=== design 1 ===
**config.mk**
```make
export PLATFORM = sky130hd
export DESIGN_NAME = spi_slave_rx_tx
export DESIGN_NICKNAME = d
export VERILOG_FILES = /design/src/rtl/spi_slave_rx_tx.sv
export SDC_FILE = /design/constraint.sdc
export NUM_CORES = 1
export LEC_CHECK = 0
export CELL_PAD_IN_SITES_DETAIL_PLACEMENT = 2
export CELL_PAD_IN_SITES_GLOBAL_PLACEMENT = 2
export CORE_MARGIN = 2
export CORE_UTILIZATION = 39
export DETAILED_ROUTE_END_ITERATION = 8
export GPL_TIMING_DRIVEN = 0
export MAX_ROUTING_LAYER = met4
export PLACE_DENSITY_LB_ADDON = 0.3
export SLEW_MARGIN = 15
export SYNTH_ARGS = -nofsm -noshare
export SYNTH_HDL_FRONTEND = slang
export SYNTH_SLANG_ARGS = --single-unit
```
**constraint.sdc**
```tcl
create_clock -name clk -period 3.1 [get_ports clk]
set_input_delay 0.31 -clock clk [delete_from_list [all_inputs] [get_ports clk]]
set_output_delay 0.31 -clock clk [all_outputs]
set_load 0.01 [all_outputs]
```
**src/rtl/spi_slave_rx_tx.sv**
```systemverilog
// SPI mode-0 target: oversamples sck/ss/mosi with clk, captures MOSI words into a
// valid/ack register with sticky overflow, and shifts a programmable reply word out on MISO.
module spi_slave_rx_tx #(
  parameter int unsigned DATA_WIDTH  = 8,
  parameter int unsigned SYNC_STAGES = 2
) (
  input  logic                  clk,
  input  logic                  rst,
  input  logic                  sck,
  input  logic                  ss,
  input  logic                  mosi,
  output logic                  miso,
  input  logic [DATA_WIDTH-1:0] tx_data,
  input  logic                  tx_wr,
  output logic [DATA_WIDTH-1:0] rx_data,
  output logic                  rx_valid,
  input  logic                  rx_ack,
  output logic                  ovf,
  input  logic                  ovf_clr,
  output logic                  busy
);

  localparam int unsigned CntW = $clog2(DATA_WIDTH + 1);

  typedef enum logic [0:0] {StIdle, StXfer} state_e;

  // Synchronizers and edge-detect history
  logic [SYNC_STAGES-1:0] sck_sync_q, ss_sync_q, mosi_sync_q, sync_valid_q;
  logic                   sck_hist_q, ss_hist_q, armed_q;
  logic                   sck_sync, ss_sync, mosi_sync;
  logic                   sck_rise, sck_fall, ss_rise, ss_fall;

  assign sck_sync  = sck_sync_q[SYNC_STAGES-1];
  assign ss_sync   = ss_sync_q[SYNC_STAGES-1];
  assign mosi_sync = mosi_sync_q[SYNC_STAGES-1];

  always_ff @(posedge clk or posedge rst) begin
    if (rst) begin
      sck_sync_q   <= '0;
      ss_sync_q    <= '1;
      mosi_sync_q  <= '0;
      sync_valid_q <= '0;
      sck_hist_q   <= 1'b0;
      ss_hist_q    <= 1'b1;
      armed_q      <= 1'b0;
    end else begin
      sck_sync_q   <= {sck_sync_q[SYNC_STAGES-2:0], sck};
      ss_sync_q    <= {ss_sync_q[SYNC_STAGES-2:0], ss};
      mosi_sync_q  <= {mosi_sync_q[SYNC_STAGES-2:0], mosi};
      sync_valid_q <= {sync_valid_q[SYNC_STAGES-2:0], 1'b1};
      sck_hist_q   <= sck_sync;
      ss_hist_q    <= ss_sync;
      // Only a genuine deselect seen after reset arms frame detection, so a frame
      // already running when reset is released is ignored.
      armed_q      <= armed_q | (sync_valid_q[SYNC_STAGES-1] & ss_sync);
    end
  end

  assign sck_rise = sck_sync & ~sck_hist_q;
  assign sck_fall = ~sck_sync & sck_hist_q;
  assign ss_rise  = ss_sync & ~ss_hist_q;
  assign ss_fall  = ~ss_sync & ss_hist_q & armed_q;

  // Transfer state
  state_e                state_q, state_d;
  logic [DATA_WIDTH-1:0] tx_buf_q, tx_buf_d;
  logic [DATA_WIDTH-1:0] tx_shift_q, tx_shift_d;
  logic [DATA_WIDTH-1:0] rx_shift_q, rx_shift_d;
  logic [CntW-1:0]       count_q, count_d;
  logic [DATA_WIDTH-1:0] rx_data_q, rx_data_d;
  logic                  rx_valid_q, rx_valid_d;
  logic                  ovf_q, ovf_d;
  logic                  miso_q, miso_d;
  logic                  word_done;
  logic [DATA_WIDTH-1:0] next_word;

  assign next_word = {rx_shift_q[DATA_WIDTH-2:0], mosi_sync};

  always_comb begin
    state_d    = state_q;
    tx_shift_d = tx_shift_q;
    rx_shift_d = rx_shift_q;
    count_d    = count_q;
    word_done  = 1'b0;

    unique case (state_q)
      StIdle: begin
        if (ss_fall) begin
          tx_shift_d = tx_buf_q;
          rx_shift_d = '0;
          count_d    = '0;
          state_d    = StXfer;
        end
      end
      StXfer: begin
        // Deselect takes priority over a coincident sck rise; partial words are dropped.
        if (ss_rise) begin
          state_d = StIdle;
          count_d = '0;
        end else if (sck_rise) begin
          rx_shift_d = next_word;
          if (count_q == CntW'(DATA_WIDTH - 1)) begin
            word_done  = 1'b1;
            count_d    = '0;
            tx_shift_d = tx_buf_q;
          end else begin
            count_d = count_q + CntW'(1);
          end
        end else if (sck_fall && count_q != '0) begin
          tx_shift_d = tx_shift_q << 1;
        end
      end
      default: state_d = StIdle;
    endcase
  end

  always_comb begin
    tx_buf_d   = tx_wr ? tx_data : tx_buf_q;
    rx_data_d  = rx_data_q;
    rx_valid_d = rx_valid_q;
    ovf_d      = ovf_q;

    if (rx_ack && rx_valid_q) begin
      rx_valid_d = 1'b0;
    end
    if (ovf_clr) begin
      ovf_d = 1'b0;
    end
    // A completing word beats both the ack and ovf_clr.
    if (word_done) begin
      rx_data_d  = next_word;
      rx_valid_d = 1'b1;
      if (rx_valid_q && !rx_ack) begin
        ovf_d = 1'b1;
      end
    end

    miso_d = (state_d == StXfer) ? tx_shift_d[DATA_WIDTH-1] : 1'b0;
  end

  always_ff @(posedge clk or posedge rst) begin
    if (rst) begin
      state_q    <= StIdle;
      tx_buf_q   <= '0;
      tx_shift_q <= '0;
      rx_shift_q <= '0;
      count_q    <= '0;
      rx_data_q  <= '0;
      rx_valid_q <= 1'b0;
      ovf_q      <= 1'b0;
      miso_q     <= 1'b0;
    end else begin
      state_q    <= state_d;
      tx_buf_q   <= tx_buf_d;
      tx_shift_q <= tx_shift_d;
      rx_shift_q <= rx_shift_d;
      count_q    <= count_d;
      rx_data_q  <= rx_data_d;
      rx_valid_q <= rx_valid_d;
      ovf_q      <= ovf_d;
      miso_q     <= miso_d;
    end
  end

  assign miso     = miso_q;
  assign rx_data  = rx_data_q;
  assign rx_valid = rx_valid_q;
  assign ovf      = ovf_q;
  assign busy     = (state_q == StXfer);

endmodule

```
=== design 2 ===
[config.mk]
export PLATFORM = sky130hd
export DESIGN_NAME = b16_mem8_bridge_flat
export DESIGN_NICKNAME = d
export VERILOG_FILES = /design/src/rtl/b16_mem8_bridge_if.sv /design/src/rtl/b16_mem8_bridge.sv /design/src/flat_wrapper.sv
export SDC_FILE = /design/constraint.sdc
export NUM_CORES = 1
export LEC_CHECK = 0
export CAP_MARGIN = 20
export CORE_MARGIN = 3
export CORE_UTILIZATION = 50
export CTS_BUF_LIST = sky130_fd_sc_hd__clkbuf_2 sky130_fd_sc_hd__clkbuf_4 sky130_fd_sc_hd__clkbuf_8
export DETAILED_ROUTE_END_ITERATION = 8
export PLACE_DENSITY = 0.8
export SLEW_MARGIN = 0
export SYNTH_ARGS = -nofsm -noshare
export SYNTH_HDL_FRONTEND = slang
export SYNTH_SLANG_ARGS = --single-unit
[constraint.sdc]
create_clock -name clk -period 2.6 [get_ports clk]
set_clock_uncertainty 0.05 [all_clocks]
set_input_delay 0.39 -clock clk [delete_from_list [all_inputs] [get_ports clk]]
set_output_delay 0.39 -clock clk [all_outputs]
set_load 0.05 [all_outputs]
[src/rtl/b16_mem8_bridge_if.sv]
// rtl/b16_mem8_bridge_if.sv - CPU-side and SRAM-side bus bundle of the b16 16-to-8 bit memory bridge
interface b16_mem8_bridge_if #(
    parameter int l = 16
);
    // CPU side
    logic [l-1:0] addr;
    logic         rd;
    logic [1:0]   wr;
    logic [l-1:0] cpu_dout;
    logic [l-1:0] cpu_din;
    logic         ready;
    // async SRAM side
    logic [l-1:0] mem_addr;
    logic [7:0]   mem_dout;
    logic [7:0]   mem_din;
    logic         mem_cs_n;
    logic         mem_oe_n;
    logic         mem_we_n;

    // the bridge itself
    modport slave (
        input  addr, rd, wr, cpu_dout, mem_din,
        output cpu_din, ready, mem_addr, mem_dout, mem_cs_n, mem_oe_n, mem_we_n
    );

    // the core plus the SRAM around the bridge
    modport master (
        output addr, rd, wr, cpu_dout, mem_din,
        input  cpu_din, ready, mem_addr, mem_dout, mem_cs_n, mem_oe_n, mem_we_n
    );
endinterface

[src/rtl/b16_mem8_bridge.sv]
// rtl/b16_mem8_bridge.sv - b16 16-bit CPU access to 8-bit async SRAM bridge; optional last-word read buffer under B16_BRIDGE_LASTWORD_EN
module b16_mem8_bridge #(
    parameter int l    = 16,
    parameter int WAIT = 1
) (
    input  logic             clk,
    input  logic             reset,
    b16_mem8_bridge_if.slave bus
);
    typedef enum logic [2:0] {IDLE, RD_HI, RD_LO, WR_HI, WR_LO, DONE} state_t;

    localparam logic [3:0] WAIT_C = 4'(WAIT);

    state_t       state_q;
    logic [3:0]   cnt_q;
    logic [l-2:0] word_q;
    logic [1:0]   wr_q;
    logic [l-1:0] data_q;
    logic         gap_q;
    logic [l-1:0] cpu_din_q;
    logic [l-1:0] mem_addr_q;
    logic [7:0]   mem_dout_q;
    logic         cs_n_q;
    logic         oe_n_q;
    logic         we_n_q;

    logic         req;
    logic         phase_end;
    logic         hit;
    logic [l-1:0] hit_data;

    assign req       = bus.rd | (|bus.wr);
    assign phase_end = (cnt_q == WAIT_C);

`ifdef B16_BRIDGE_LASTWORD_EN
    logic         lw_valid_q;
    logic [l-2:0] lw_addr_q;
    logic [l-1:0] lw_data_q;

    assign hit      = lw_valid_q && bus.rd && !(|bus.wr) && (lw_addr_q == bus.addr[l-1:1]);
    assign hit_data = lw_data_q;

    // last-word buffer: filled as a word read completes, dropped by a write to that word
    always_ff @(posedge clk or negedge reset) begin
        if (!reset) begin
            lw_valid_q <= 1'b0;
            lw_addr_q  <= '0;
            lw_data_q  <= '0;
        end else if (state_q == IDLE && (|bus.wr) && bus.addr[l-1:1] == lw_addr_q) begin
            lw_valid_q <= 1'b0;
        end else if (state_q == RD_LO && phase_end) begin
            lw_valid_q <= 1'b1;
            lw_addr_q  <= word_q;
            lw_data_q  <= {cpu_din_q[l-1:8], bus.mem_din};
        end
    end
`else
    assign hit      = 1'b0;
    assign hit_data = cpu_din_q;
`endif

    // access sequencer: latches the request, walks the byte phases, drives registered strobes
    always_ff @(posedge clk or negedge reset) begin
        if (!reset) begin
            state_q    <= IDLE;
            cnt_q      <= 4'd0;
            word_q     <= '0;
            wr_q       <= 2'b00;
            data_q     <= '0;
            gap_q      <= 1'b0;
            cpu_din_q  <= '0;
            mem_addr_q <= '0;
            mem_dout_q <= 8'h00;
            cs_n_q     <= 1'b1;
            oe_n_q     <= 1'b1;
            we_n_q     <= 1'b1;
        end else begin
            case (state_q)
                IDLE: begin
                    cnt_q <= 4'd0;
                    gap_q <= 1'b0;
                    if (|bus.wr) begin
                        // a write wins over a simultaneous read
                        word_q <= bus.addr[l-1:1];
                        wr_q   <= bus.wr;
                        data_q <= bus.cpu_dout;
                        cs_n_q <= 1'b0;
                        oe_n_q <= 1'b1;
                        we_n_q <= 1'b0;
                        if (bus.wr[1]) begin
                            state_q    <= WR_HI;
                            mem_addr_q <= {bus.addr[l-1:1], 1'b0};
                            mem_dout_q <= bus.cpu_dout[l-1:8];
                        end else begin
                            state_q    <= WR_LO;
                            mem_addr_q <= {bus.addr[l-1:1], 1'b1};
                            mem_dout_q <= bus.cpu_dout[7:0];
                        end
                    end else if (hit) begin
                        cpu_din_q <= hit_data;
                    end else if (bus.rd) begin
                        word_q     <= bus.addr[l-1:1];
                        wr_q       <= 2'b00;
                        state_q    <= RD_HI;
                        mem_addr_q <= {bus.addr[l-1:1], 1'b0};
                        cs_n_q     <= 1'b0;
                        oe_n_q     <= 1'b0;
                        we_n_q     <= 1'b1;
                    end
                end
                RD_HI: begin
                    if (phase_end) begin
                        cpu_din_q[l-1:8] <= bus.mem_din;
                        cnt_q            <= 4'd0;
                        mem_addr_q       <= {word_q, 1'b1};
                        state_q          <= RD_LO;
                    end else begin
                        cnt_q <= cnt_q + 4'd1;
                    end
                end
                RD_LO: begin
                    if (phase_end) begin
                        cpu_din_q[7:0] <= bus.mem_din;
                        cnt_q          <= 4'd0;
                        cs_n_q         <= 1'b1;
                        oe_n_q         <= 1'b1;
                        state_q        <= DONE;
                    end else begin
                        cnt_q <= cnt_q + 4'd1;
                    end
                end
                WR_HI: begin
                    if (phase_end) begin
                        cnt_q  <= 4'd0;
                        we_n_q <= 1'b1;
                        if (wr_q == 2'b11) begin
                            // odd byte follows after one we_n-high cycle with the new address/data
                            mem_addr_q <= {word_q, 1'b1};
                            mem_dout_q <= data_q[7:0];
                            gap_q      <= 1'b1;
                            state_q    <= WR_LO;
                        end else begin
                            cs_n_q  <= 1'b1;
                            state_q <= DONE;
                        end
                    end else begin
                        cnt_q <= cnt_q + 4'd1;
                    end
                end
                WR_LO: begin
                    if (gap_q) begin
                        gap_q  <= 1'b0;
                        we_n_q <= 1'b0;
                    end else if (phase_end) begin
                        cnt_q   <= 4'd0;
                        cs_n_q  <= 1'b1;
                        we_n_q  <= 1'b1;
                        state_q <= DONE;
                    end else begin
                        cnt_q <= cnt_q + 4'd1;
                    end
                end
                DONE: begin
                    state_q <= IDLE;
                end
                default: begin
                    state_q <= IDLE;
                    cs_n_q  <= 1'b1;
                    oe_n_q  <= 1'b1;
                    we_n_q  <= 1'b1;
                end
            endcase
        end
    end

    // ready releases the core: idle with nothing asked, a buffer hit, or a finished access
    assign bus.ready    = reset & (((state_q == IDLE) && (!req || hit)) || (state_q == DONE));
    assign bus.cpu_din  = hit ? hit_data : cpu_din_q;
    assign bus.mem_addr = mem_addr_q;
    assign bus.mem_dout = mem_dout_q;
    assign bus.mem_cs_n = cs_n_q;
    assign bus.mem_oe_n = oe_n_q;
    assign bus.mem_we_n = we_n_q;
endmodule

[src/flat_wrapper.sv]
// flat-port wrapper written by rule: the top's interface ports become plain ports
module b16_mem8_bridge_flat 
#(
    parameter int l    = 16,
    parameter int WAIT = 1
)
  (clk, reset, bus_addr, bus_rd, bus_wr, bus_cpu_dout, bus_mem_din, bus_cpu_din, bus_ready, bus_mem_addr, bus_mem_dout, bus_mem_cs_n, bus_mem_oe_n, bus_mem_we_n);
  b16_mem8_bridge_if #(.l(l)) bus_i ();
  input  logic clk;
  input  logic reset;
  input wire logic [$bits(bus_i.addr)-1:0] bus_addr;
  input wire logic [$bits(bus_i.rd)-1:0] bus_rd;
  input wire logic [$bits(bus_i.wr)-1:0] bus_wr;
  input wire logic [$bits(bus_i.cpu_dout)-1:0] bus_cpu_dout;
  input wire logic [$bits(bus_i.mem_din)-1:0] bus_mem_din;
  output wire logic [$bits(bus_i.cpu_din)-1:0] bus_cpu_din;
  output wire logic [$bits(bus_i.ready)-1:0] bus_ready;
  output wire logic [$bits(bus_i.mem_addr)-1:0] bus_mem_addr;
  output wire logic [$bits(bus_i.mem_dout)-1:0] bus_mem_dout;
  output wire logic [$bits(bus_i.mem_cs_n)-1:0] bus_mem_cs_n;
  output wire logic [$bits(bus_i.mem_oe_n)-1:0] bus_mem_oe_n;
  output wire logic [$bits(bus_i.mem_we_n)-1:0] bus_mem_we_n;
  assign bus_i.addr = bus_addr;
  assign bus_i.rd = bus_rd;
  assign bus_i.wr = bus_wr;
  assign bus_i.cpu_dout = bus_cpu_dout;
  assign bus_i.mem_din = bus_mem_din;
  assign bus_cpu_din = bus_i.cpu_din;
  assign bus_ready = bus_i.ready;
  assign bus_mem_addr = bus_i.mem_addr;
  assign bus_mem_dout = bus_i.mem_dout;
  assign bus_mem_cs_n = bus_i.mem_cs_n;
  assign bus_mem_oe_n = bus_i.mem_oe_n;
  assign bus_mem_we_n = bus_i.mem_we_n;
  b16_mem8_bridge #(.l(l), .WAIT(WAIT)) u_core (.clk(clk), .reset(reset), .bus(bus_i));
endmodule
=== design 3 ===
<file path="config.mk">
export PLATFORM = sky130hd
export DESIGN_NAME = blake2_compress
export DESIGN_NICKNAME = d
export VERILOG_FILES = /design/src/rtl/blake2_compress.sv
export SDC_FILE = /design/constraint.sdc
export NUM_CORES = 2
export LEC_CHECK = 0
export ABC_CLOCK_PERIOD_IN_PS = 169600
export CAP_MARGIN = 10
export CORE_MARGIN = 2
export CORE_UTILIZATION = 35
export CTS_CLUSTER_DIAMETER = 200
export DETAILED_ROUTE_END_ITERATION = 7
export HOLD_SLACK_MARGIN = 0.05
export PLACE_DENSITY_LB_ADDON = 0.3
export SLEW_MARGIN = 40
export SYNTH_ARGS = -nofsm -noshare
export SYNTH_HDL_FRONTEND = slang
export SYNTH_SLANG_ARGS = --single-unit
</file>
<file path="constraint.sdc">
create_clock -name clk -period 169.6 [get_ports clk]
set_clock_uncertainty 0.2 [all_clocks]
set_input_delay 25.44 -clock clk [delete_from_list [all_inputs] [get_ports clk]]
set_output_delay 25.44 -clock clk [all_outputs]
set_load 0.005 [all_outputs]
</file>
<file path="src/rtl/blake2_compress.sv">
// Iterative BLAKE2 compression function F (BLAKE2s for W=32, BLAKE2b for W=64).
// A single combinational G mixer is stepped once per clock over all rounds of a block.
module blake2_compress #(
  parameter int W = 32
) (
  input  logic            clk,
  input  logic            rst,
  input  logic            valid_i,
  output logic            ready_o,
  input  logic [8*W-1:0]  h_i,
  input  logic [16*W-1:0] m_i,
  input  logic [2*W-1:0]  t_i,
  input  logic            f_i,
  output logic            valid_o,
  input  logic            ready_i,
  output logic [8*W-1:0]  h_o
);

  if (W != 32 && W != 64) begin : g_bad_width
    $error("blake2_compress: W must be 32 or 64");
  end

  localparam int ROUNDS = (W == 64) ? 12 : 10;
  localparam int R1     = (W == 64) ? 32 : 16;
  localparam int R2     = (W == 64) ? 24 : 12;
  localparam int R3     = (W == 64) ? 16 : 8;
  localparam int R4     = (W == 64) ? 63 : 7;
  localparam logic [3:0] LAST_ROUND = 4'(ROUNDS - 1);

  typedef logic [W-1:0] word_t;
  typedef enum logic [1:0] {IDLE, MIX, DONE} state_t;

  // BLAKE2s IVs are the upper halves of the BLAKE2b IVs.
  localparam logic [63:0] IV64 [8] = '{
    64'h6a09e667f3bcc908, 64'hbb67ae8584caa73b, 64'h3c6ef372fe94f82b, 64'ha54ff53a5f1d36f1,
    64'h510e527fade682d1, 64'h9b05688c2b3e6c1f, 64'h1f83d9abfb41bd6b, 64'h5be0cd19137e2179
  };

  // Message schedule, one row per round; entry k of a row is nibble k (LSB first).
  localparam logic [63:0] SIGMA [10] = '{
    64'hFEDCBA9876543210, 64'h357B20C16DF984AE, 64'h491763EADF250C8B, 64'h8F04A562EBCD1397,
    64'hD386CB1EFA427509, 64'h91EF57D438B0A6C2, 64'hB8293670A4DEF15C, 64'hA2684F05931CE7BD,
    64'h5A417D2C803B9EF6, 64'h0DC3E9BF5167482A
  };

  function automatic word_t rotr(input word_t x, input int r);
    return (x >> r) | (x << (W - r));
  endfunction

  state_t     state;
  logic [3:0] round;
  logic [2:0] step;
  word_t      h_r [8];
  word_t      m_r [16];
  word_t      v [16];
  word_t      v_init [16];
  word_t      v_nxt [16];
  logic [3:0] ia, ib, ic, id, sx, sy, rmod;
  logic [63:0] srow;
  word_t      a1, b1, c1, d1, a2, b2, c2, d2;

  assign ready_o = (state == IDLE) && !rst;

  always_comb begin
    for (int i = 0; i < 8; i++) begin
      v_init[i]   = h_i[i*W +: W];
      v_init[i+8] = word_t'(IV64[i] >> (64 - W));
    end
    v_init[12] = v_init[12] ^ t_i[W-1:0];
    v_init[13] = v_init[13] ^ t_i[2*W-1:W];
    if (f_i) v_init[14] = ~v_init[14];
  end

  // Steps 0..3 mix columns, 4..7 mix diagonals.
  always_comb begin
    case (step)
      3'd0:    {ia, ib, ic, id} = {4'd0, 4'd4, 4'd8,  4'd12};
      3'd1:    {ia, ib, ic, id} = {4'd1, 4'd5, 4'd9,  4'd13};
      3'd2:    {ia, ib, ic, id} = {4'd2, 4'd6, 4'd10, 4'd14};
      3'd3:    {ia, ib, ic, id} = {4'd3, 4'd7, 4'd11, 4'd15};
      3'd4:    {ia, ib, ic, id} = {4'd0, 4'd5, 4'd10, 4'd15};
      3'd5:    {ia, ib, ic, id} = {4'd1, 4'd6, 4'd11, 4'd12};
      3'd6:    {ia, ib, ic, id} = {4'd2, 4'd7, 4'd8,  4'd13};
      default: {ia, ib, ic, id} = {4'd3, 4'd4, 4'd9,  4'd14};
    endcase
  end

  // NOTE: blocking '=' is right here: each G stage consumes the previous stage's result in the same cycle.
  always_comb begin
    rmod = (round >= 4'd10) ? round - 4'd10 : round;
    srow = SIGMA[rmod];
    sx   = srow[{step, 3'b000} +: 4];
    sy   = srow[{step, 3'b100} +: 4];
    a1 = v[ia] + v[ib] + m_r[sx];
    d1 = rotr(v[id] ^ a1, R1);
    c1 = v[ic] + d1;
    b1 = rotr(v[ib] ^ c1, R2);
    a2 = a1 + b1 + m_r[sy];
    d2 = rotr(d1 ^ a2, R3);
    c2 = c1 + d2;
    b2 = rotr(b1 ^ c2, R4);
    // NOTE: v_nxt starts as a full copy of v so every element is assigned on every path and no latch is inferred.
    v_nxt     = v;
    v_nxt[ia] = a2;
    v_nxt[ib] = b2;
    v_nxt[ic] = c2;
    v_nxt[id] = d2;
  end

  // NOTE: h_r, m_r and v are pure datapath storage, always loaded before use, so they carry no reset.
  always_ff @(posedge clk) begin
    if (rst) begin
      state   <= IDLE;
      valid_o <= 1'b0;
      h_o     <= '0;
      round   <= '0;
      step    <= '0;
    end else begin
      case (state)
        IDLE: if (valid_i) begin
          for (int i = 0; i < 8; i++)  h_r[i] <= h_i[i*W +: W];
          for (int j = 0; j < 16; j++) m_r[j] <= m_i[j*W +: W];
          v     <= v_init;
          round <= '0;
          step  <= '0;
          state <= MIX;
        end
        MIX: begin
          v    <= v_nxt;
          step <= step + 3'd1;
          if (step == 3'd7) begin
            if (round == LAST_ROUND) begin
              for (int i = 0; i < 8; i++) h_o[i*W +: W] <= h_r[i] ^ v_nxt[i] ^ v_nxt[i+8];
              valid_o <= 1'b1;
              round   <= '0;
              state   <= DONE;
            end else begin
              round <= round + 4'd1;
            end
          end
        end
        DONE: if (ready_i) begin
          valid_o <= 1'b0;
          state   <= IDLE;
        end
        default: state <= IDLE;
      endcase
    end
  end

endmodule

</file>
### Wiring by layer, design 3

Scale bar: 100 um. Two of the layers only.
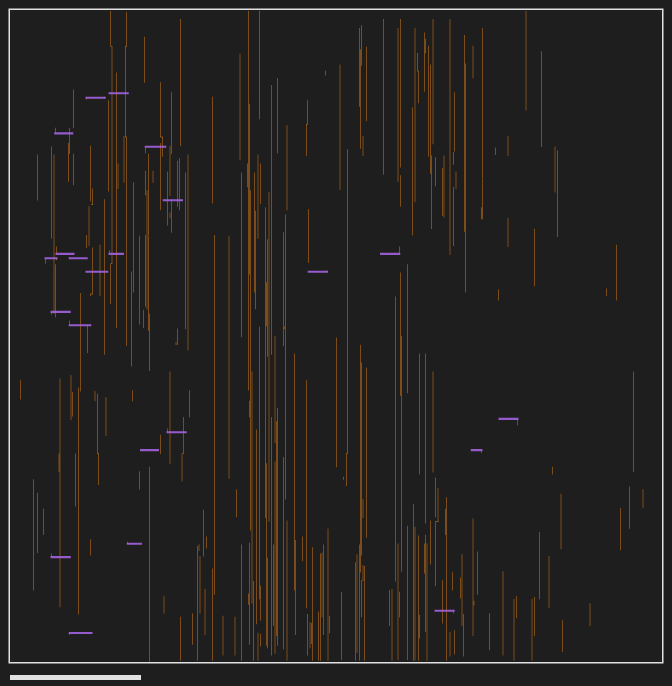
| color | layer | wire length |
|---|---|---|
| purple | metal 5 | 288 um |
| orange | metal 4 | 17300 um |
total wire length: 388700 um
wire length per cell after detailed routing: 31.38 um

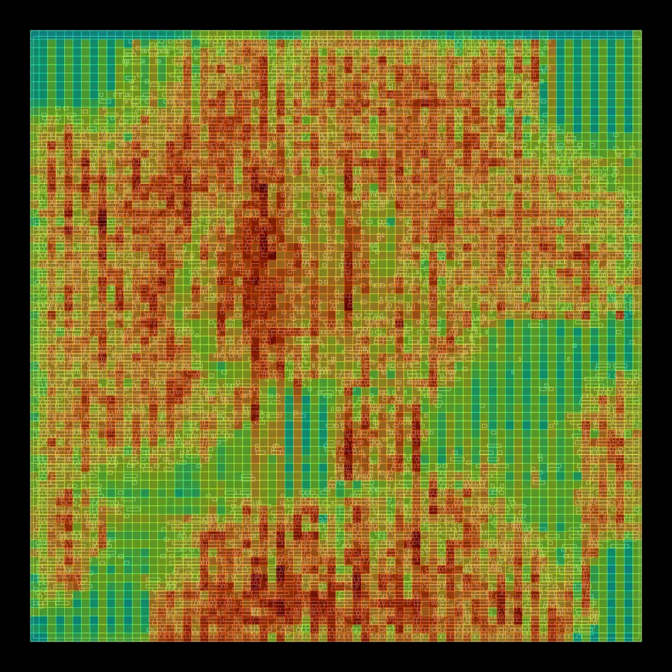
*Routing congestion map, design 3*
met2 usage in global routing: 45.50%
Global Route Usage Sum: 30.39%
met1 Use GR: 42.26%

==> results.rst, design 3 <==
Run summary
-----------

.. list-table::
   :header-rows: 1

   * - Metric
     - Value
   * - Number of cells on the worst reg-to-reg path
     - 70
   * - Core Rows
     - 180
   * - Count of routing violations after the opening detailed-route iteration
     - 9193
   * - Count of flip-flops with a built-in enable after synthesis
     - 1280
   * - Top cells by area, synth
     - edfxtp_1 45%, dfxtp_1 6.3%, xnor2_1 5.4%
   * - Most frequently used cell type in the post-synthesis netlist
     - edfxtp_1
   * - Most frequently placed logic cells in the final layout
     - 1280 x edfxtp_1, 1197 x nand2_1, 1093 x clkdlybuf4s50_1
   * - Non-Filler Instances
     - 12380
   * - Routed vias
     - 71160
   * - Most frequent cells after synthesis
     - 1280 x edfxtp_1, 1200 x nand2_1, 692 x a21oi_1
   * - Fill cell instance count of the final layout
     - 22640
   * - Series of cell instances along the critical path
     - buf_8 -> nor3_1 -> clkdlybuf4s50_1
   * - Ys Warns
     - 0
   * - WL met1
     - 165200 um
   * - Cycle use final
     - 30.97%
   * - Detailed-route vias per instance
     - 5.746
   * - Dominant kind of cell
     - registers
   * - Run status
     - finished, final reports clean
   * - HP Start
     - h_o[77]
   * - Count of inserted tapcells
     - 3185
   * - Area share of xor/xnor cells in the synthesized design
     - 8.165%
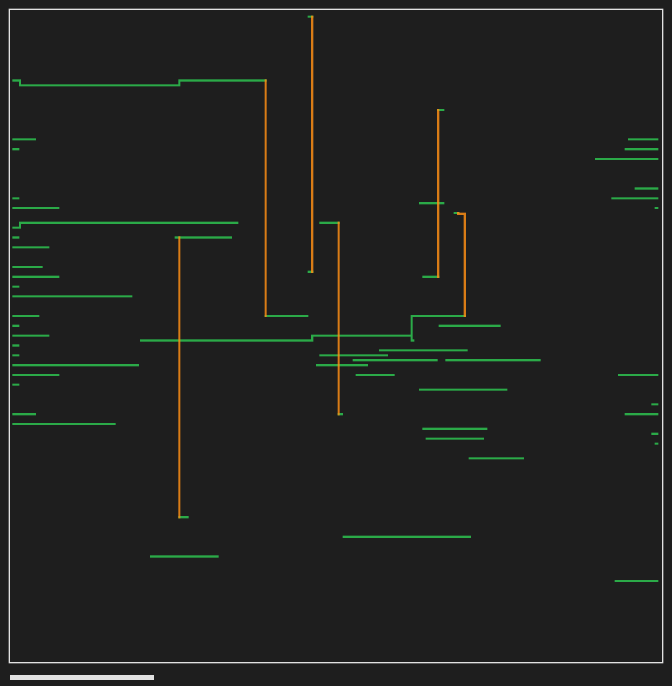
*Wiring by layer, design 2*
Scale bar: 20 um. Two of the layers only.
| color | layer | wire length |
|---|---|---|
| green | metal 3 | 407 um |
| orange | metal 4 | 172 um |
wire length per cell after detailed routing: 16.18 um
Global Route Usage Sum: 20.56%
routed vias: 2708

==> results.rst, design 2 <==
Run summary
-----------

.. list-table::
   :header-rows: 1

   * - Metric
     - Value
   * - Run status
     - finished, final reports clean
   * - Synthesized area divided by synthesized cell count
     - 11.70 sq um
   * - Number of standard cells reported by yosys
     - 304
   * - Critical Path Slowest Stage Cell
     - clkdlybuf4s50_1
   * - Non-Filler Instances
     - 494
   * - Maximum clock path buffer count
     - 2
   * - Clock net sink count
     - 76
   * - Library cell occupying the most area in the post-synthesis netlist
     - dfrtp_1
   * - Worst-path fanout max
     - 4
   * - Initial antenna violation count
     - 0
   * - Area of the die
     - 8162 sq um
   * - Hold Vio Cnt, Final
     - 0
   * - Floorplan net count
     - 351
   * - Highest layer used for signal routing
     - met4
   * - M3 GR Usage
     - 4.167%
   * - Type of the tightest min-delay check
     - flip-flop to flip-flop
   * - Syn-to-layout area delta
     - 33.06%
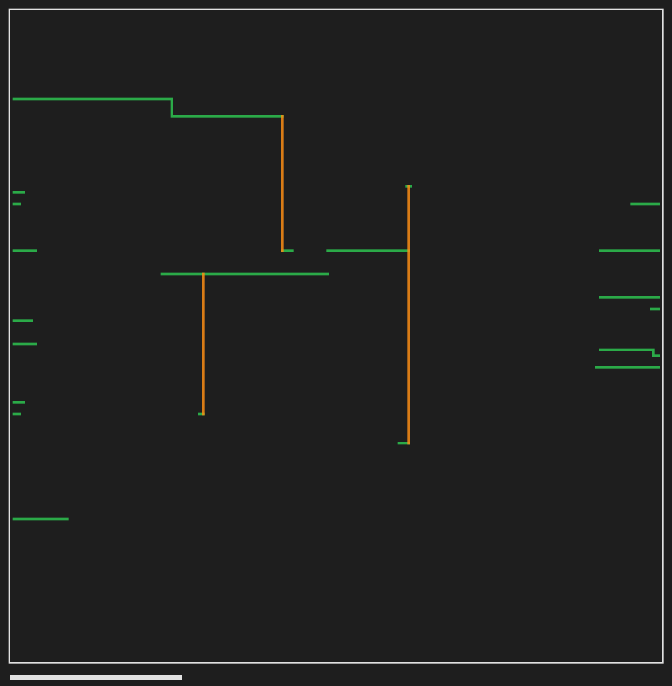
*Wiring by layer, design 1*
Scale bar: 20 um. Two of the layers only.
| color | layer | wire length |
|---|---|---|
| green | metal 3 | 114 um |
| orange | metal 4 | 61.9 um |
total wire length: 4505 um
Global Route Usage Sum: 17.36%

==> results.rst, design 1 <==
Run summary
-----------

.. list-table::
   :header-rows: 1

   * - Metric
     - Value
   * - Run status
     - finished, final reports clean
   * - Most common cell after layout, fill and taps aside
     - dfrtp_1
   * - Diodes inserted
     - 0
   * - Port bufs
     - 26
   * - Register share after synthesis
     - 62.11%
   * - Largest net degree at the start of global routing
     - 39
   * - Slew HR
     - 62.37%
   * - M3 GR Usage
     - 3.436%
   * - Count of inserted tapcells
     - 70
   * - Most common flop cell mapped by yosys
     - dfrtp_1
   * - Storage element area
     - 1255 sq um
   * - Clock tree from TritonCTS
     - built
   * - Count of hold buffers inserted by post-cts repair
     - 0
   * - Worst setup path endpoint
     - tx_shift_q[2]
   * - Adder and majority gate portion of the synthesized area
     - 1.238%
   * - Non-clock inverter count
     - 14
   * - Required time at the endpoint of the critical path
     - 3.29 ns
   * - Dominant kind of cell
     - registers
   * - Non-clock buffers, area share
     - 12.24%
   * - WL met1
     - 1873 um
   * - Clock net sink count
     - 50
   * - Largest non-sequential cell family by area
     - simple AND/OR/NAND/NOR gates
   * - Share of the synthesized area in the top cell type
     - 58.20%
   * - Fin Setup TNS
     - 0 ns
   * - Via count of the first global-routing pass
     - 1561
   * - Floorplan die height
     - 75.98 um
   * - H-tree levels
     - 2
   * - Count of flip-flops with a built-in enable after synthesis
     - 0
   * - Place WS
     - 1.202 ns
   * - Inserted Clock Buffers
     - 5
   * - Number of cells on the worst reg-to-reg path
     - 5

==> notes/layouts.md <==
Pictures saved along the way, in no particular order.

The metal 1 layer.
panel A
Scale bar: 20 um. Cells faint in the background.
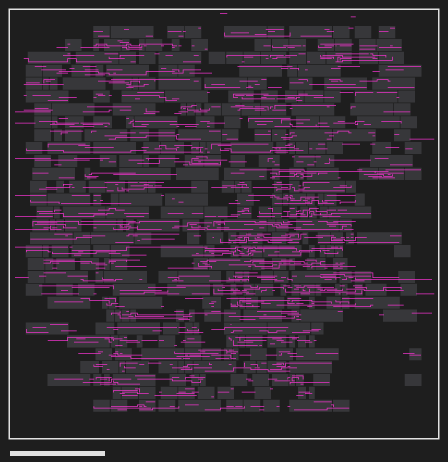
panel B
Scale bar: 100 um. Cells faint in the background.
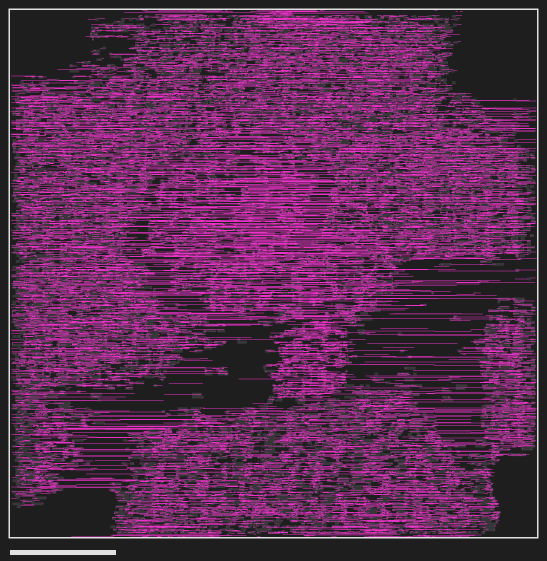
panel C
Scale bar: 20 um. Cells faint in the background.
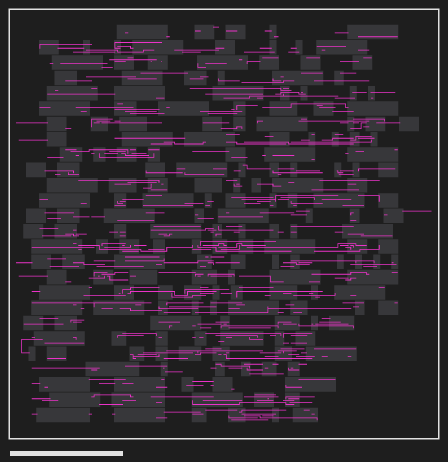
- panel C = design 1
- panel B = design 3
- panel A = design 2

Key to panel B:
share of all routed wire: 43%
main direction: horizontal
wire length on this layer: 165 mm


=== design 4 ===
$ cat config.mk
export PLATFORM = sky130hd
export DESIGN_NAME = md_unit
export DESIGN_NICKNAME = d
export VERILOG_FILES = /design/src/rtl/md_pkg.sv /design/src/rtl/md_div_step.sv /design/src/rtl/md_unit.sv
export SDC_FILE = /design/constraint.sdc
export NUM_CORES = 1
export LEC_CHECK = 0
export ABC_AREA = 1
export CORE_MARGIN = 5
export CORE_UTILIZATION = 50
export CTS_CLUSTER_DIAMETER = 30
export DETAILED_ROUTE_END_ITERATION = 7
export PLACE_DENSITY_LB_ADDON = 0.05
export SLEW_MARGIN = 10
export SYNTH_ARGS = -nofsm -noshare
export SYNTH_HDL_FRONTEND = slang
export SYNTH_HIERARCHICAL = 1
export SYNTH_SLANG_ARGS = --single-unit
export TNS_END_PERCENT = 100
$ cat constraint.sdc
create_clock -name Clk -period 4.3 [get_ports Clk]
set_input_delay 0.86 -clock Clk [delete_from_list [all_inputs] [get_ports Clk]]
set_output_delay 0.86 -clock Clk [all_outputs]
set_load 0.02 [all_outputs]
$ cat src/rtl/md_pkg.sv
// Shared definitions for the multiply/divide unit: op codes, FSM states and
// the iteration-counter width helper.
package md_pkg;

    localparam logic [2:0] MD_MULT  = 3'd0;
    localparam logic [2:0] MD_MULTU = 3'd1;
    localparam logic [2:0] MD_DIV   = 3'd2;
    localparam logic [2:0] MD_DIVU  = 3'd3;
    localparam logic [2:0] MD_MTHI  = 3'd4;
    localparam logic [2:0] MD_MTLO  = 3'd5;

    typedef enum logic [1:0] {
        IDLE = 2'd0,
        MUL  = 2'd1,
        DIV  = 2'd2,
        DONE = 2'd3
    } md_state_t;

    // Counter wide enough to hold WIDTH itself, not just WIDTH-1.
    function automatic int md_cnt_w(input int width);
        return $clog2(width) + 1;
    endfunction

    localparam int MD_WIDTH = 32;
    localparam int CNT_W    = md_cnt_w(MD_WIDTH);

endpackage

$ cat src/rtl/md_div_step.sv
// One restoring-division step: shift the next dividend bit into the partial
// remainder and subtract the divisor if it fits.
module md_div_step
    import md_pkg::*;
#(
    parameter int WIDTH = 32
) (
    input  logic [WIDTH-1:0] rem_in,
    input  logic             dividend_bit,
    input  logic [WIDTH-1:0] divisor,
    output logic [WIDTH-1:0] rem_out,
    output logic             q_bit
);

    logic [WIDTH:0] shifted;
    logic [WIDTH:0] diff;

    assign shifted = {rem_in, dividend_bit};
    assign diff    = shifted - {1'b0, divisor};
    assign q_bit   = (shifted >= {1'b0, divisor});
    assign rem_out = q_bit ? diff[WIDTH-1:0] : shifted[WIDTH-1:0];

endmodule

$ cat src/rtl/md_unit.sv
// Iterative multiply/divide unit with architectural HI/LO registers.
// Multiply is shift-add (MUL_STEP bits per cycle), divide is restoring
// (one bit per cycle); signed ops work on magnitudes and fix the sign at the end.
// Optional feature: define MD_DIV_ZERO_FLAG_EN to add the md_div_zero output.
module md_unit
    import md_pkg::*;
#(
    parameter int WIDTH    = 32,
    parameter int MUL_STEP = 1
) (
    input  logic             Clk,
    input  logic             Reset,
    input  logic             E_md_start,
    input  logic [2:0]       E_md_control,
    input  logic             E_md_cancel,
    input  logic [WIDTH-1:0] E_A,
    input  logic [WIDTH-1:0] E_B,
    output logic             md_busy,
    output logic             md_signal,
    output logic [WIDTH-1:0] res_hi,
`ifdef MD_DIV_ZERO_FLAG_EN
    output logic             md_div_zero,
`endif
    output logic [WIDTH-1:0] res_lo
);

    localparam int CNT_BITS = md_cnt_w(WIDTH);
    localparam logic [CNT_BITS-1:0] MUL_LAST = CNT_BITS'(WIDTH / MUL_STEP - 1);
    localparam logic [CNT_BITS-1:0] DIV_LAST = CNT_BITS'(WIDTH - 1);

    md_state_t state;
    md_state_t state_next;

    logic load_mul;
    logic load_div;
    logic load_hi;
    logic load_lo;
    logic last_iter;

    logic [CNT_BITS-1:0] cnt;

    logic [2*WIDTH-1:0] acc;
    logic [2*WIDTH-1:0] mcand;
    logic [2*WIDTH-1:0] pp;
    logic [2*WIDTH-1:0] acc_next;
    logic [2*WIDTH-1:0] prod_fix;
    logic [WIDTH-1:0]   mplier;
    logic               neg_prod;

    logic [WIDTH-1:0] divisor;
    logic [WIDTH-1:0] rem;
    logic [WIDTH-1:0] quo;
    logic [WIDTH-1:0] rem_next;
    logic [WIDTH-1:0] quo_next;
    logic [WIDTH-1:0] rem_fix;
    logic [WIDTH-1:0] quo_fix;
    logic [WIDTH-1:0] a_raw;
    logic             q_bit;
    logic             neg_quo;
    logic             neg_rem;
    logic             b_zero;

    logic             is_signed;
    logic             a_neg;
    logic             b_neg;
    logic [WIDTH-1:0] a_mag;
    logic [WIDTH-1:0] b_mag;

    logic [WIDTH-1:0] hi;
    logic [WIDTH-1:0] lo;
    logic             signal_q;

    // Operands are reduced to magnitudes at acceptance; sign flags are kept aside.
    assign is_signed = (E_md_control == MD_MULT) || (E_md_control == MD_DIV);
    assign a_neg     = is_signed & E_A[WIDTH-1];
    assign b_neg     = is_signed & E_B[WIDTH-1];
    assign a_mag     = a_neg ? -E_A : E_A;
    assign b_mag     = b_neg ? -E_B : E_B;

    // Partial product for the multiplier bits retired this cycle.
    always_comb begin
        pp = '0;
        for (int j = 0; j < MUL_STEP; j++) begin
            if (mplier[j]) begin
                pp = pp + (mcand << j);
            end
        end
    end

    assign acc_next = acc + pp;
    assign prod_fix = neg_prod ? -acc_next : acc_next;

    md_div_step #(
        .WIDTH(WIDTH)
    ) u_div_step (
        .rem_in      (rem),
        .dividend_bit(quo[WIDTH-1]),
        .divisor     (divisor),
        .rem_out     (rem_next),
        .q_bit       (q_bit)
    );

    assign quo_next = {quo[WIDTH-2:0], q_bit};
    assign quo_fix  = neg_quo ? -quo_next : quo_next;
    assign rem_fix  = neg_rem ? -rem_next : rem_next;

    // State register; reset may strike mid-operation.
    always_ff @(posedge Clk or negedge Reset) begin
        if (!Reset) begin
            state <= IDLE;
        end else begin
            state <= state_next;
        end
    end

    // Next-state decode, busy output and the one-cycle load/finish strobes.
    always_comb begin
        state_next = state;
        md_busy    = 1'b0;
        load_mul   = 1'b0;
        load_div   = 1'b0;
        load_hi    = 1'b0;
        load_lo    = 1'b0;
        last_iter  = 1'b0;
        case (state)
            IDLE: begin
                if (E_md_start && !E_md_cancel) begin
                    case (E_md_control)
                        MD_MULT, MD_MULTU: begin
                            load_mul   = 1'b1;
                            state_next = MUL;
                        end
                        MD_DIV, MD_DIVU: begin
                            load_div   = 1'b1;
                            state_next = DIV;
                        end
                        MD_MTHI: load_hi = 1'b1;
                        MD_MTLO: load_lo = 1'b1;
                        default: ;
                    endcase
                end
            end
            MUL: begin
                md_busy = 1'b1;
                if (E_md_cancel) begin
                    state_next = IDLE;
                end else if (cnt == MUL_LAST) begin
                    last_iter  = 1'b1;
                    state_next = DONE;
                end
            end
            DIV: begin
                md_busy = 1'b1;
                if (E_md_cancel) begin
                    state_next = IDLE;
                end else if (cnt == DIV_LAST) begin
                    last_iter  = 1'b1;
                    state_next = DONE;
                end
            end
            DONE: state_next = IDLE;
            default: state_next = IDLE;
        endcase
    end

    // Datapath: operand latch, iteration, and the HI/LO commit on the final step.
    // The commit uses the final iteration's result directly so HI/LO are already
    // valid while md_signal is high in DONE.
    always_ff @(posedge Clk or negedge Reset) begin
        if (!Reset) begin
            cnt      <= '0;
            acc      <= '0;
            mcand    <= '0;
            mplier   <= '0;
            neg_prod <= 1'b0;
            divisor  <= '0;
            rem      <= '0;
            quo      <= '0;
            a_raw    <= '0;
            neg_quo  <= 1'b0;
            neg_rem  <= 1'b0;
            b_zero   <= 1'b0;
            hi       <= '0;
            lo       <= '0;
            signal_q <= 1'b0;
`ifdef MD_DIV_ZERO_FLAG_EN
            md_div_zero <= 1'b0;
`endif
        end else begin
            signal_q <= 1'b0;
`ifdef MD_DIV_ZERO_FLAG_EN
            md_div_zero <= 1'b0;
`endif
            if (load_mul) begin
                acc      <= '0;
                mcand    <= {{WIDTH{1'b0}}, a_mag};
                mplier   <= b_mag;
                neg_prod <= a_neg ^ b_neg;
                cnt      <= '0;
            end
            if (load_div) begin
                rem     <= '0;
                quo     <= a_mag;
                divisor <= b_mag;
                neg_quo <= a_neg ^ b_neg;
                neg_rem <= a_neg;
                a_raw   <= E_A;
                b_zero  <= (E_B == '0);
                cnt     <= '0;
            end
            if (load_hi) begin
                hi       <= E_A;
                signal_q <= 1'b1;
            end
            if (load_lo) begin
                lo       <= E_A;
                signal_q <= 1'b1;
            end
            if (state == MUL) begin
                acc    <= acc_next;
                mcand  <= mcand << MUL_STEP;
                mplier <= mplier >> MUL_STEP;
                cnt    <= cnt + 1'b1;
            end
            if (state == DIV) begin
                rem <= rem_next;
                quo <= quo_next;
                cnt <= cnt + 1'b1;
            end
            if (last_iter) begin
                signal_q <= 1'b1;
                if (state == DIV) begin
                    if (b_zero) begin
                        hi <= a_raw;
                        lo <= {WIDTH{1'b1}};
                    end else begin
                        hi <= rem_fix;
                        lo <= quo_fix;
                    end
`ifdef MD_DIV_ZERO_FLAG_EN
                    md_div_zero <= b_zero;
`endif
                end else begin
                    hi <= prod_fix[2*WIDTH-1:WIDTH];
                    lo <= prod_fix[WIDTH-1:0];
                end
            end
        end
    end

    assign md_signal = signal_q;
    assign res_hi    = hi;
    assign res_lo    = lo;

endmodule

=== design 5 ===
### src/rtl/fancy_sample_fifo.sv
// Sample FIFO behind fancy_counter: buffers {data, fancy} pairs and hands them out on valid/ready.
// The counter cannot be stalled, so samples that arrive while the buffer is full are dropped and counted.
module fancy_sample_fifo #(
  parameter int DEPTH = 8,
  parameter int WIDTH = 16
) (
  input  logic                       clk,
  input  logic                       reset,
  input  logic                       in_valid,
  input  logic [WIDTH-1:0]           in_data,
  input  logic [WIDTH-1:0]           in_fancy,
  output logic                       out_valid,
  input  logic                       out_ready,
  output logic [2*WIDTH-1:0]         out_data,
  output logic [$clog2(DEPTH):0]     count,
  output logic                       full,
  output logic                       empty,
  output logic                       overflow,
  output logic [15:0]                drop_count
);

  localparam int AW = $clog2(DEPTH);
  localparam int CW = AW + 1;

  logic [2*WIDTH-1:0] mem [DEPTH];
  logic [AW-1:0]      wr_ptr;
  logic [AW-1:0]      rd_ptr;
  logic [CW-1:0]      count_q;
  logic               overflow_q;
  logic [15:0]        drop_q;

  logic push;
  logic pop;
  logic drop;

  // Flags come only from the count register, so they never glitch with the inputs.
  assign full      = (count_q == CW'(DEPTH));
  assign empty     = (count_q == '0);
  assign out_valid = !empty;
  assign count     = count_q;
  assign overflow  = overflow_q;
  assign drop_count = drop_q;

  assign pop  = out_valid && out_ready;
  assign push = in_valid && (!full || pop);
  assign drop = in_valid && full && !pop;

  assign out_data = empty ? '0 : mem[rd_ptr];

  // Storage is never reset; stale entries are hidden by the empty mask.
  always_ff @(posedge clk) begin
    if (!reset && push) begin
      mem[wr_ptr] <= {in_data, in_fancy};
    end
  end

  always_ff @(posedge clk) begin
    if (reset) begin
      wr_ptr     <= '0;
      rd_ptr     <= '0;
      count_q    <= '0;
      overflow_q <= 1'b0;
      drop_q     <= '0;
    end else begin
      if (push) begin
        wr_ptr <= wr_ptr + AW'(1);
      end
      if (pop) begin
        rd_ptr <= rd_ptr + AW'(1);
      end
      case ({push, pop})
        2'b10:   count_q <= count_q + CW'(1);
        2'b01:   count_q <= count_q - CW'(1);
        default: count_q <= count_q;
      endcase
      if (drop) begin
        overflow_q <= 1'b1;
        if (drop_q != 16'hFFFF) begin
          drop_q <= drop_q + 16'd1;
        end
      end
    end
  end

endmodule

### config.mk
export PLATFORM = sky130hd
export DESIGN_NAME = fancy_sample_fifo
export DESIGN_NICKNAME = d
export VERILOG_FILES = /design/src/rtl/fancy_sample_fifo.sv
export SDC_FILE = /design/constraint.sdc
export NUM_CORES = 1
export LEC_CHECK = 0
export CAP_MARGIN = 20
export CORE_UTILIZATION = 49
export DETAILED_ROUTE_END_ITERATION = 10
export PLACE_DENSITY = 0.66
export SLEW_MARGIN = 20
export SYNTH_ARGS = -nofsm -noshare
export SYNTH_HDL_FRONTEND = slang
export SYNTH_SLANG_ARGS = --single-unit
### constraint.sdc
create_clock -name clk -period 7.35 [get_ports clk]
set_input_delay 1.47 -clock clk [delete_from_list [all_inputs] [get_ports clk]]
set_output_delay 1.47 -clock clk [all_outputs]
set_load 0.02 [all_outputs]
### The metal 1 layer, design 5

Scale bar: 50 um. Cells faint in the background.
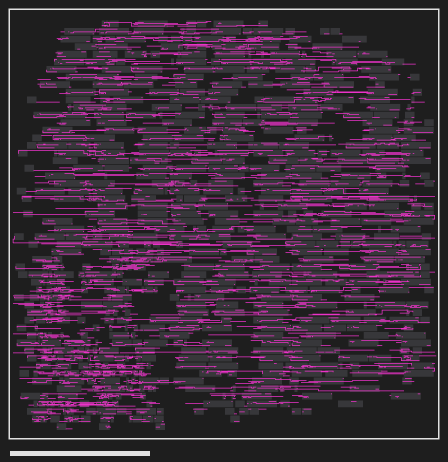
nets with wire on the layer: 678
longest straight run: 51.5 um
routed vias: 5714
met1 Use GR: 25.62%

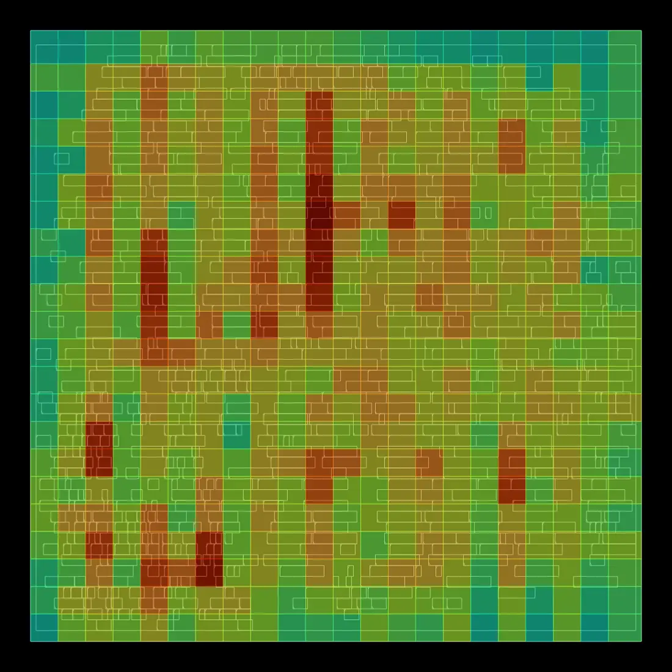
*Routing congestion map, design 5*
utilization after layout: 60.30%
wire length per cell after detailed routing: 22.11 um

==> results.rst, design 5 <==
Run summary
-----------

.. list-table::
   :header-rows: 1

   * - Metric
     - Value
   * - Arrival time worst endpoint
     - 3.43 ns
   * - Clock tree from TritonCTS
     - built
   * - Register share after synthesis
     - 73.99%
   * - Worst-path fanout max
     - 40
   * - Count of flip-flops with a built-in enable after synthesis
     - 256
   * - Met2 usage in global routing
     - 33.57%
   * - Number of ports placed on the die boundary
     - 92
   * - Count of inserted tapcells
     - 280
   * - Registers
     - 286
   * - Detailed Routing Iterations Pass 1
     - 4
   * - Number of cells on the worst reg-to-reg path
     - 4
   * - Top register by number of flip-flops
     - mem
   * - Crit-path max cell delay
     - 0.74 ns
   * - Worst R2R Start
     - count[1]
   * - Floorplan die height
     - 153.2 um
   * - Final global-route overflow total
     - 0
   * - Number of standard cells reported by yosys
     - 588
   * - Flip-flop and latch count after synthesis
     - 286
   * - MUX area fraction
     - 16.21%
   * - Area of the die
     - 23470 sq um
   * - Number of logic gates
     - 262
   * - Highest layer used for signal routing
     - met4
   * - Place WS
     - 2.889 ns
   * - Count of cells along the worst hold path
     - 2
   * - Area of placed instances
     - 12500 sq um
   * - Most frequently used cell type in the post-synthesis netlist
     - edfxtp_1
   * - Port bufs
     - 91
   * - Proportion of power drawn by the clock network
     - 31.4%
   * - Top cells by area, synth
     - edfxtp_1 69%, mux4_2 13%, dfxtp_1 5.4%
   * - Critical Path Source Type
     - flip-flop
   * - Clock net sink count
     - 286
   * - Total wire length
     - 21910 um
   * - Number of max-cap violations
     - 0
   * - Post-route cell area
     - 13320 sq um
   * - Run status
     - finished, final reports clean
   * - Number of setup violations in the final report
     - 0
   * - Final clock-cell share
     - 6.114%
   * - Dpl hpwl
     - 12620 um
   * - Diodes inserted
     - 0
   * - Minimum clock period after layout
     - 4.902 ns
   * - Minimum hold slack
     - 0.4873 ns
   * - Met3 WL post-DR
     - 990 um
   * - Required time at the endpoint of the critical path
     - 5.88 ns
   * - Non-clock inverter count
     - 5
   * - Register share of total power
     - 45.8%
   * - Core Rows
     - 54
   * - Synth async-reset ratio
     - 0%
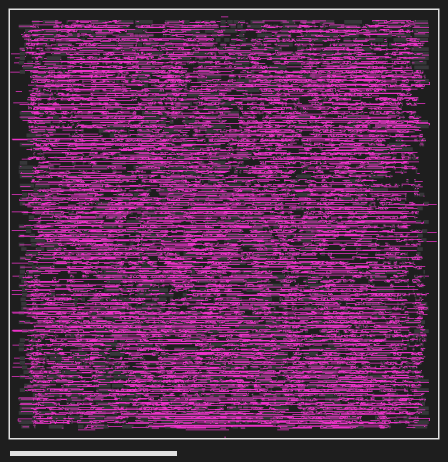
*The metal 1 layer, design 4*
Scale bar: 100 um. Cells faint in the background.
longest straight run: 105 um
nets with wire on the layer: 5023
share of all routed wire: 40%
wire length on this layer: 50.6 mm
main direction: horizontal
routed vias: 32870
total wire length: 126300 um
met1 Use GR: 47.08%

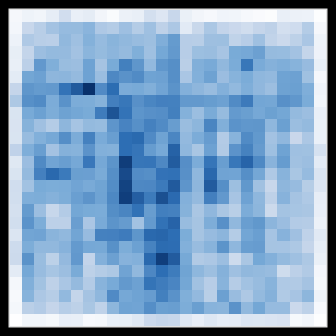
*Routed metal per tile, design 4*
The die is cut into 26 by 26 equal tiles; white is low, dark blue is high, scaled to the fullest tile. Values are wire area over tile area, all layers added.
mean over tiles: 0.33
fullest tile: 0.77
nearly empty tiles: 0.60%
Global Route Usage Sum: 37.35%
wire length per cell after detailed routing: 21.15 um

==> results.rst, design 4 <==
Run summary
-----------

.. list-table::
   :header-rows: 1

   * - Metric
     - Value
   * - Run status
     - finished, final reports clean
   * - Worst R2R Start
     - mplier[0]
   * - Non-clock inverter count
     - 825
   * - Dominant kind of cell
     - multi-input combinational cells
   * - Largest non-sequential cell family by area
     - simple AND/OR/NAND/NOR gates
   * - Adder and majority gate portion of the synthesized area
     - 4.436%
   * - Count of routing violations after the opening detailed-route iteration
     - 3097
   * - Count of inserted tapcells
     - 782
   * - Fill cell instance count of the final layout
     - 5933
   * - Sequential share of cell area
     - 24.56%
   * - Clock tree from TritonCTS
     - built
   * - Startpoint of the most critical setup path
     - mplier[0]
   * - Most frequent cells after synthesis
     - 1843 x nand2_1, 801 x inv_1, 365 x dfrtp_1
   * - Final estimated routing congestion in global placement
     - 1.049
   * - Number of buffer and inverter instances along the worst setup path
     - 4

=== design 6 ===
$ cat src/rtl/obi_pkg.sv
// OBI request/response types shared by the system bus and the peripheral subsystem.
package obi_pkg;

  typedef struct packed {
    logic        req;
    logic        we;
    logic [3:0]  be;
    logic [31:0] addr;
    logic [31:0] wdata;
  } obi_req_t;

  typedef struct packed {
    logic        gnt;
    logic        rvalid;
    logic [31:0] rdata;
  } obi_resp_t;

endpackage

$ cat src/rtl/periph_arb_pkg.sv
// Shared types and the round-robin pick helper for periph_obi_arbiter.
// The PERIPH_ARB_PRIO0_EN build option is handled in the top module.
package periph_arb_pkg;

  localparam int unsigned MAX_MST        = 8;
  localparam int unsigned MAX_OUTSTD_DEF = 4;

  typedef logic [$clog2(MAX_MST)-1:0] mst_idx_t;

  // First set bit of req_vec at or after ptr, wrapping modulo num_mst.
  function automatic mst_idx_t rr_pick(input logic [MAX_MST-1:0] req_vec,
                                       input mst_idx_t ptr,
                                       input int unsigned num_mst);
    mst_idx_t pick;
    mst_idx_t idx;
    logic     found;
    pick  = '0;
    found = 1'b0;
    for (int unsigned i = 0; i < MAX_MST; i++) begin
      idx = mst_idx_t'((32'(ptr) + i) % num_mst);
      if (i < num_mst && !found && req_vec[idx]) begin
        pick  = idx;
        found = 1'b1;
      end
    end
    return pick;
  endfunction

endpackage

$ cat src/rtl/periph_arb_id_fifo.sv
// In-order FIFO of issuer indices for outstanding transactions.
// Push when full and pop when empty are ignored.
module periph_arb_id_fifo #(
  parameter int unsigned W     = 2,
  parameter int unsigned DEPTH = 4
) (
  input  logic                       clk,
  input  logic                       rst,
  input  logic                       push,
  input  logic                       pop,
  input  logic [W-1:0]               data,
  output logic [W-1:0]               head,
  output logic                       full,
  output logic                       empty,
  output logic [$clog2(DEPTH):0]     count
);

  localparam int unsigned PW = $clog2(DEPTH);

  logic [W-1:0]  mem [DEPTH];
  logic [PW-1:0] wptr;
  logic [PW-1:0] rptr;
  logic [PW:0]   cnt;
  logic          do_push;
  logic          do_pop;

  assign full    = (cnt == (PW+1)'(DEPTH));
  assign empty   = (cnt == '0);
  assign do_push = push && !full;
  assign do_pop  = pop && !empty;
  assign head    = mem[rptr];
  assign count   = cnt;

  always_ff @(posedge clk) begin
    if (rst) begin
      wptr <= '0;
      rptr <= '0;
      cnt  <= '0;
    end else begin
      if (do_push) wptr <= wptr + 1'b1;
      if (do_pop)  rptr <= rptr + 1'b1;
      case ({do_push, do_pop})
        2'b10:   cnt <= cnt + 1'b1;
        2'b01:   cnt <= cnt - 1'b1;
        default: cnt <= cnt;
      endcase
    end
  end

  always_ff @(posedge clk) begin
    if (do_push) mem[wptr] <= data;
  end

endmodule

$ cat src/rtl/periph_obi_arbiter.sv
// Round-robin OBI arbiter with request locking and in-order response routing.
// Build option PERIPH_ARB_PRIO0_EN gives master 0 fixed highest priority.
module periph_obi_arbiter
  import obi_pkg::*;
  import periph_arb_pkg::*;
#(
  parameter int unsigned NumMst    = 3,
  parameter int unsigned MaxOutstd = MAX_OUTSTD_DEF,
  parameter int unsigned IdxW      = $clog2(NumMst)
) (
  input  logic                         clk_i,
  input  logic                         rst_i,
  input  obi_req_t                     mst_req_i  [NumMst],
  output obi_resp_t                    mst_resp_o [NumMst],
  output obi_req_t                     slv_req_o,
  input  obi_resp_t                    slv_resp_i,
  output logic [$clog2(MaxOutstd):0]   outstd_o,
  output logic                         busy_o,
  output logic                         err_o
);

  logic [MAX_MST-1:0]        req_vec;
  logic                      any_req;
  mst_idx_t                  rr_ptr;
  mst_idx_t                  lock_idx;
  logic                      lock;
  mst_idx_t                  pick;
  mst_idx_t                  winner;
  mst_idx_t                  next_ptr;
  mst_idx_t                  head_idx;
  logic                      issue;
  logic                      gnt;
  logic                      pop;
  logic [IdxW-1:0]           fifo_head;
  logic                      fifo_full;
  logic                      fifo_empty;
  logic [$clog2(MaxOutstd):0] fifo_count;

  always_comb begin
    req_vec = '0;
    for (int i = 0; i < NumMst; i++) req_vec[i] = mst_req_i[i].req;
  end

  assign any_req = |req_vec;

`ifdef PERIPH_ARB_PRIO0_EN
  logic [MAX_MST-1:0] req_vec_rest;
  always_comb begin
    req_vec_rest    = req_vec;
    req_vec_rest[0] = 1'b0;
    pick = req_vec[0] ? '0 : rr_pick(req_vec_rest, rr_ptr, NumMst);
  end
`else
  assign pick = rr_pick(req_vec, rr_ptr, NumMst);
`endif

  // A presented-but-ungranted request must stay stable, so the lock overrides arbitration.
  assign winner   = lock ? lock_idx : pick;
  assign next_ptr = (32'(winner) == NumMst - 1) ? '0 : winner + 1'b1;
  assign issue    = !rst_i && any_req && !fifo_full;
  assign gnt      = issue && slv_resp_i.gnt;
  assign pop      = !rst_i && slv_resp_i.rvalid && !fifo_empty;
  assign head_idx = mst_idx_t'(fifo_head);

  always_comb begin
    slv_req_o = '0;
    for (int i = 0; i < NumMst; i++) begin
      if (issue && mst_idx_t'(i) == winner) slv_req_o = mst_req_i[i];
    end
  end

  always_comb begin
    for (int i = 0; i < NumMst; i++) begin
      mst_resp_o[i]     = '0;
      mst_resp_o[i].gnt = gnt && (mst_idx_t'(i) == winner);
      if (pop && mst_idx_t'(i) == head_idx) begin
        mst_resp_o[i].rvalid = 1'b1;
        mst_resp_o[i].rdata  = slv_resp_i.rdata;
      end
    end
  end

  always_ff @(posedge clk_i) begin
    if (rst_i) begin
      rr_ptr   <= '0;
      lock     <= 1'b0;
      lock_idx <= '0;
      err_o    <= 1'b0;
    end else begin
      if (issue && !slv_resp_i.gnt) begin
        lock     <= 1'b1;
        lock_idx <= winner;
      end else if (gnt) begin
        lock <= 1'b0;
`ifdef PERIPH_ARB_PRIO0_EN
        if (winner != '0) rr_ptr <= next_ptr;
`else
        rr_ptr <= next_ptr;
`endif
      end
      if (slv_resp_i.rvalid && fifo_empty) err_o <= 1'b1;
    end
  end

  periph_arb_id_fifo #(
    .W     (IdxW),
    .DEPTH (MaxOutstd)
  ) u_id_fifo (
    .clk   (clk_i),
    .rst   (rst_i),
    .push  (gnt),
    .pop   (pop),
    .data  (IdxW'(winner)),
    .head  (fifo_head),
    .full  (fifo_full),
    .empty (fifo_empty),
    .count (fifo_count)
  );

  assign outstd_o = fifo_count;
  assign busy_o   = (fifo_count != '0);

endmodule

$ cat config.mk
export PLATFORM = sky130hd
export DESIGN_NAME = periph_obi_arbiter
export DESIGN_NICKNAME = d
export VERILOG_FILES = /design/src/rtl/obi_pkg.sv /design/src/rtl/periph_arb_pkg.sv /design/src/rtl/periph_arb_id_fifo.sv /design/src/rtl/periph_obi_arbiter.sv
export SDC_FILE = /design/constraint.sdc
export NUM_CORES = 1
export LEC_CHECK = 0
export ABC_AREA = 1
export ABC_CLOCK_PERIOD_IN_PS = 10740
export CELL_PAD_IN_SITES_DETAIL_PLACEMENT = 2
export CELL_PAD_IN_SITES_GLOBAL_PLACEMENT = 2
export CORE_ASPECT_RATIO = 1.4
export CORE_MARGIN = 4
export CORE_UTILIZATION = 16
export DETAILED_ROUTE_END_ITERATION = 16
export PLACE_DENSITY_LB_ADDON = 0.1
export SYNTH_ARGS = -nofsm -noshare
export SYNTH_HDL_FRONTEND = slang
export SYNTH_SLANG_ARGS = --single-unit
$ cat constraint.sdc
create_clock -name clk_i -period 10.74 [get_ports clk_i]
set_input_delay 2.685 -clock clk_i [delete_from_list [all_inputs] [get_ports clk_i]]
set_output_delay 2.685 -clock clk_i [all_outputs]
set_load 0.03 [all_outputs]
=== design 7 ===
File: src/rtl/scc_pkg.sv
// Shared definitions for the SCC core pipeline stages.
package scc_pkg;

  localparam int unsigned DataW = 32;
  localparam int unsigned RegW  = 3;

  localparam logic [1:0] MEM_OP_NONE  = 2'b00;
  localparam logic [1:0] MEM_OP_LOAD  = 2'b01;
  localparam logic [1:0] MEM_OP_STORE = 2'b10;

  typedef enum logic [1:0] {
    IDLE = 2'b00,
    REQ  = 2'b01,
    DONE = 2'b10
  } mem_state_t;

endpackage

File: src/rtl/mem_stage.sv
// SCC memory-access stage: ALU pass-through or single-word load/store with a bounded wait,
// producing one registered write-back beat per instruction.
module mem_stage
  import scc_pkg::*;
#(
  parameter int unsigned TIMEOUT = 15
) (
  input  logic               clk,
  input  logic               rst_n,
  input  logic               in_valid,
  output logic               in_ready,
  input  logic [DataW:0]     ALU_results,
  input  logic [1:0]         mem_op,
  input  logic [RegW-1:0]    dest_reg,
  input  logic               wb_en_in,
  input  logic [DataW-1:0]   pointer_reg_value,
  input  logic [15:0]        offset,
  input  logic [DataW-1:0]   store_data,
  input  logic               flush,
  output logic               dmem_req,
  output logic               dmem_we,
  output logic [DataW-1:0]   dmem_addr,
  output logic [DataW-1:0]   dmem_wdata,
  input  logic               dmem_ack,
  input  logic [DataW-1:0]   dmem_rdata,
  output logic               wb_valid,
  output logic [RegW-1:0]    wb_reg,
  output logic [DataW-1:0]   wb_data,
  output logic               wb_carry,
  output logic               mem_fault
);

  localparam logic [7:0] TimeoutLast = 8'(TIMEOUT - 1);

  mem_state_t            state_q, state_d;
  logic                  rdy_q, rdy_d;
  logic                  req_q, req_d;
  logic                  we_q, we_d;
  logic [DataW-1:0]      addr_q, addr_d;
  logic [DataW-1:0]      wdata_q, wdata_d;
  logic [7:0]            cnt_q, cnt_d;
  logic                  load_q, load_d;
  logic                  wb_en_q, wb_en_d;
  logic                  flushed_q, flushed_d;
  logic                  wb_valid_q, wb_valid_d;
  logic [RegW-1:0]       wb_reg_q, wb_reg_d;
  logic [DataW-1:0]      wb_data_q, wb_data_d;
  logic                  wb_carry_q, wb_carry_d;
  logic                  fault_q, fault_d;

  logic                  capture;
  logic                  is_mem;
  logic                  squashed;
  logic [DataW-1:0]      addr_sum;

  // rdy_q keeps in_ready low until the first edge after reset release.
  assign in_ready = rdy_q && (state_q == IDLE || state_q == DONE) && !flush;
  assign capture  = in_valid && in_ready;
  assign is_mem   = (mem_op == MEM_OP_LOAD) || (mem_op == MEM_OP_STORE);
  assign addr_sum = pointer_reg_value + {{16{offset[15]}}, offset};
  assign squashed = flushed_q || flush;

  always_comb begin
    state_d    = state_q;
    rdy_d      = 1'b1;
    req_d      = req_q;
    we_d       = we_q;
    addr_d     = addr_q;
    wdata_d    = wdata_q;
    cnt_d      = cnt_q;
    load_d     = load_q;
    wb_en_d    = wb_en_q;
    flushed_d  = flushed_q;
    wb_valid_d = 1'b0;
    wb_reg_d   = wb_reg_q;
    wb_data_d  = wb_data_q;
    wb_carry_d = wb_carry_q;
    fault_d    = 1'b0;

    unique case (state_q)
      REQ: begin
        if (flush) flushed_d = 1'b1;
        // Ack takes priority over expiry in the same cycle.
        if (dmem_ack) begin
          state_d    = DONE;
          req_d      = 1'b0;
          wb_valid_d = load_q && wb_en_q && !squashed;
          if (load_q) wb_data_d = dmem_rdata;
        end else if (cnt_q == TimeoutLast) begin
          state_d = DONE;
          req_d   = 1'b0;
          fault_d = !squashed;
        end else begin
          cnt_d = cnt_q + 8'd1;
        end
      end
      IDLE, DONE: begin
        if (capture) begin
          wb_reg_d   = dest_reg;
          wb_carry_d = ALU_results[DataW];
          wb_en_d    = wb_en_in;
          load_d     = (mem_op == MEM_OP_LOAD);
          if (!is_mem) begin
            state_d    = DONE;
            wb_valid_d = wb_en_in;
            wb_data_d  = ALU_results[DataW-1:0];
          end else if (addr_sum[1:0] != 2'b00) begin
            state_d = DONE;
            fault_d = 1'b1;
          end else begin
            state_d   = REQ;
            req_d     = 1'b1;
            we_d      = (mem_op == MEM_OP_STORE);
            addr_d    = addr_sum;
            wdata_d   = store_data;
            cnt_d     = 8'd0;
            flushed_d = 1'b0;
          end
        end else begin
          state_d = IDLE;
        end
      end
      default: state_d = IDLE;
    endcase
  end

  always_ff @(posedge clk or negedge rst_n) begin
    if (!rst_n) begin
      state_q    <= IDLE;
      rdy_q      <= 1'b0;
      req_q      <= 1'b0;
      we_q       <= 1'b0;
      addr_q     <= '0;
      wdata_q    <= '0;
      cnt_q      <= '0;
      load_q     <= 1'b0;
      wb_en_q    <= 1'b0;
      flushed_q  <= 1'b0;
      wb_valid_q <= 1'b0;
      wb_reg_q   <= '0;
      wb_data_q  <= '0;
      wb_carry_q <= 1'b0;
      fault_q    <= 1'b0;
    end else begin
      state_q    <= state_d;
      rdy_q      <= rdy_d;
      req_q      <= req_d;
      we_q       <= we_d;
      addr_q     <= addr_d;
      wdata_q    <= wdata_d;
      cnt_q      <= cnt_d;
      load_q     <= load_d;
      wb_en_q    <= wb_en_d;
      flushed_q  <= flushed_d;
      wb_valid_q <= wb_valid_d;
      wb_reg_q   <= wb_reg_d;
      wb_data_q  <= wb_data_d;
      wb_carry_q <= wb_carry_d;
      fault_q    <= fault_d;
    end
  end

  assign dmem_req   = req_q;
  assign dmem_we    = we_q;
  assign dmem_addr  = addr_q;
  assign dmem_wdata = wdata_q;
  // A flush in the DONE cycle squashes the beat presented that cycle.
  assign wb_valid   = wb_valid_q && !flush;
  assign mem_fault  = fault_q && !flush;
  assign wb_reg     = wb_reg_q;
  assign wb_data    = wb_data_q;
  assign wb_carry   = wb_carry_q;

endmodule

File: config.mk
export PLATFORM = sky130hd
export DESIGN_NAME = mem_stage
export DESIGN_NICKNAME = d
export VERILOG_FILES = /design/src/rtl/scc_pkg.sv /design/src/rtl/mem_stage.sv
export SDC_FILE = /design/constraint.sdc
export NUM_CORES = 1
export LEC_CHECK = 0
export ABC_AREA = 1
export CAP_MARGIN = 20
export CORE_ASPECT_RATIO = 0.75
export CORE_MARGIN = 3
export CORE_UTILIZATION = 46
export DETAILED_ROUTE_END_ITERATION = 12
export PLACE_DENSITY = 0.83
export SLEW_MARGIN = 20
export SYNTH_ARGS = -nofsm -noshare
export SYNTH_HDL_FRONTEND = slang
export SYNTH_SLANG_ARGS = --single-unit
File: constraint.sdc
create_clock -name clk -period 2.15 [get_ports clk]
set_input_delay 0.43 -clock clk [delete_from_list [all_inputs] [get_ports clk]]
set_output_delay 0.43 -clock clk [all_outputs]
set_load 0.02 [all_outputs]
=== design 8 ===
`config.mk`:
```
export PLATFORM = sky130hd
export DESIGN_NAME = rab_ar_sender
export DESIGN_NICKNAME = d
export VERILOG_FILES = /design/src/rtl/rab_ar_sender.sv
export SDC_FILE = /design/constraint.sdc
export NUM_CORES = 1
export LEC_CHECK = 0
export CAP_MARGIN = 5
export CORE_AREA = 2 2 92 94
export DETAILED_ROUTE_END_ITERATION = 10
export DIE_AREA = 0 0 94 96
export GPL_TIMING_DRIVEN = 0
export PLACE_DENSITY = 0.77
export SYNTH_ARGS = -nofsm -noshare
export SYNTH_HDL_FRONTEND = slang
export SYNTH_SLANG_ARGS = --single-unit
export TNS_END_PERCENT = 50
```
`constraint.sdc`:
```
create_clock -name Clk_CI -period 2.6 [get_ports Clk_CI]
set_input_delay 0.52 -clock Clk_CI [delete_from_list [all_inputs] [get_ports Clk_CI]]
set_output_delay 0.52 -clock Clk_CI [all_outputs]
set_load 0.01 [all_outputs]
```
`src/rtl/rab_ar_sender.sv`:
```
// RAB read-address sender: turns a lookup accept/drop decision into either one
// master AR request or a burst of len+1 SLVERR R beats, then pulses sent_o.
module rab_ar_sender #(
  parameter int AXI_ADDR_WIDTH = 40,
  parameter int AXI_ID_WIDTH   = 8,
  parameter int AXI_USER_WIDTH = 6
) (
  input  logic                      Clk_CI,
  input  logic                      Rst_RBI,
  input  logic                      accept_i,
  input  logic                      drop_i,
  input  logic [AXI_ADDR_WIDTH-1:0] addr_i,
  input  logic [AXI_ID_WIDTH-1:0]   id_i,
  input  logic [7:0]                len_i,
  input  logic [AXI_USER_WIDTH-1:0] user_i,
  input  logic                      cache_coherent_i,
  output logic                      sent_o,
  output logic                      m_ar_valid_o,
  input  logic                      m_ar_ready_i,
  output logic [AXI_ADDR_WIDTH-1:0] m_ar_addr_o,
  output logic [AXI_ID_WIDTH-1:0]   m_ar_id_o,
  output logic [7:0]                m_ar_len_o,
  output logic [AXI_USER_WIDTH-1:0] m_ar_user_o,
  output logic [3:0]                m_ar_cache_o,
  output logic                      s_r_valid_o,
  input  logic                      s_r_ready_i,
  output logic [AXI_ID_WIDTH-1:0]   s_r_id_o,
  output logic [1:0]                s_r_resp_o,
  output logic                      s_r_last_o
);

  typedef enum logic [1:0] {
    IDLE    = 2'd0,
    FORWARD = 2'd1,
    ERROR   = 2'd2
  } state_t;

  state_t                      r_state;
  state_t                      w_next;
  logic [AXI_ADDR_WIDTH-1:0]   r_addr;
  logic [AXI_ID_WIDTH-1:0]     r_id;
  logic [7:0]                  r_len;
  logic [AXI_USER_WIDTH-1:0]   r_user;
  logic [3:0]                  r_cache;
  logic [8:0]                  r_cnt;
  logic                        w_ar_hs;
  logic                        w_r_hs;
  logic                        w_last;

  assign w_ar_hs = (r_state == FORWARD) && m_ar_ready_i;
  assign w_r_hs  = (r_state == ERROR) && s_r_ready_i;
  assign w_last  = (r_cnt == {1'b0, r_len});

  // Payload is captured only in IDLE, so it stays frozen for the whole transfer.
  always_ff @(posedge Clk_CI or negedge Rst_RBI) begin
    if (!Rst_RBI) begin
      r_state <= IDLE;
      r_addr  <= '0;
      r_id    <= '0;
      r_len   <= '0;
      r_user  <= '0;
      r_cache <= '0;
      r_cnt   <= '0;
    end else begin
      r_state <= w_next;
      case (r_state)
        IDLE: begin
          if (drop_i) begin
            r_id  <= id_i;
            r_len <= len_i;
            r_cnt <= '0;
          end else if (accept_i) begin
            r_addr  <= addr_i;
            r_id    <= id_i;
            r_len   <= len_i;
            r_user  <= user_i;
            r_cache <= {4{cache_coherent_i}};
          end
        end
        ERROR: begin
          if (w_r_hs) r_cnt <= r_cnt + 9'd1;
        end
        default: ;
      endcase
    end
  end

  always_comb begin
    w_next       = r_state;
    sent_o       = 1'b0;
    m_ar_valid_o = 1'b0;
    s_r_valid_o  = 1'b0;
    s_r_resp_o   = 2'b00;
    s_r_last_o   = 1'b0;
    case (r_state)
      IDLE: begin
        if (drop_i)        w_next = ERROR;
        else if (accept_i) w_next = FORWARD;
      end
      FORWARD: begin
        m_ar_valid_o = 1'b1;
        if (w_ar_hs) begin
          sent_o = 1'b1;
          w_next = IDLE;
        end
      end
      ERROR: begin
        s_r_valid_o = 1'b1;
        s_r_resp_o  = 2'b10;
        s_r_last_o  = w_last;
        if (w_r_hs && w_last) begin
          sent_o = 1'b1;
          w_next = IDLE;
        end
      end
      default: w_next = IDLE;
    endcase
  end

  assign m_ar_addr_o  = r_addr;
  assign m_ar_id_o    = r_id;
  assign m_ar_len_o   = r_len;
  assign m_ar_user_o  = r_user;
  assign m_ar_cache_o = r_cache;
  assign s_r_id_o     = r_id;

endmodule

```
=== design 9 ===
===== config.mk =====
export PLATFORM = sky130hd
export DESIGN_NAME = pc_branch_ctrl
export DESIGN_NICKNAME = d
export VERILOG_FILES = /design/src/rtl/pc_branch_ctrl_pkg.sv /design/src/rtl/branch_target_gen.sv /design/src/rtl/pc_branch_ctrl.sv
export SDC_FILE = /design/constraint.sdc
export NUM_CORES = 1
export LEC_CHECK = 0
export CORE_ASPECT_RATIO = 1.75
export CORE_MARGIN = 4
export CORE_UTILIZATION = 51
export CTS_CLUSTER_SIZE = 10
export DETAILED_ROUTE_END_ITERATION = 10
export GPL_TIMING_DRIVEN = 1
export PLACE_DENSITY = 0.83
export SETUP_SLACK_MARGIN = 0.05
export SYNTH_ARGS = -nofsm -noshare
export SYNTH_HDL_FRONTEND = slang
export SYNTH_SLANG_ARGS = --single-unit

===== constraint.sdc =====
create_clock -name clk -period 3.8 [get_ports clk]
set_input_delay 0.95 -clock clk [delete_from_list [all_inputs] [get_ports clk]]
set_output_delay 0.95 -clock clk [all_outputs]
set_load 0.01 [all_outputs]

===== src/rtl/pc_branch_ctrl_pkg.sv =====
// Shared definitions for the PC / branch control block: branch funct3
// encodings, FSM state encoding, the default reset vector, and the
// branch-condition decode helper.
package pc_branch_ctrl_pkg;

   localparam logic [31:0] RESET_VECTOR_DEFAULT = 32'h0000_0000;

   // Branch condition encodings carried in funct3.
   localparam logic [2:0] F3_BEQ  = 3'b000;
   localparam logic [2:0] F3_BNE  = 3'b001;
   localparam logic [2:0] F3_BLT  = 3'b100;
   localparam logic [2:0] F3_BGE  = 3'b101;
   localparam logic [2:0] F3_BLTU = 3'b110;
   localparam logic [2:0] F3_BGEU = 3'b111;

   typedef enum logic [1:0] {
      ST_BOOT  = 2'd0,
      ST_FETCH = 2'd1,
      ST_TRAP  = 2'd2
   } state_t;

   // Decide whether a conditional branch is taken from the comparator flags.
   // Signed and unsigned variants share the same flag; the comparator mode is
   // chosen separately through funct3[1]. Reserved encodings never branch.
   function automatic logic branch_cond(input logic [2:0] funct3,
                                        input logic       eq,
                                        input logic       lt);
      logic cond;
      cond = 1'b0;
      case (funct3)
         F3_BEQ:           cond = eq;
         F3_BNE:           cond = !eq;
         F3_BLT, F3_BLTU:  cond = lt;
         F3_BGE, F3_BGEU:  cond = !lt;
         default:          cond = 1'b0;
      endcase
      return cond;
   endfunction

endpackage


===== src/rtl/branch_target_gen.sv =====
// Combinational redirect decision and target address generation for the
// current instruction. JALR wins over JAL, which wins over a branch.
module branch_target_gen
   import pc_branch_ctrl_pkg::*;
(
   input  logic [31:0] pc,
   input  logic        is_branch,
   input  logic        is_jal,
   input  logic        is_jalr,
   input  logic [2:0]  funct3,
   input  logic [31:0] imm,
   input  logic [31:0] rs1_data,
   input  logic        br_eq,
   input  logic        br_lt,
   output logic        redirect,
   output logic [31:0] target,
   output logic        misaligned
);

   logic [31:0] pc_rel;
   logic [31:0] jalr_sum;

   // Both additions wrap modulo 2^32; there is deliberately no carry out.
   assign pc_rel   = pc + imm;
   assign jalr_sum = rs1_data + imm;

   // Select the redirect target by class priority and decide whether it is taken.
   always_comb begin
      // NOTE: every output of this block gets a default first so no path
      // leaves it unassigned, which would otherwise infer a latch.
      redirect = 1'b0;
      target   = pc_rel;
      if (is_jalr) begin
         redirect = 1'b1;
         target   = {jalr_sum[31:1], 1'b0};
      end else if (is_jal) begin
         redirect = 1'b1;
         target   = pc_rel;
      end else if (is_branch) begin
         redirect = branch_cond(funct3, br_eq, br_lt);
         target   = pc_rel;
      end
   end

   // Only a redirect can land off a word boundary; sequential flow never does.
   assign misaligned = redirect & (target[1:0] != 2'b00);

endmodule


===== src/rtl/pc_branch_ctrl.sv =====
// Program counter and control-flow sequencer. A three-state FSM boots, then
// fetches one instruction per ready cycle, redirecting on taken branches and
// jumps, and freezes in a sticky trap on a misaligned target.
module pc_branch_ctrl
   import pc_branch_ctrl_pkg::*;
#(
   parameter logic [31:0] RESET_VECTOR = RESET_VECTOR_DEFAULT
) (
   input  logic        clk,
   input  logic        rst_n,
   input  logic        imem_ready,
   input  logic        is_branch,
   input  logic        is_jal,
   input  logic        is_jalr,
   input  logic [2:0]  funct3,
   input  logic [31:0] imm,
   input  logic [31:0] rs1_data,
   input  logic        br_eq,
   input  logic        br_lt,
   output logic        br_un,
   output logic [31:0] pc,
   output logic [31:0] pc_plus4,
   output logic        fetch_req,
   output logic        retire,
   output logic        taken,
   output logic        trap,
   output logic [15:0] taken_cnt
);

   state_t      state;
   logic        redirect;
   logic [31:0] target;
   logic        misaligned;
   logic [31:0] next_pc;

   branch_target_gen u_target_gen (
      .pc         (pc),
      .is_branch  (is_branch),
      .is_jal     (is_jal),
      .is_jalr    (is_jalr),
      .funct3     (funct3),
      .imm        (imm),
      .rs1_data   (rs1_data),
      .br_eq      (br_eq),
      .br_lt      (br_lt),
      .redirect   (redirect),
      .target     (target),
      .misaligned (misaligned)
   );

   // Unsigned variants (BLTU/BGEU) are the encodings with funct3[1] set.
   assign br_un    = funct3[1];
   assign pc_plus4 = pc + 32'd4;
   assign next_pc  = redirect ? target : pc_plus4;

   // Completion is combinational so the instruction retires in its ready cycle.
   assign retire = (state == ST_FETCH) & imem_ready & !misaligned;
   assign taken  = retire & redirect;

   // FSM with its registered outputs, plus the PC and redirect counter.
   always_ff @(posedge clk or negedge rst_n) begin
      if (!rst_n) begin
         // NOTE: sequential state uses non-blocking assignments so every
         // register samples pre-edge values regardless of statement order.
         state     <= ST_BOOT;
         pc        <= RESET_VECTOR;
         taken_cnt <= 16'd0;
         fetch_req <= 1'b0;
         trap      <= 1'b0;
      end else begin
         case (state)
            ST_BOOT: begin
               state     <= ST_FETCH;
               fetch_req <= 1'b1;
            end
            ST_FETCH: begin
               if (imem_ready) begin
                  if (misaligned) begin
                     // PC keeps the faulting instruction's address.
                     state     <= ST_TRAP;
                     fetch_req <= 1'b0;
                     trap      <= 1'b1;
                  end else begin
                     pc <= next_pc;
                     if (redirect) begin
                        taken_cnt <= taken_cnt + 16'd1;
                     end
                  end
               end
            end
            ST_TRAP: begin
               fetch_req <= 1'b0;
               trap      <= 1'b1;
            end
            default: begin
               state     <= ST_BOOT;
               fetch_req <= 1'b0;
               trap      <= 1'b0;
            end
         endcase
      end
   end

endmodule


### Routing congestion map, design 6

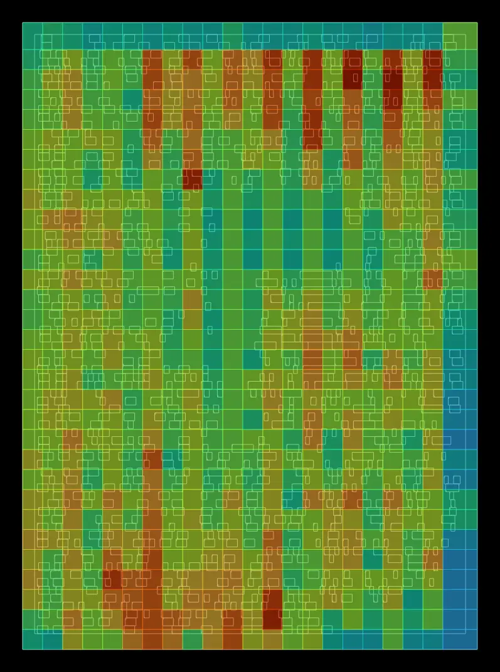
wire length per cell after detailed routing: 19.96 um
Global Route Usage Sum: 16.88%
utilization after layout: 30.72%
Most Used Layer, Global Route: met2
M3 GR Usage: 7.131%

==> results.rst, design 6 <==
Run summary
-----------

.. list-table::
   :header-rows: 1

   * - Metric
     - Value
   * - Run status
     - finished, final reports clean
   * - Port bufs
     - 422
   * - Flip-flop and latch count after synthesis
     - 25
   * - Library cell occupying the most area in the post-synthesis netlist
     - nand3_2
   * - Dominant kind of cell
     - buffers
   * - Number of warnings in the stage logs
     - 39
   * - Most common flop cell mapped by yosys
     - dfxtp_1
   * - Start-to-end type of the worst setup path
     - primary input to output port
   * - Met3 WL post-DR
     - 3091 um
   * - Most frequently used cell type in the post-synthesis netlist
     - nand3_1
   * - Worst setup path endpoint
     - slv_req_o[16]
   * - Flip-flop count of the largest register after layout
     - 8
   * - Met2 WL
     - 16610 um
   * - Area share of xor/xnor cells in the synthesized design
     - 0.1767%
   * - Count of cell instances traversed by the critical path
     - 17
   * - Required time at the endpoint of the critical path
     - 8.06 ns
   * - Count of hold buffers inserted by post-cts repair
     - 0
   * - Post-route antenna net violation count
     - 0
   * - DRC
     - 0
   * - Adder and majority gate portion of the synthesized area
     - 6.360%
   * - Number of setup violations in the final report
     - 0
   * - Relative contribution of combinational cells to total power
     - 93.2%
   * - Final clock-cell share
     - 0.8487%
   * - Detailed Routing Iterations Pass 1
     - 4
   * - Peak supply drop
     - 0.2813 mV
   * - HP Start
     - lock_idx[2]
   * - Total wire length
     - 30040 um
   * - Sequential power
     - 0.140 mW
   * - Clock root cell
     - clkbuf_16
   * - Number of standard cells reported by yosys
     - 730
   * - Most frequent cells after synthesis
     - 174 x nand3_1, 128 x nand3_2, 116 x nor2_1
   * - Yosys aoi share
     - 4.669%
   * - Worst path setup slack after routing
     - 1.747 ns
   * - Fraction of power spent switching nets
     - 62.23%
   * - Met1 Use GR
     - 16.08%
   * - Overall power after layout
     - 3.253 mW
   * - Number of ports placed on the die boundary
     - 423
   * - Gate Count Post-Synth
     - 730
   * - Area of placed instances
     - 9343 sq um
   * - Number of logic gates
     - 561
   * - Number of cells on the worst reg-to-reg path
     - 24
   * - Clock net sink count
     - 25
   * - Heaviest power group
     - combinational cells
   * - Leakage power
     - 4.001 nW
   * - Combinational-cell power consumption
     - 3.03 mW
   * - Clock-pin slew on the worst setup and hold paths
     - 0.06 ns
   * - Chip area line of the yosys report
     - 4957 sq um
   * - Met2 usage in global routing
     - 33.47%
   * - Non-Filler Instances
     - 1505
   * - Dpl cells
     - 1496
   * - Arrival time worst endpoint
     - 6.31 ns
   * - Floorplan Core Area
     - 30710 sq um
   * - Worst R2R Start
     - rr_ptr[0]
   * - Proportion of power drawn by the clock network
     - 2.5%
   * - Core Rows
     - 76
   * - Logic share of the area
     - 38.23%
   * - Most common cell after layout, fill and taps aside
     - clkdlybuf4s50_1
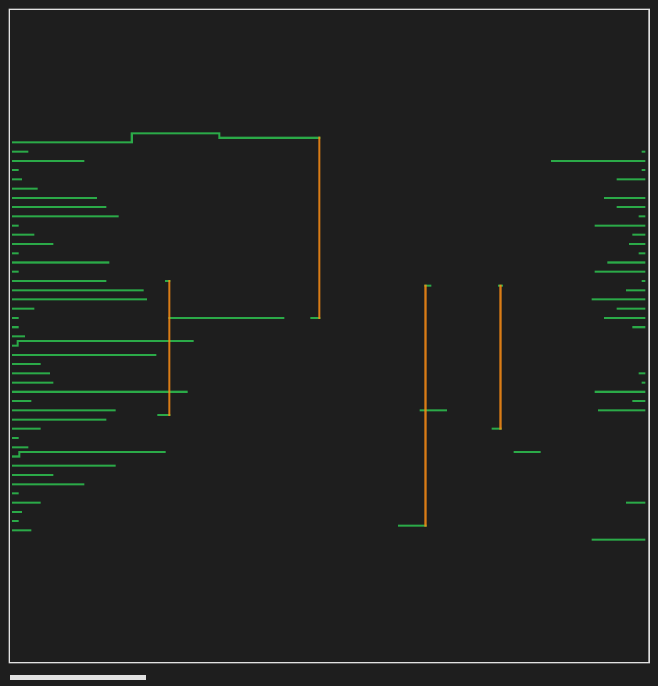
*Wiring by layer, design 8*
Scale bar: 20 um. Two of the layers only.
| color | layer | wire length |
|---|---|---|
| orange | metal 4 | 103 um |
| green | metal 3 | 512 um |
wire length per cell after detailed routing: 14.90 um
Global Route Usage Sum: 16.88%

==> results.rst, design 8 <==
Run summary
-----------

.. list-table::
   :header-rows: 1

   * - Metric
     - Value
   * - Run status
     - finished, final reports clean
   * - Largest delay share family, worst path
     - simple AND/OR/NAND/NOR gates
   * - Routed vias
     - 2437
   * - Most common flop cell mapped by yosys
     - dfrtp_1
   * - Utilization after layout
     - 61.96%
   * - Top cells by area, synth
     - dfrtp_1 58%, mux2_2 22%, buf_4 3.1%
   * - Minimum clock period after layout
     - 2.402 ns
   * - Area of the die
     - 9024 sq um
   * - Detailed-route vias per instance
     - 4.826
   * - Adder and majority gate portion of the synthesized area
     - 1.571%
   * - Number of buffer and inverter instances along the worst setup path
     - 2
   * - Buffers inserted by post-CTS timing repair
     - 0
   * - Most Used Layer, Global Route
     - met2
   * - Repair and plain buffers
     - 168
   * - Crit Reg-Reg Endpoint
     - r_cnt[7]
   * - Clock net sink count
     - 74
   * - Minimum hold slack
     - 0.1353 ns
   * - Peak supply drop
     - 0.5442 mV
   * - Slew HR
     - 45.92%
   * - Sequential share of cell area
     - 37.15%
   * - Initial antenna violation count
     - 0
   * - Chip area line of the yosys report
     - 3186 sq um
   * - Final global-route overflow total
     - 0
   * - Comb area
     - 1175 sq um
   * - Leakage power
     - 2.114 nW
   * - Non-clock inverter count
     - 11
   * - PwrDens
     - 1129 nW/um^2
   * - Register share of total power
     - 35.9%
   * - Count of cell instances traversed by the critical path
     - 5
   * - Post-Syn Area
     - 3186 sq um
   * - Slack of the worst reg-to-reg path
     - 0.22 ns
   * - Maximum frequency from static timing analysis
     - 0.4163 GHz
   * - Ys Warns
     - 0
   * - Hold Vio Cnt, Final
     - 0
   * - Measured slew at the worst slew-check pin
     - 0.8057 ns
   * - Met2 WL
     - 3933 um
   * - Die width
     - 94 um
   * - Gate Count Post-Synth
     - 236
   * - Met3 WL post-DR
     - 511 um
   * - RSZ-0062 raised after global routing
     - no
   * - Global-route wire length before repair
     - 11840 um
   * - Fin Setup TNS
     - 0 ns
   * - Post-Synth Simple-Gate Area
     - 5.617%
   * - Startpoint of the most critical setup path
     - r_cnt[2]
   * - Yosys cell types
     - 34
   * - Count of inserted tapcells
     - 105
   * - Synth async-reset ratio
     - 100.0%
   * - Number of setup violations in the final report
     - 0
   * - WL met1
     - 2976 um
   * - Post-route antenna net violation count
     - 0
   * - Relative contribution of combinational cells to total power
     - 49.7%
   * - Crit-path max cell delay
     - 0.38 ns
   * - Non-Filler Instances
     - 505
   * - Critical Path Source Type
     - flip-flop
   * - Yosys aoi share
     - 4.203%
   * - Dominant kind of cell
     - registers
   * - Required time at the endpoint of the critical path
     - 2.08 ns
   * - Area of placed instances
     - 4806 sq um
   * - Logic share of the area
     - 23.55%
   * - Worst setup skew after layout
     - 0.007859 ns
   * - Post-route cell area
     - 4989 sq um
   * - Number of warnings in the stage logs
     - 28
   * - Start-to-end type of the worst setup path
     - flip-flop to output port
   * - Layout cell share with drive strength beyond 1
     - 25.00%
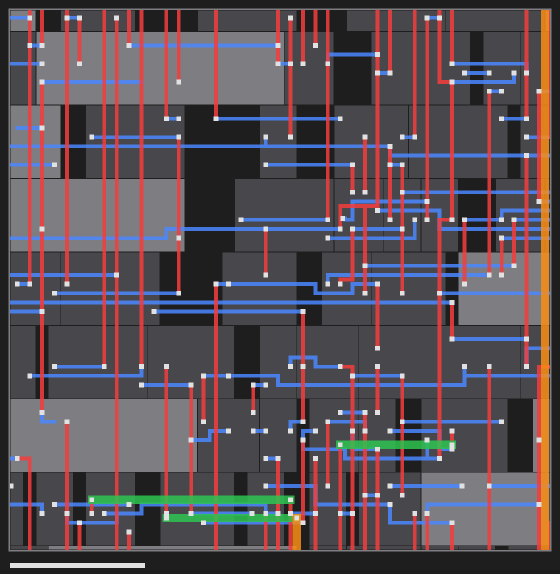
*Close-up of the layout, design 7*
Scale bar: 5 um. Window x 103 to 123, y 76 to 96 um. Cells in gray, sequential cells in the stronger gray; small squares are vias.
| color | layer |
|---|---|
| blue | metal 1 |
| green | metal 3 |
| red | metal 2 |
| orange | metal 4 |
cells with their middle in the window: 38
most frequent: nor2_1 (6), clkdlybuf4s50_1 (6)
sequential cells in the window: 4
netlist names of flops here include: wb_data (2)

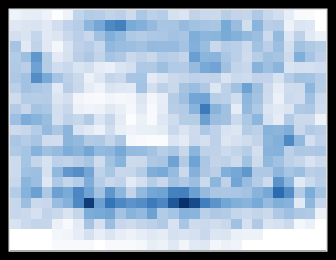
*Routed metal per tile, design 7*
The die is cut into 30 by 23 equal tiles; white is low, dark blue is high, scaled to the fullest tile. Values are wire area over tile area, all layers added.
fullest tile: 0.75
tiles over half the peak: 8.4%
mean over tiles: 0.22
nearly empty tiles: 4.1%
routed vias: 7832
Global Route Usage Sum: 26.04%
total wire length: 23090 um
wire length per cell after detailed routing: 14.54 um

==> results.rst, design 7 <==
Run summary
-----------

.. list-table::
   :header-rows: 1

   * - Metric
     - Value
   * - Floorplan Core Area
     - 15370 sq um
   * - Met1 Use GR
     - 35.18%
   * - Initial antenna violation count
     - 0
   * - Register share after synthesis
     - 40.58%
   * - Startpoint of the most critical setup path
     - flush
   * - Buffers inserted by post-CTS timing repair
     - 0
   * - Most frequently placed logic cells in the final layout
     - 395 x nand2_1, 256 x clkdlybuf4s50_1, 125 x inv_1
   * - Non-Filler Instances
     - 1588
   * - Crit-path max cell delay
     - 0.62 ns
   * - Yosys cell types
     - 37
   * - Post-CTS Resized
     - 4
   * - Minimum hold slack
     - 0.4781 ns
   * - Count of cells along the worst hold path
     - 2
   * - Final estimated routing congestion in global placement
     - 0.9857
   * - HP Start
     - wb_reg[2]
   * - Run status
     - finished, final reports clean
   * - Floorplan die height
     - 114.9 um
   * - Registers
     - 118
   * - Switching power summed over all nets
     - 3.701 mW
   * - Type of the tightest min-delay check
     - flip-flop to flip-flop
   * - Arrival time worst endpoint
     - 1.66 ns
   * - Core Rows
     - 39
   * - Hold Vio Cnt, Final
     - 0
   * - Post-Synth Simple-Gate Area
     - 31.77%
   * - Gate Count Post-Synth
     - 1038
   * - Worst Hold Endpoint
     - wb_reg[2]
   * - Critical Path Most Common Cell
     - clkdlybuf4s50_1
   * - Final global-route overflow total
     - 0
   * - DRC
     - 0
   * - Slack of the worst reg-to-reg path
     - 0.31 ns
   * - H-tree levels
     - 4
   * - Clock net power
     - 3.03 mW
   * - Chip area line of the yosys report
     - 7277 sq um
   * - Non-clock inverter count
     - 131
   * - Start-to-end type of the worst setup path
     - primary input to output port
   * - Met2 usage in global routing
     - 41.02%
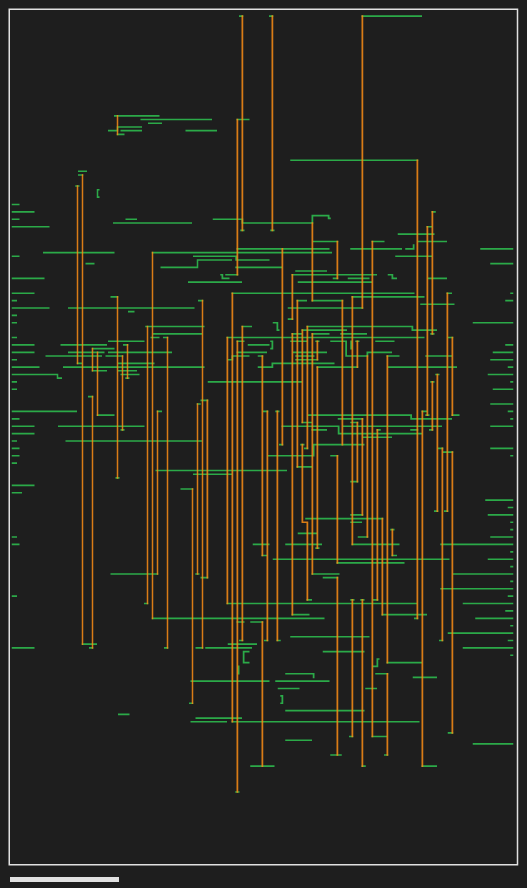
*Wiring by layer, design 9*
Scale bar: 20 um. Two of the layers only.
| color | layer | wire length |
|---|---|---|
| green | metal 3 | 1530 um |
| orange | metal 4 | 2330 um |
wire length per cell after detailed routing: 19.67 um
Global Route Usage Sum: 33.50%
routed vias: 7799
total wire length: 25060 um

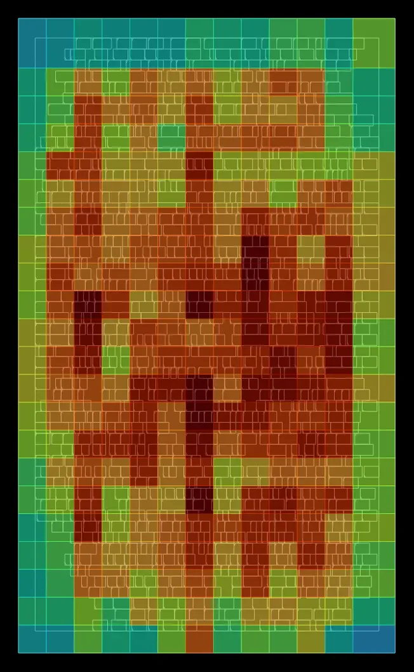
*Routing congestion map, design 9*
Most Used Layer, Global Route: met2
met1 Use GR: 33.18%
M3 GR Usage: 4.878%
met2 usage in global routing: 61.50%
utilization after layout: 75.12%

==> results.rst, design 9 <==
Run summary
-----------

.. list-table::
   :header-rows: 1

   * - Metric
     - Value
   * - Run status
     - finished, final reports clean
   * - Minimum hold slack
     - 0.4806 ns
   * - Count of hold buffers inserted by post-cts repair
     - 0
   * - Number of max-cap violations
     - 0
   * - Slew HR
     - 38.27%
   * - Yosys cell types
     - 62
   * - WL met1
     - 8170 um
   * - Arrival time worst endpoint
     - 2.77 ns
   * - Initial antenna violation count
     - 0
   * - Number of setup violations in the final report
     - 0
   * - Worst R2R Start
     - pc[0]
   * - Number of standard cells reported by yosys
     - 843
   * - Minimum clock period after layout
     - 3.717 ns
   * - Place WS
     - -0.3796 ns
   * - Fraction of power spent switching nets
     - 45.54%
   * - Library cell occupying the most area in the post-synthesis netlist
     - dfrtp_1
   * - HP Start
     - taken_cnt[15]
   * - Largest net degree at the start of global routing
     - 39
   * - Count of flip-flops with a built-in enable after synthesis
     - 0
   * - Gate Count Post-Synth
     - 843
   * - Largest non-sequential cell family by area
     - AND-OR/OR-AND gates
   * - Fin Setup TNS
     - 0 ns
   * - Top cells by area, synth
     - dfrtp_1 20%, ha_1 13%, xnor2_1 9.2%
   * - Peak supply drop
     - 0.3909 mV
   * - Number of warnings in the stage logs
     - 31
   * - Flip-flop count of the largest register after layout
     - 32
   * - Combinational-cell power consumption
     - 4.10 mW
   * - Cell internal pwr
     - 3.030 mW
   * - Final net count
     - 1249
   * - Crit-path max cell delay
     - 0.48 ns
   * - Number of logic gates
     - 743
   * - Clock net sink count
     - 52
   * - Final estimated routing congestion in global placement
     - 1.074
   * - Slack of the worst reg-to-reg path
     - 0.70 ns
   * - Sequential share of cell area
     - 13.90%
   * - Registers
     - 52
   * - Switching power summed over all nets
     - 2.534 mW

==> notes/layouts.md <==
Pictures saved along the way, in no particular order.

The metal 1 layer.
(a)
Scale bar: 50 um. Cells faint in the background.
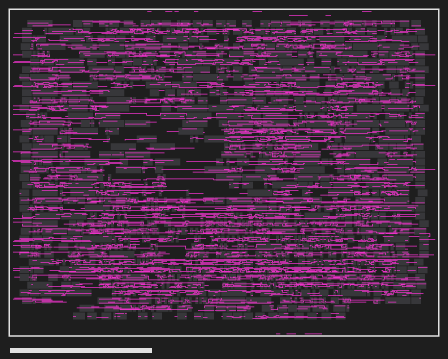
(b)
Scale bar: 50 um. Cells faint in the background.
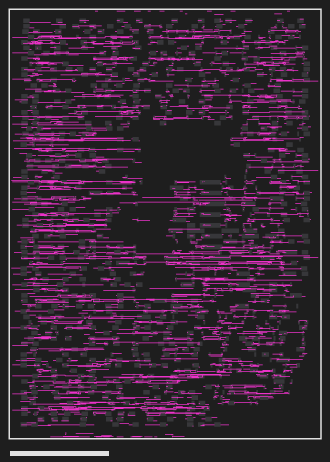
(c)
Scale bar: 20 um. Cells faint in the background.
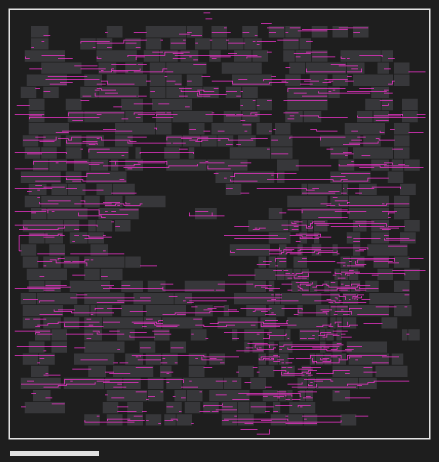
(d)
Scale bar: 20 um. Cells faint in the background.
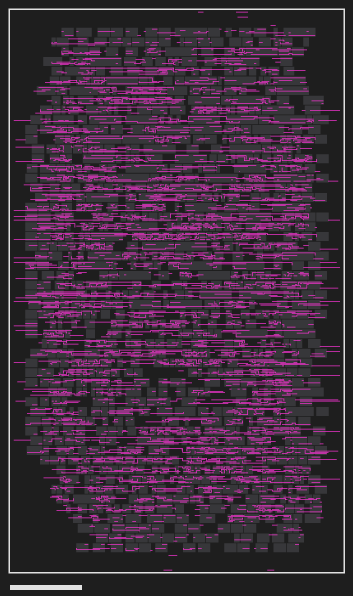
| picture | from |
|---|---|
| (b) | design 6 |
| (a) | design 7 |
| (c) | design 8 |
| (d) | design 9 |
Of these, largest die: (b)

Key to (b):
longest straight run: 58.0 um
share of all routed wire: 33%
wire length on this layer: 9770 um
nets with wire on the layer: 1149



==> notes/layouts.md <==
Pictures saved along the way, in no particular order.

Wiring by layer.
Plate I
Scale bar: 50 um. Two of the layers only.
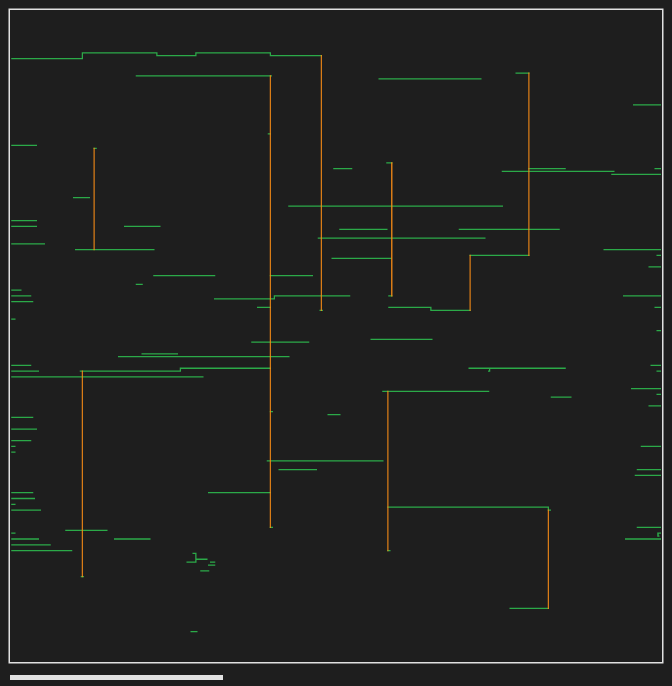
Plate II
Scale bar: 50 um. Two of the layers only.
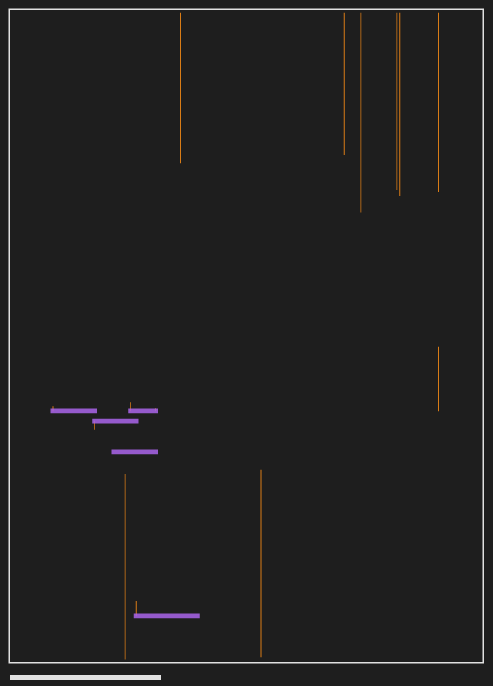
Plate III
Scale bar: 50 um. Two of the layers only.
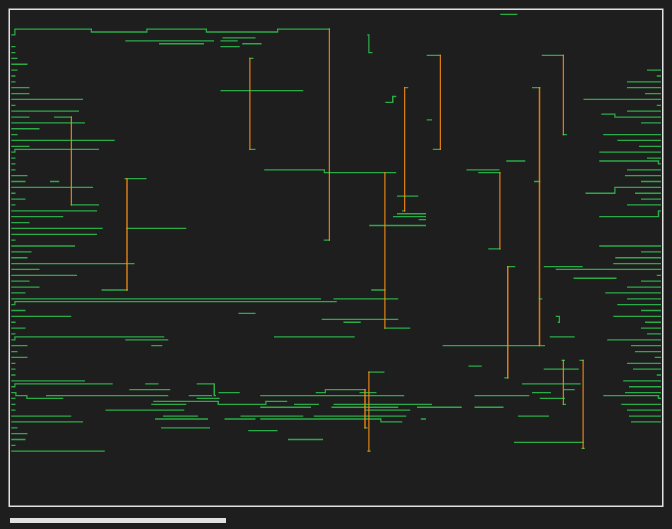
Plate IV
Scale bar: 100 um. Two of the layers only.
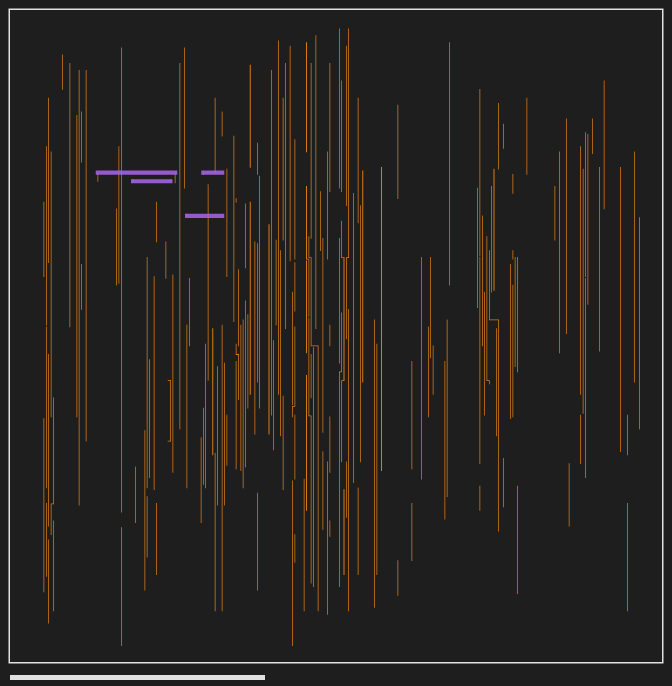
Plate II is design 6.
Plate III is design 7.
Plate I is design 5.
Plate IV is design 4.
Of these, smallest die: Plate III


## Gallery

Routed metal per tile.
picture 1
The die is cut into 25 by 25 equal tiles; white is low, dark blue is high, scaled to the fullest tile. Values are wire area over tile area, all layers added.
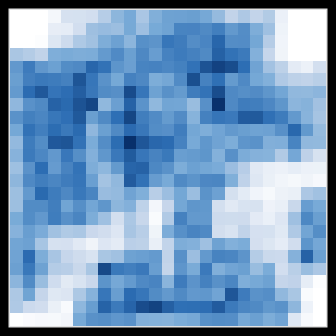
picture 2
The die is cut into 19 by 31 equal tiles; white is low, dark blue is high, scaled to the fullest tile. Values are wire area over tile area, all layers added.
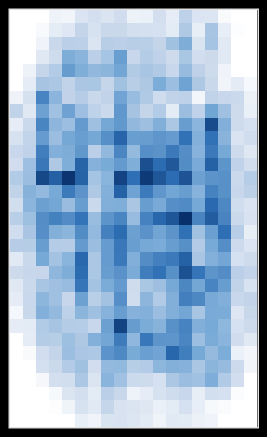
picture 3
The die is cut into 19 by 19 equal tiles; white is low, dark blue is high, scaled to the fullest tile. Values are wire area over tile area, all layers added.
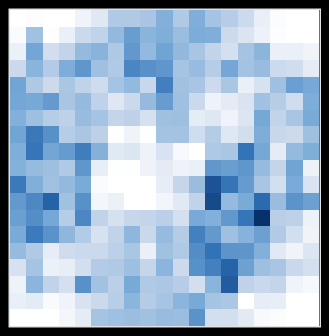
picture 4
The die is cut into 31 by 31 equal tiles; white is low, dark blue is high, scaled to the fullest tile. Values are wire area over tile area, all layers added.
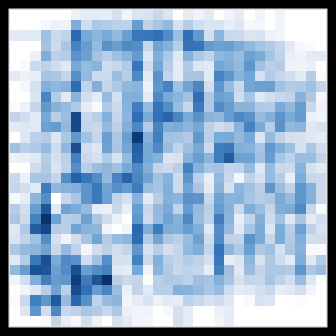
picture 5
The die is cut into 16 by 22 equal tiles; white is low, dark blue is high, scaled to the fullest tile. Values are wire area over tile area, all layers added.
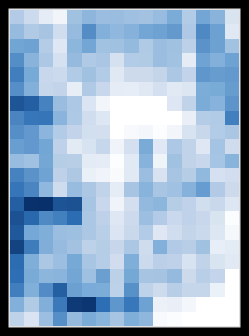
picture 6
The die is cut into 15 by 15 equal tiles; white is low, dark blue is high, scaled to the fullest tile. Values are wire area over tile area, all layers added.
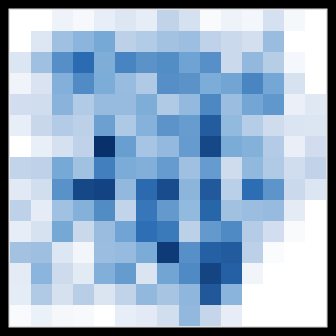
- picture 1 = design 3
- picture 5 = design 6
- picture 6 = design 1
- picture 2 = design 9
- picture 4 = design 5
- picture 3 = design 8

Power and IR drop assume default switching activity.
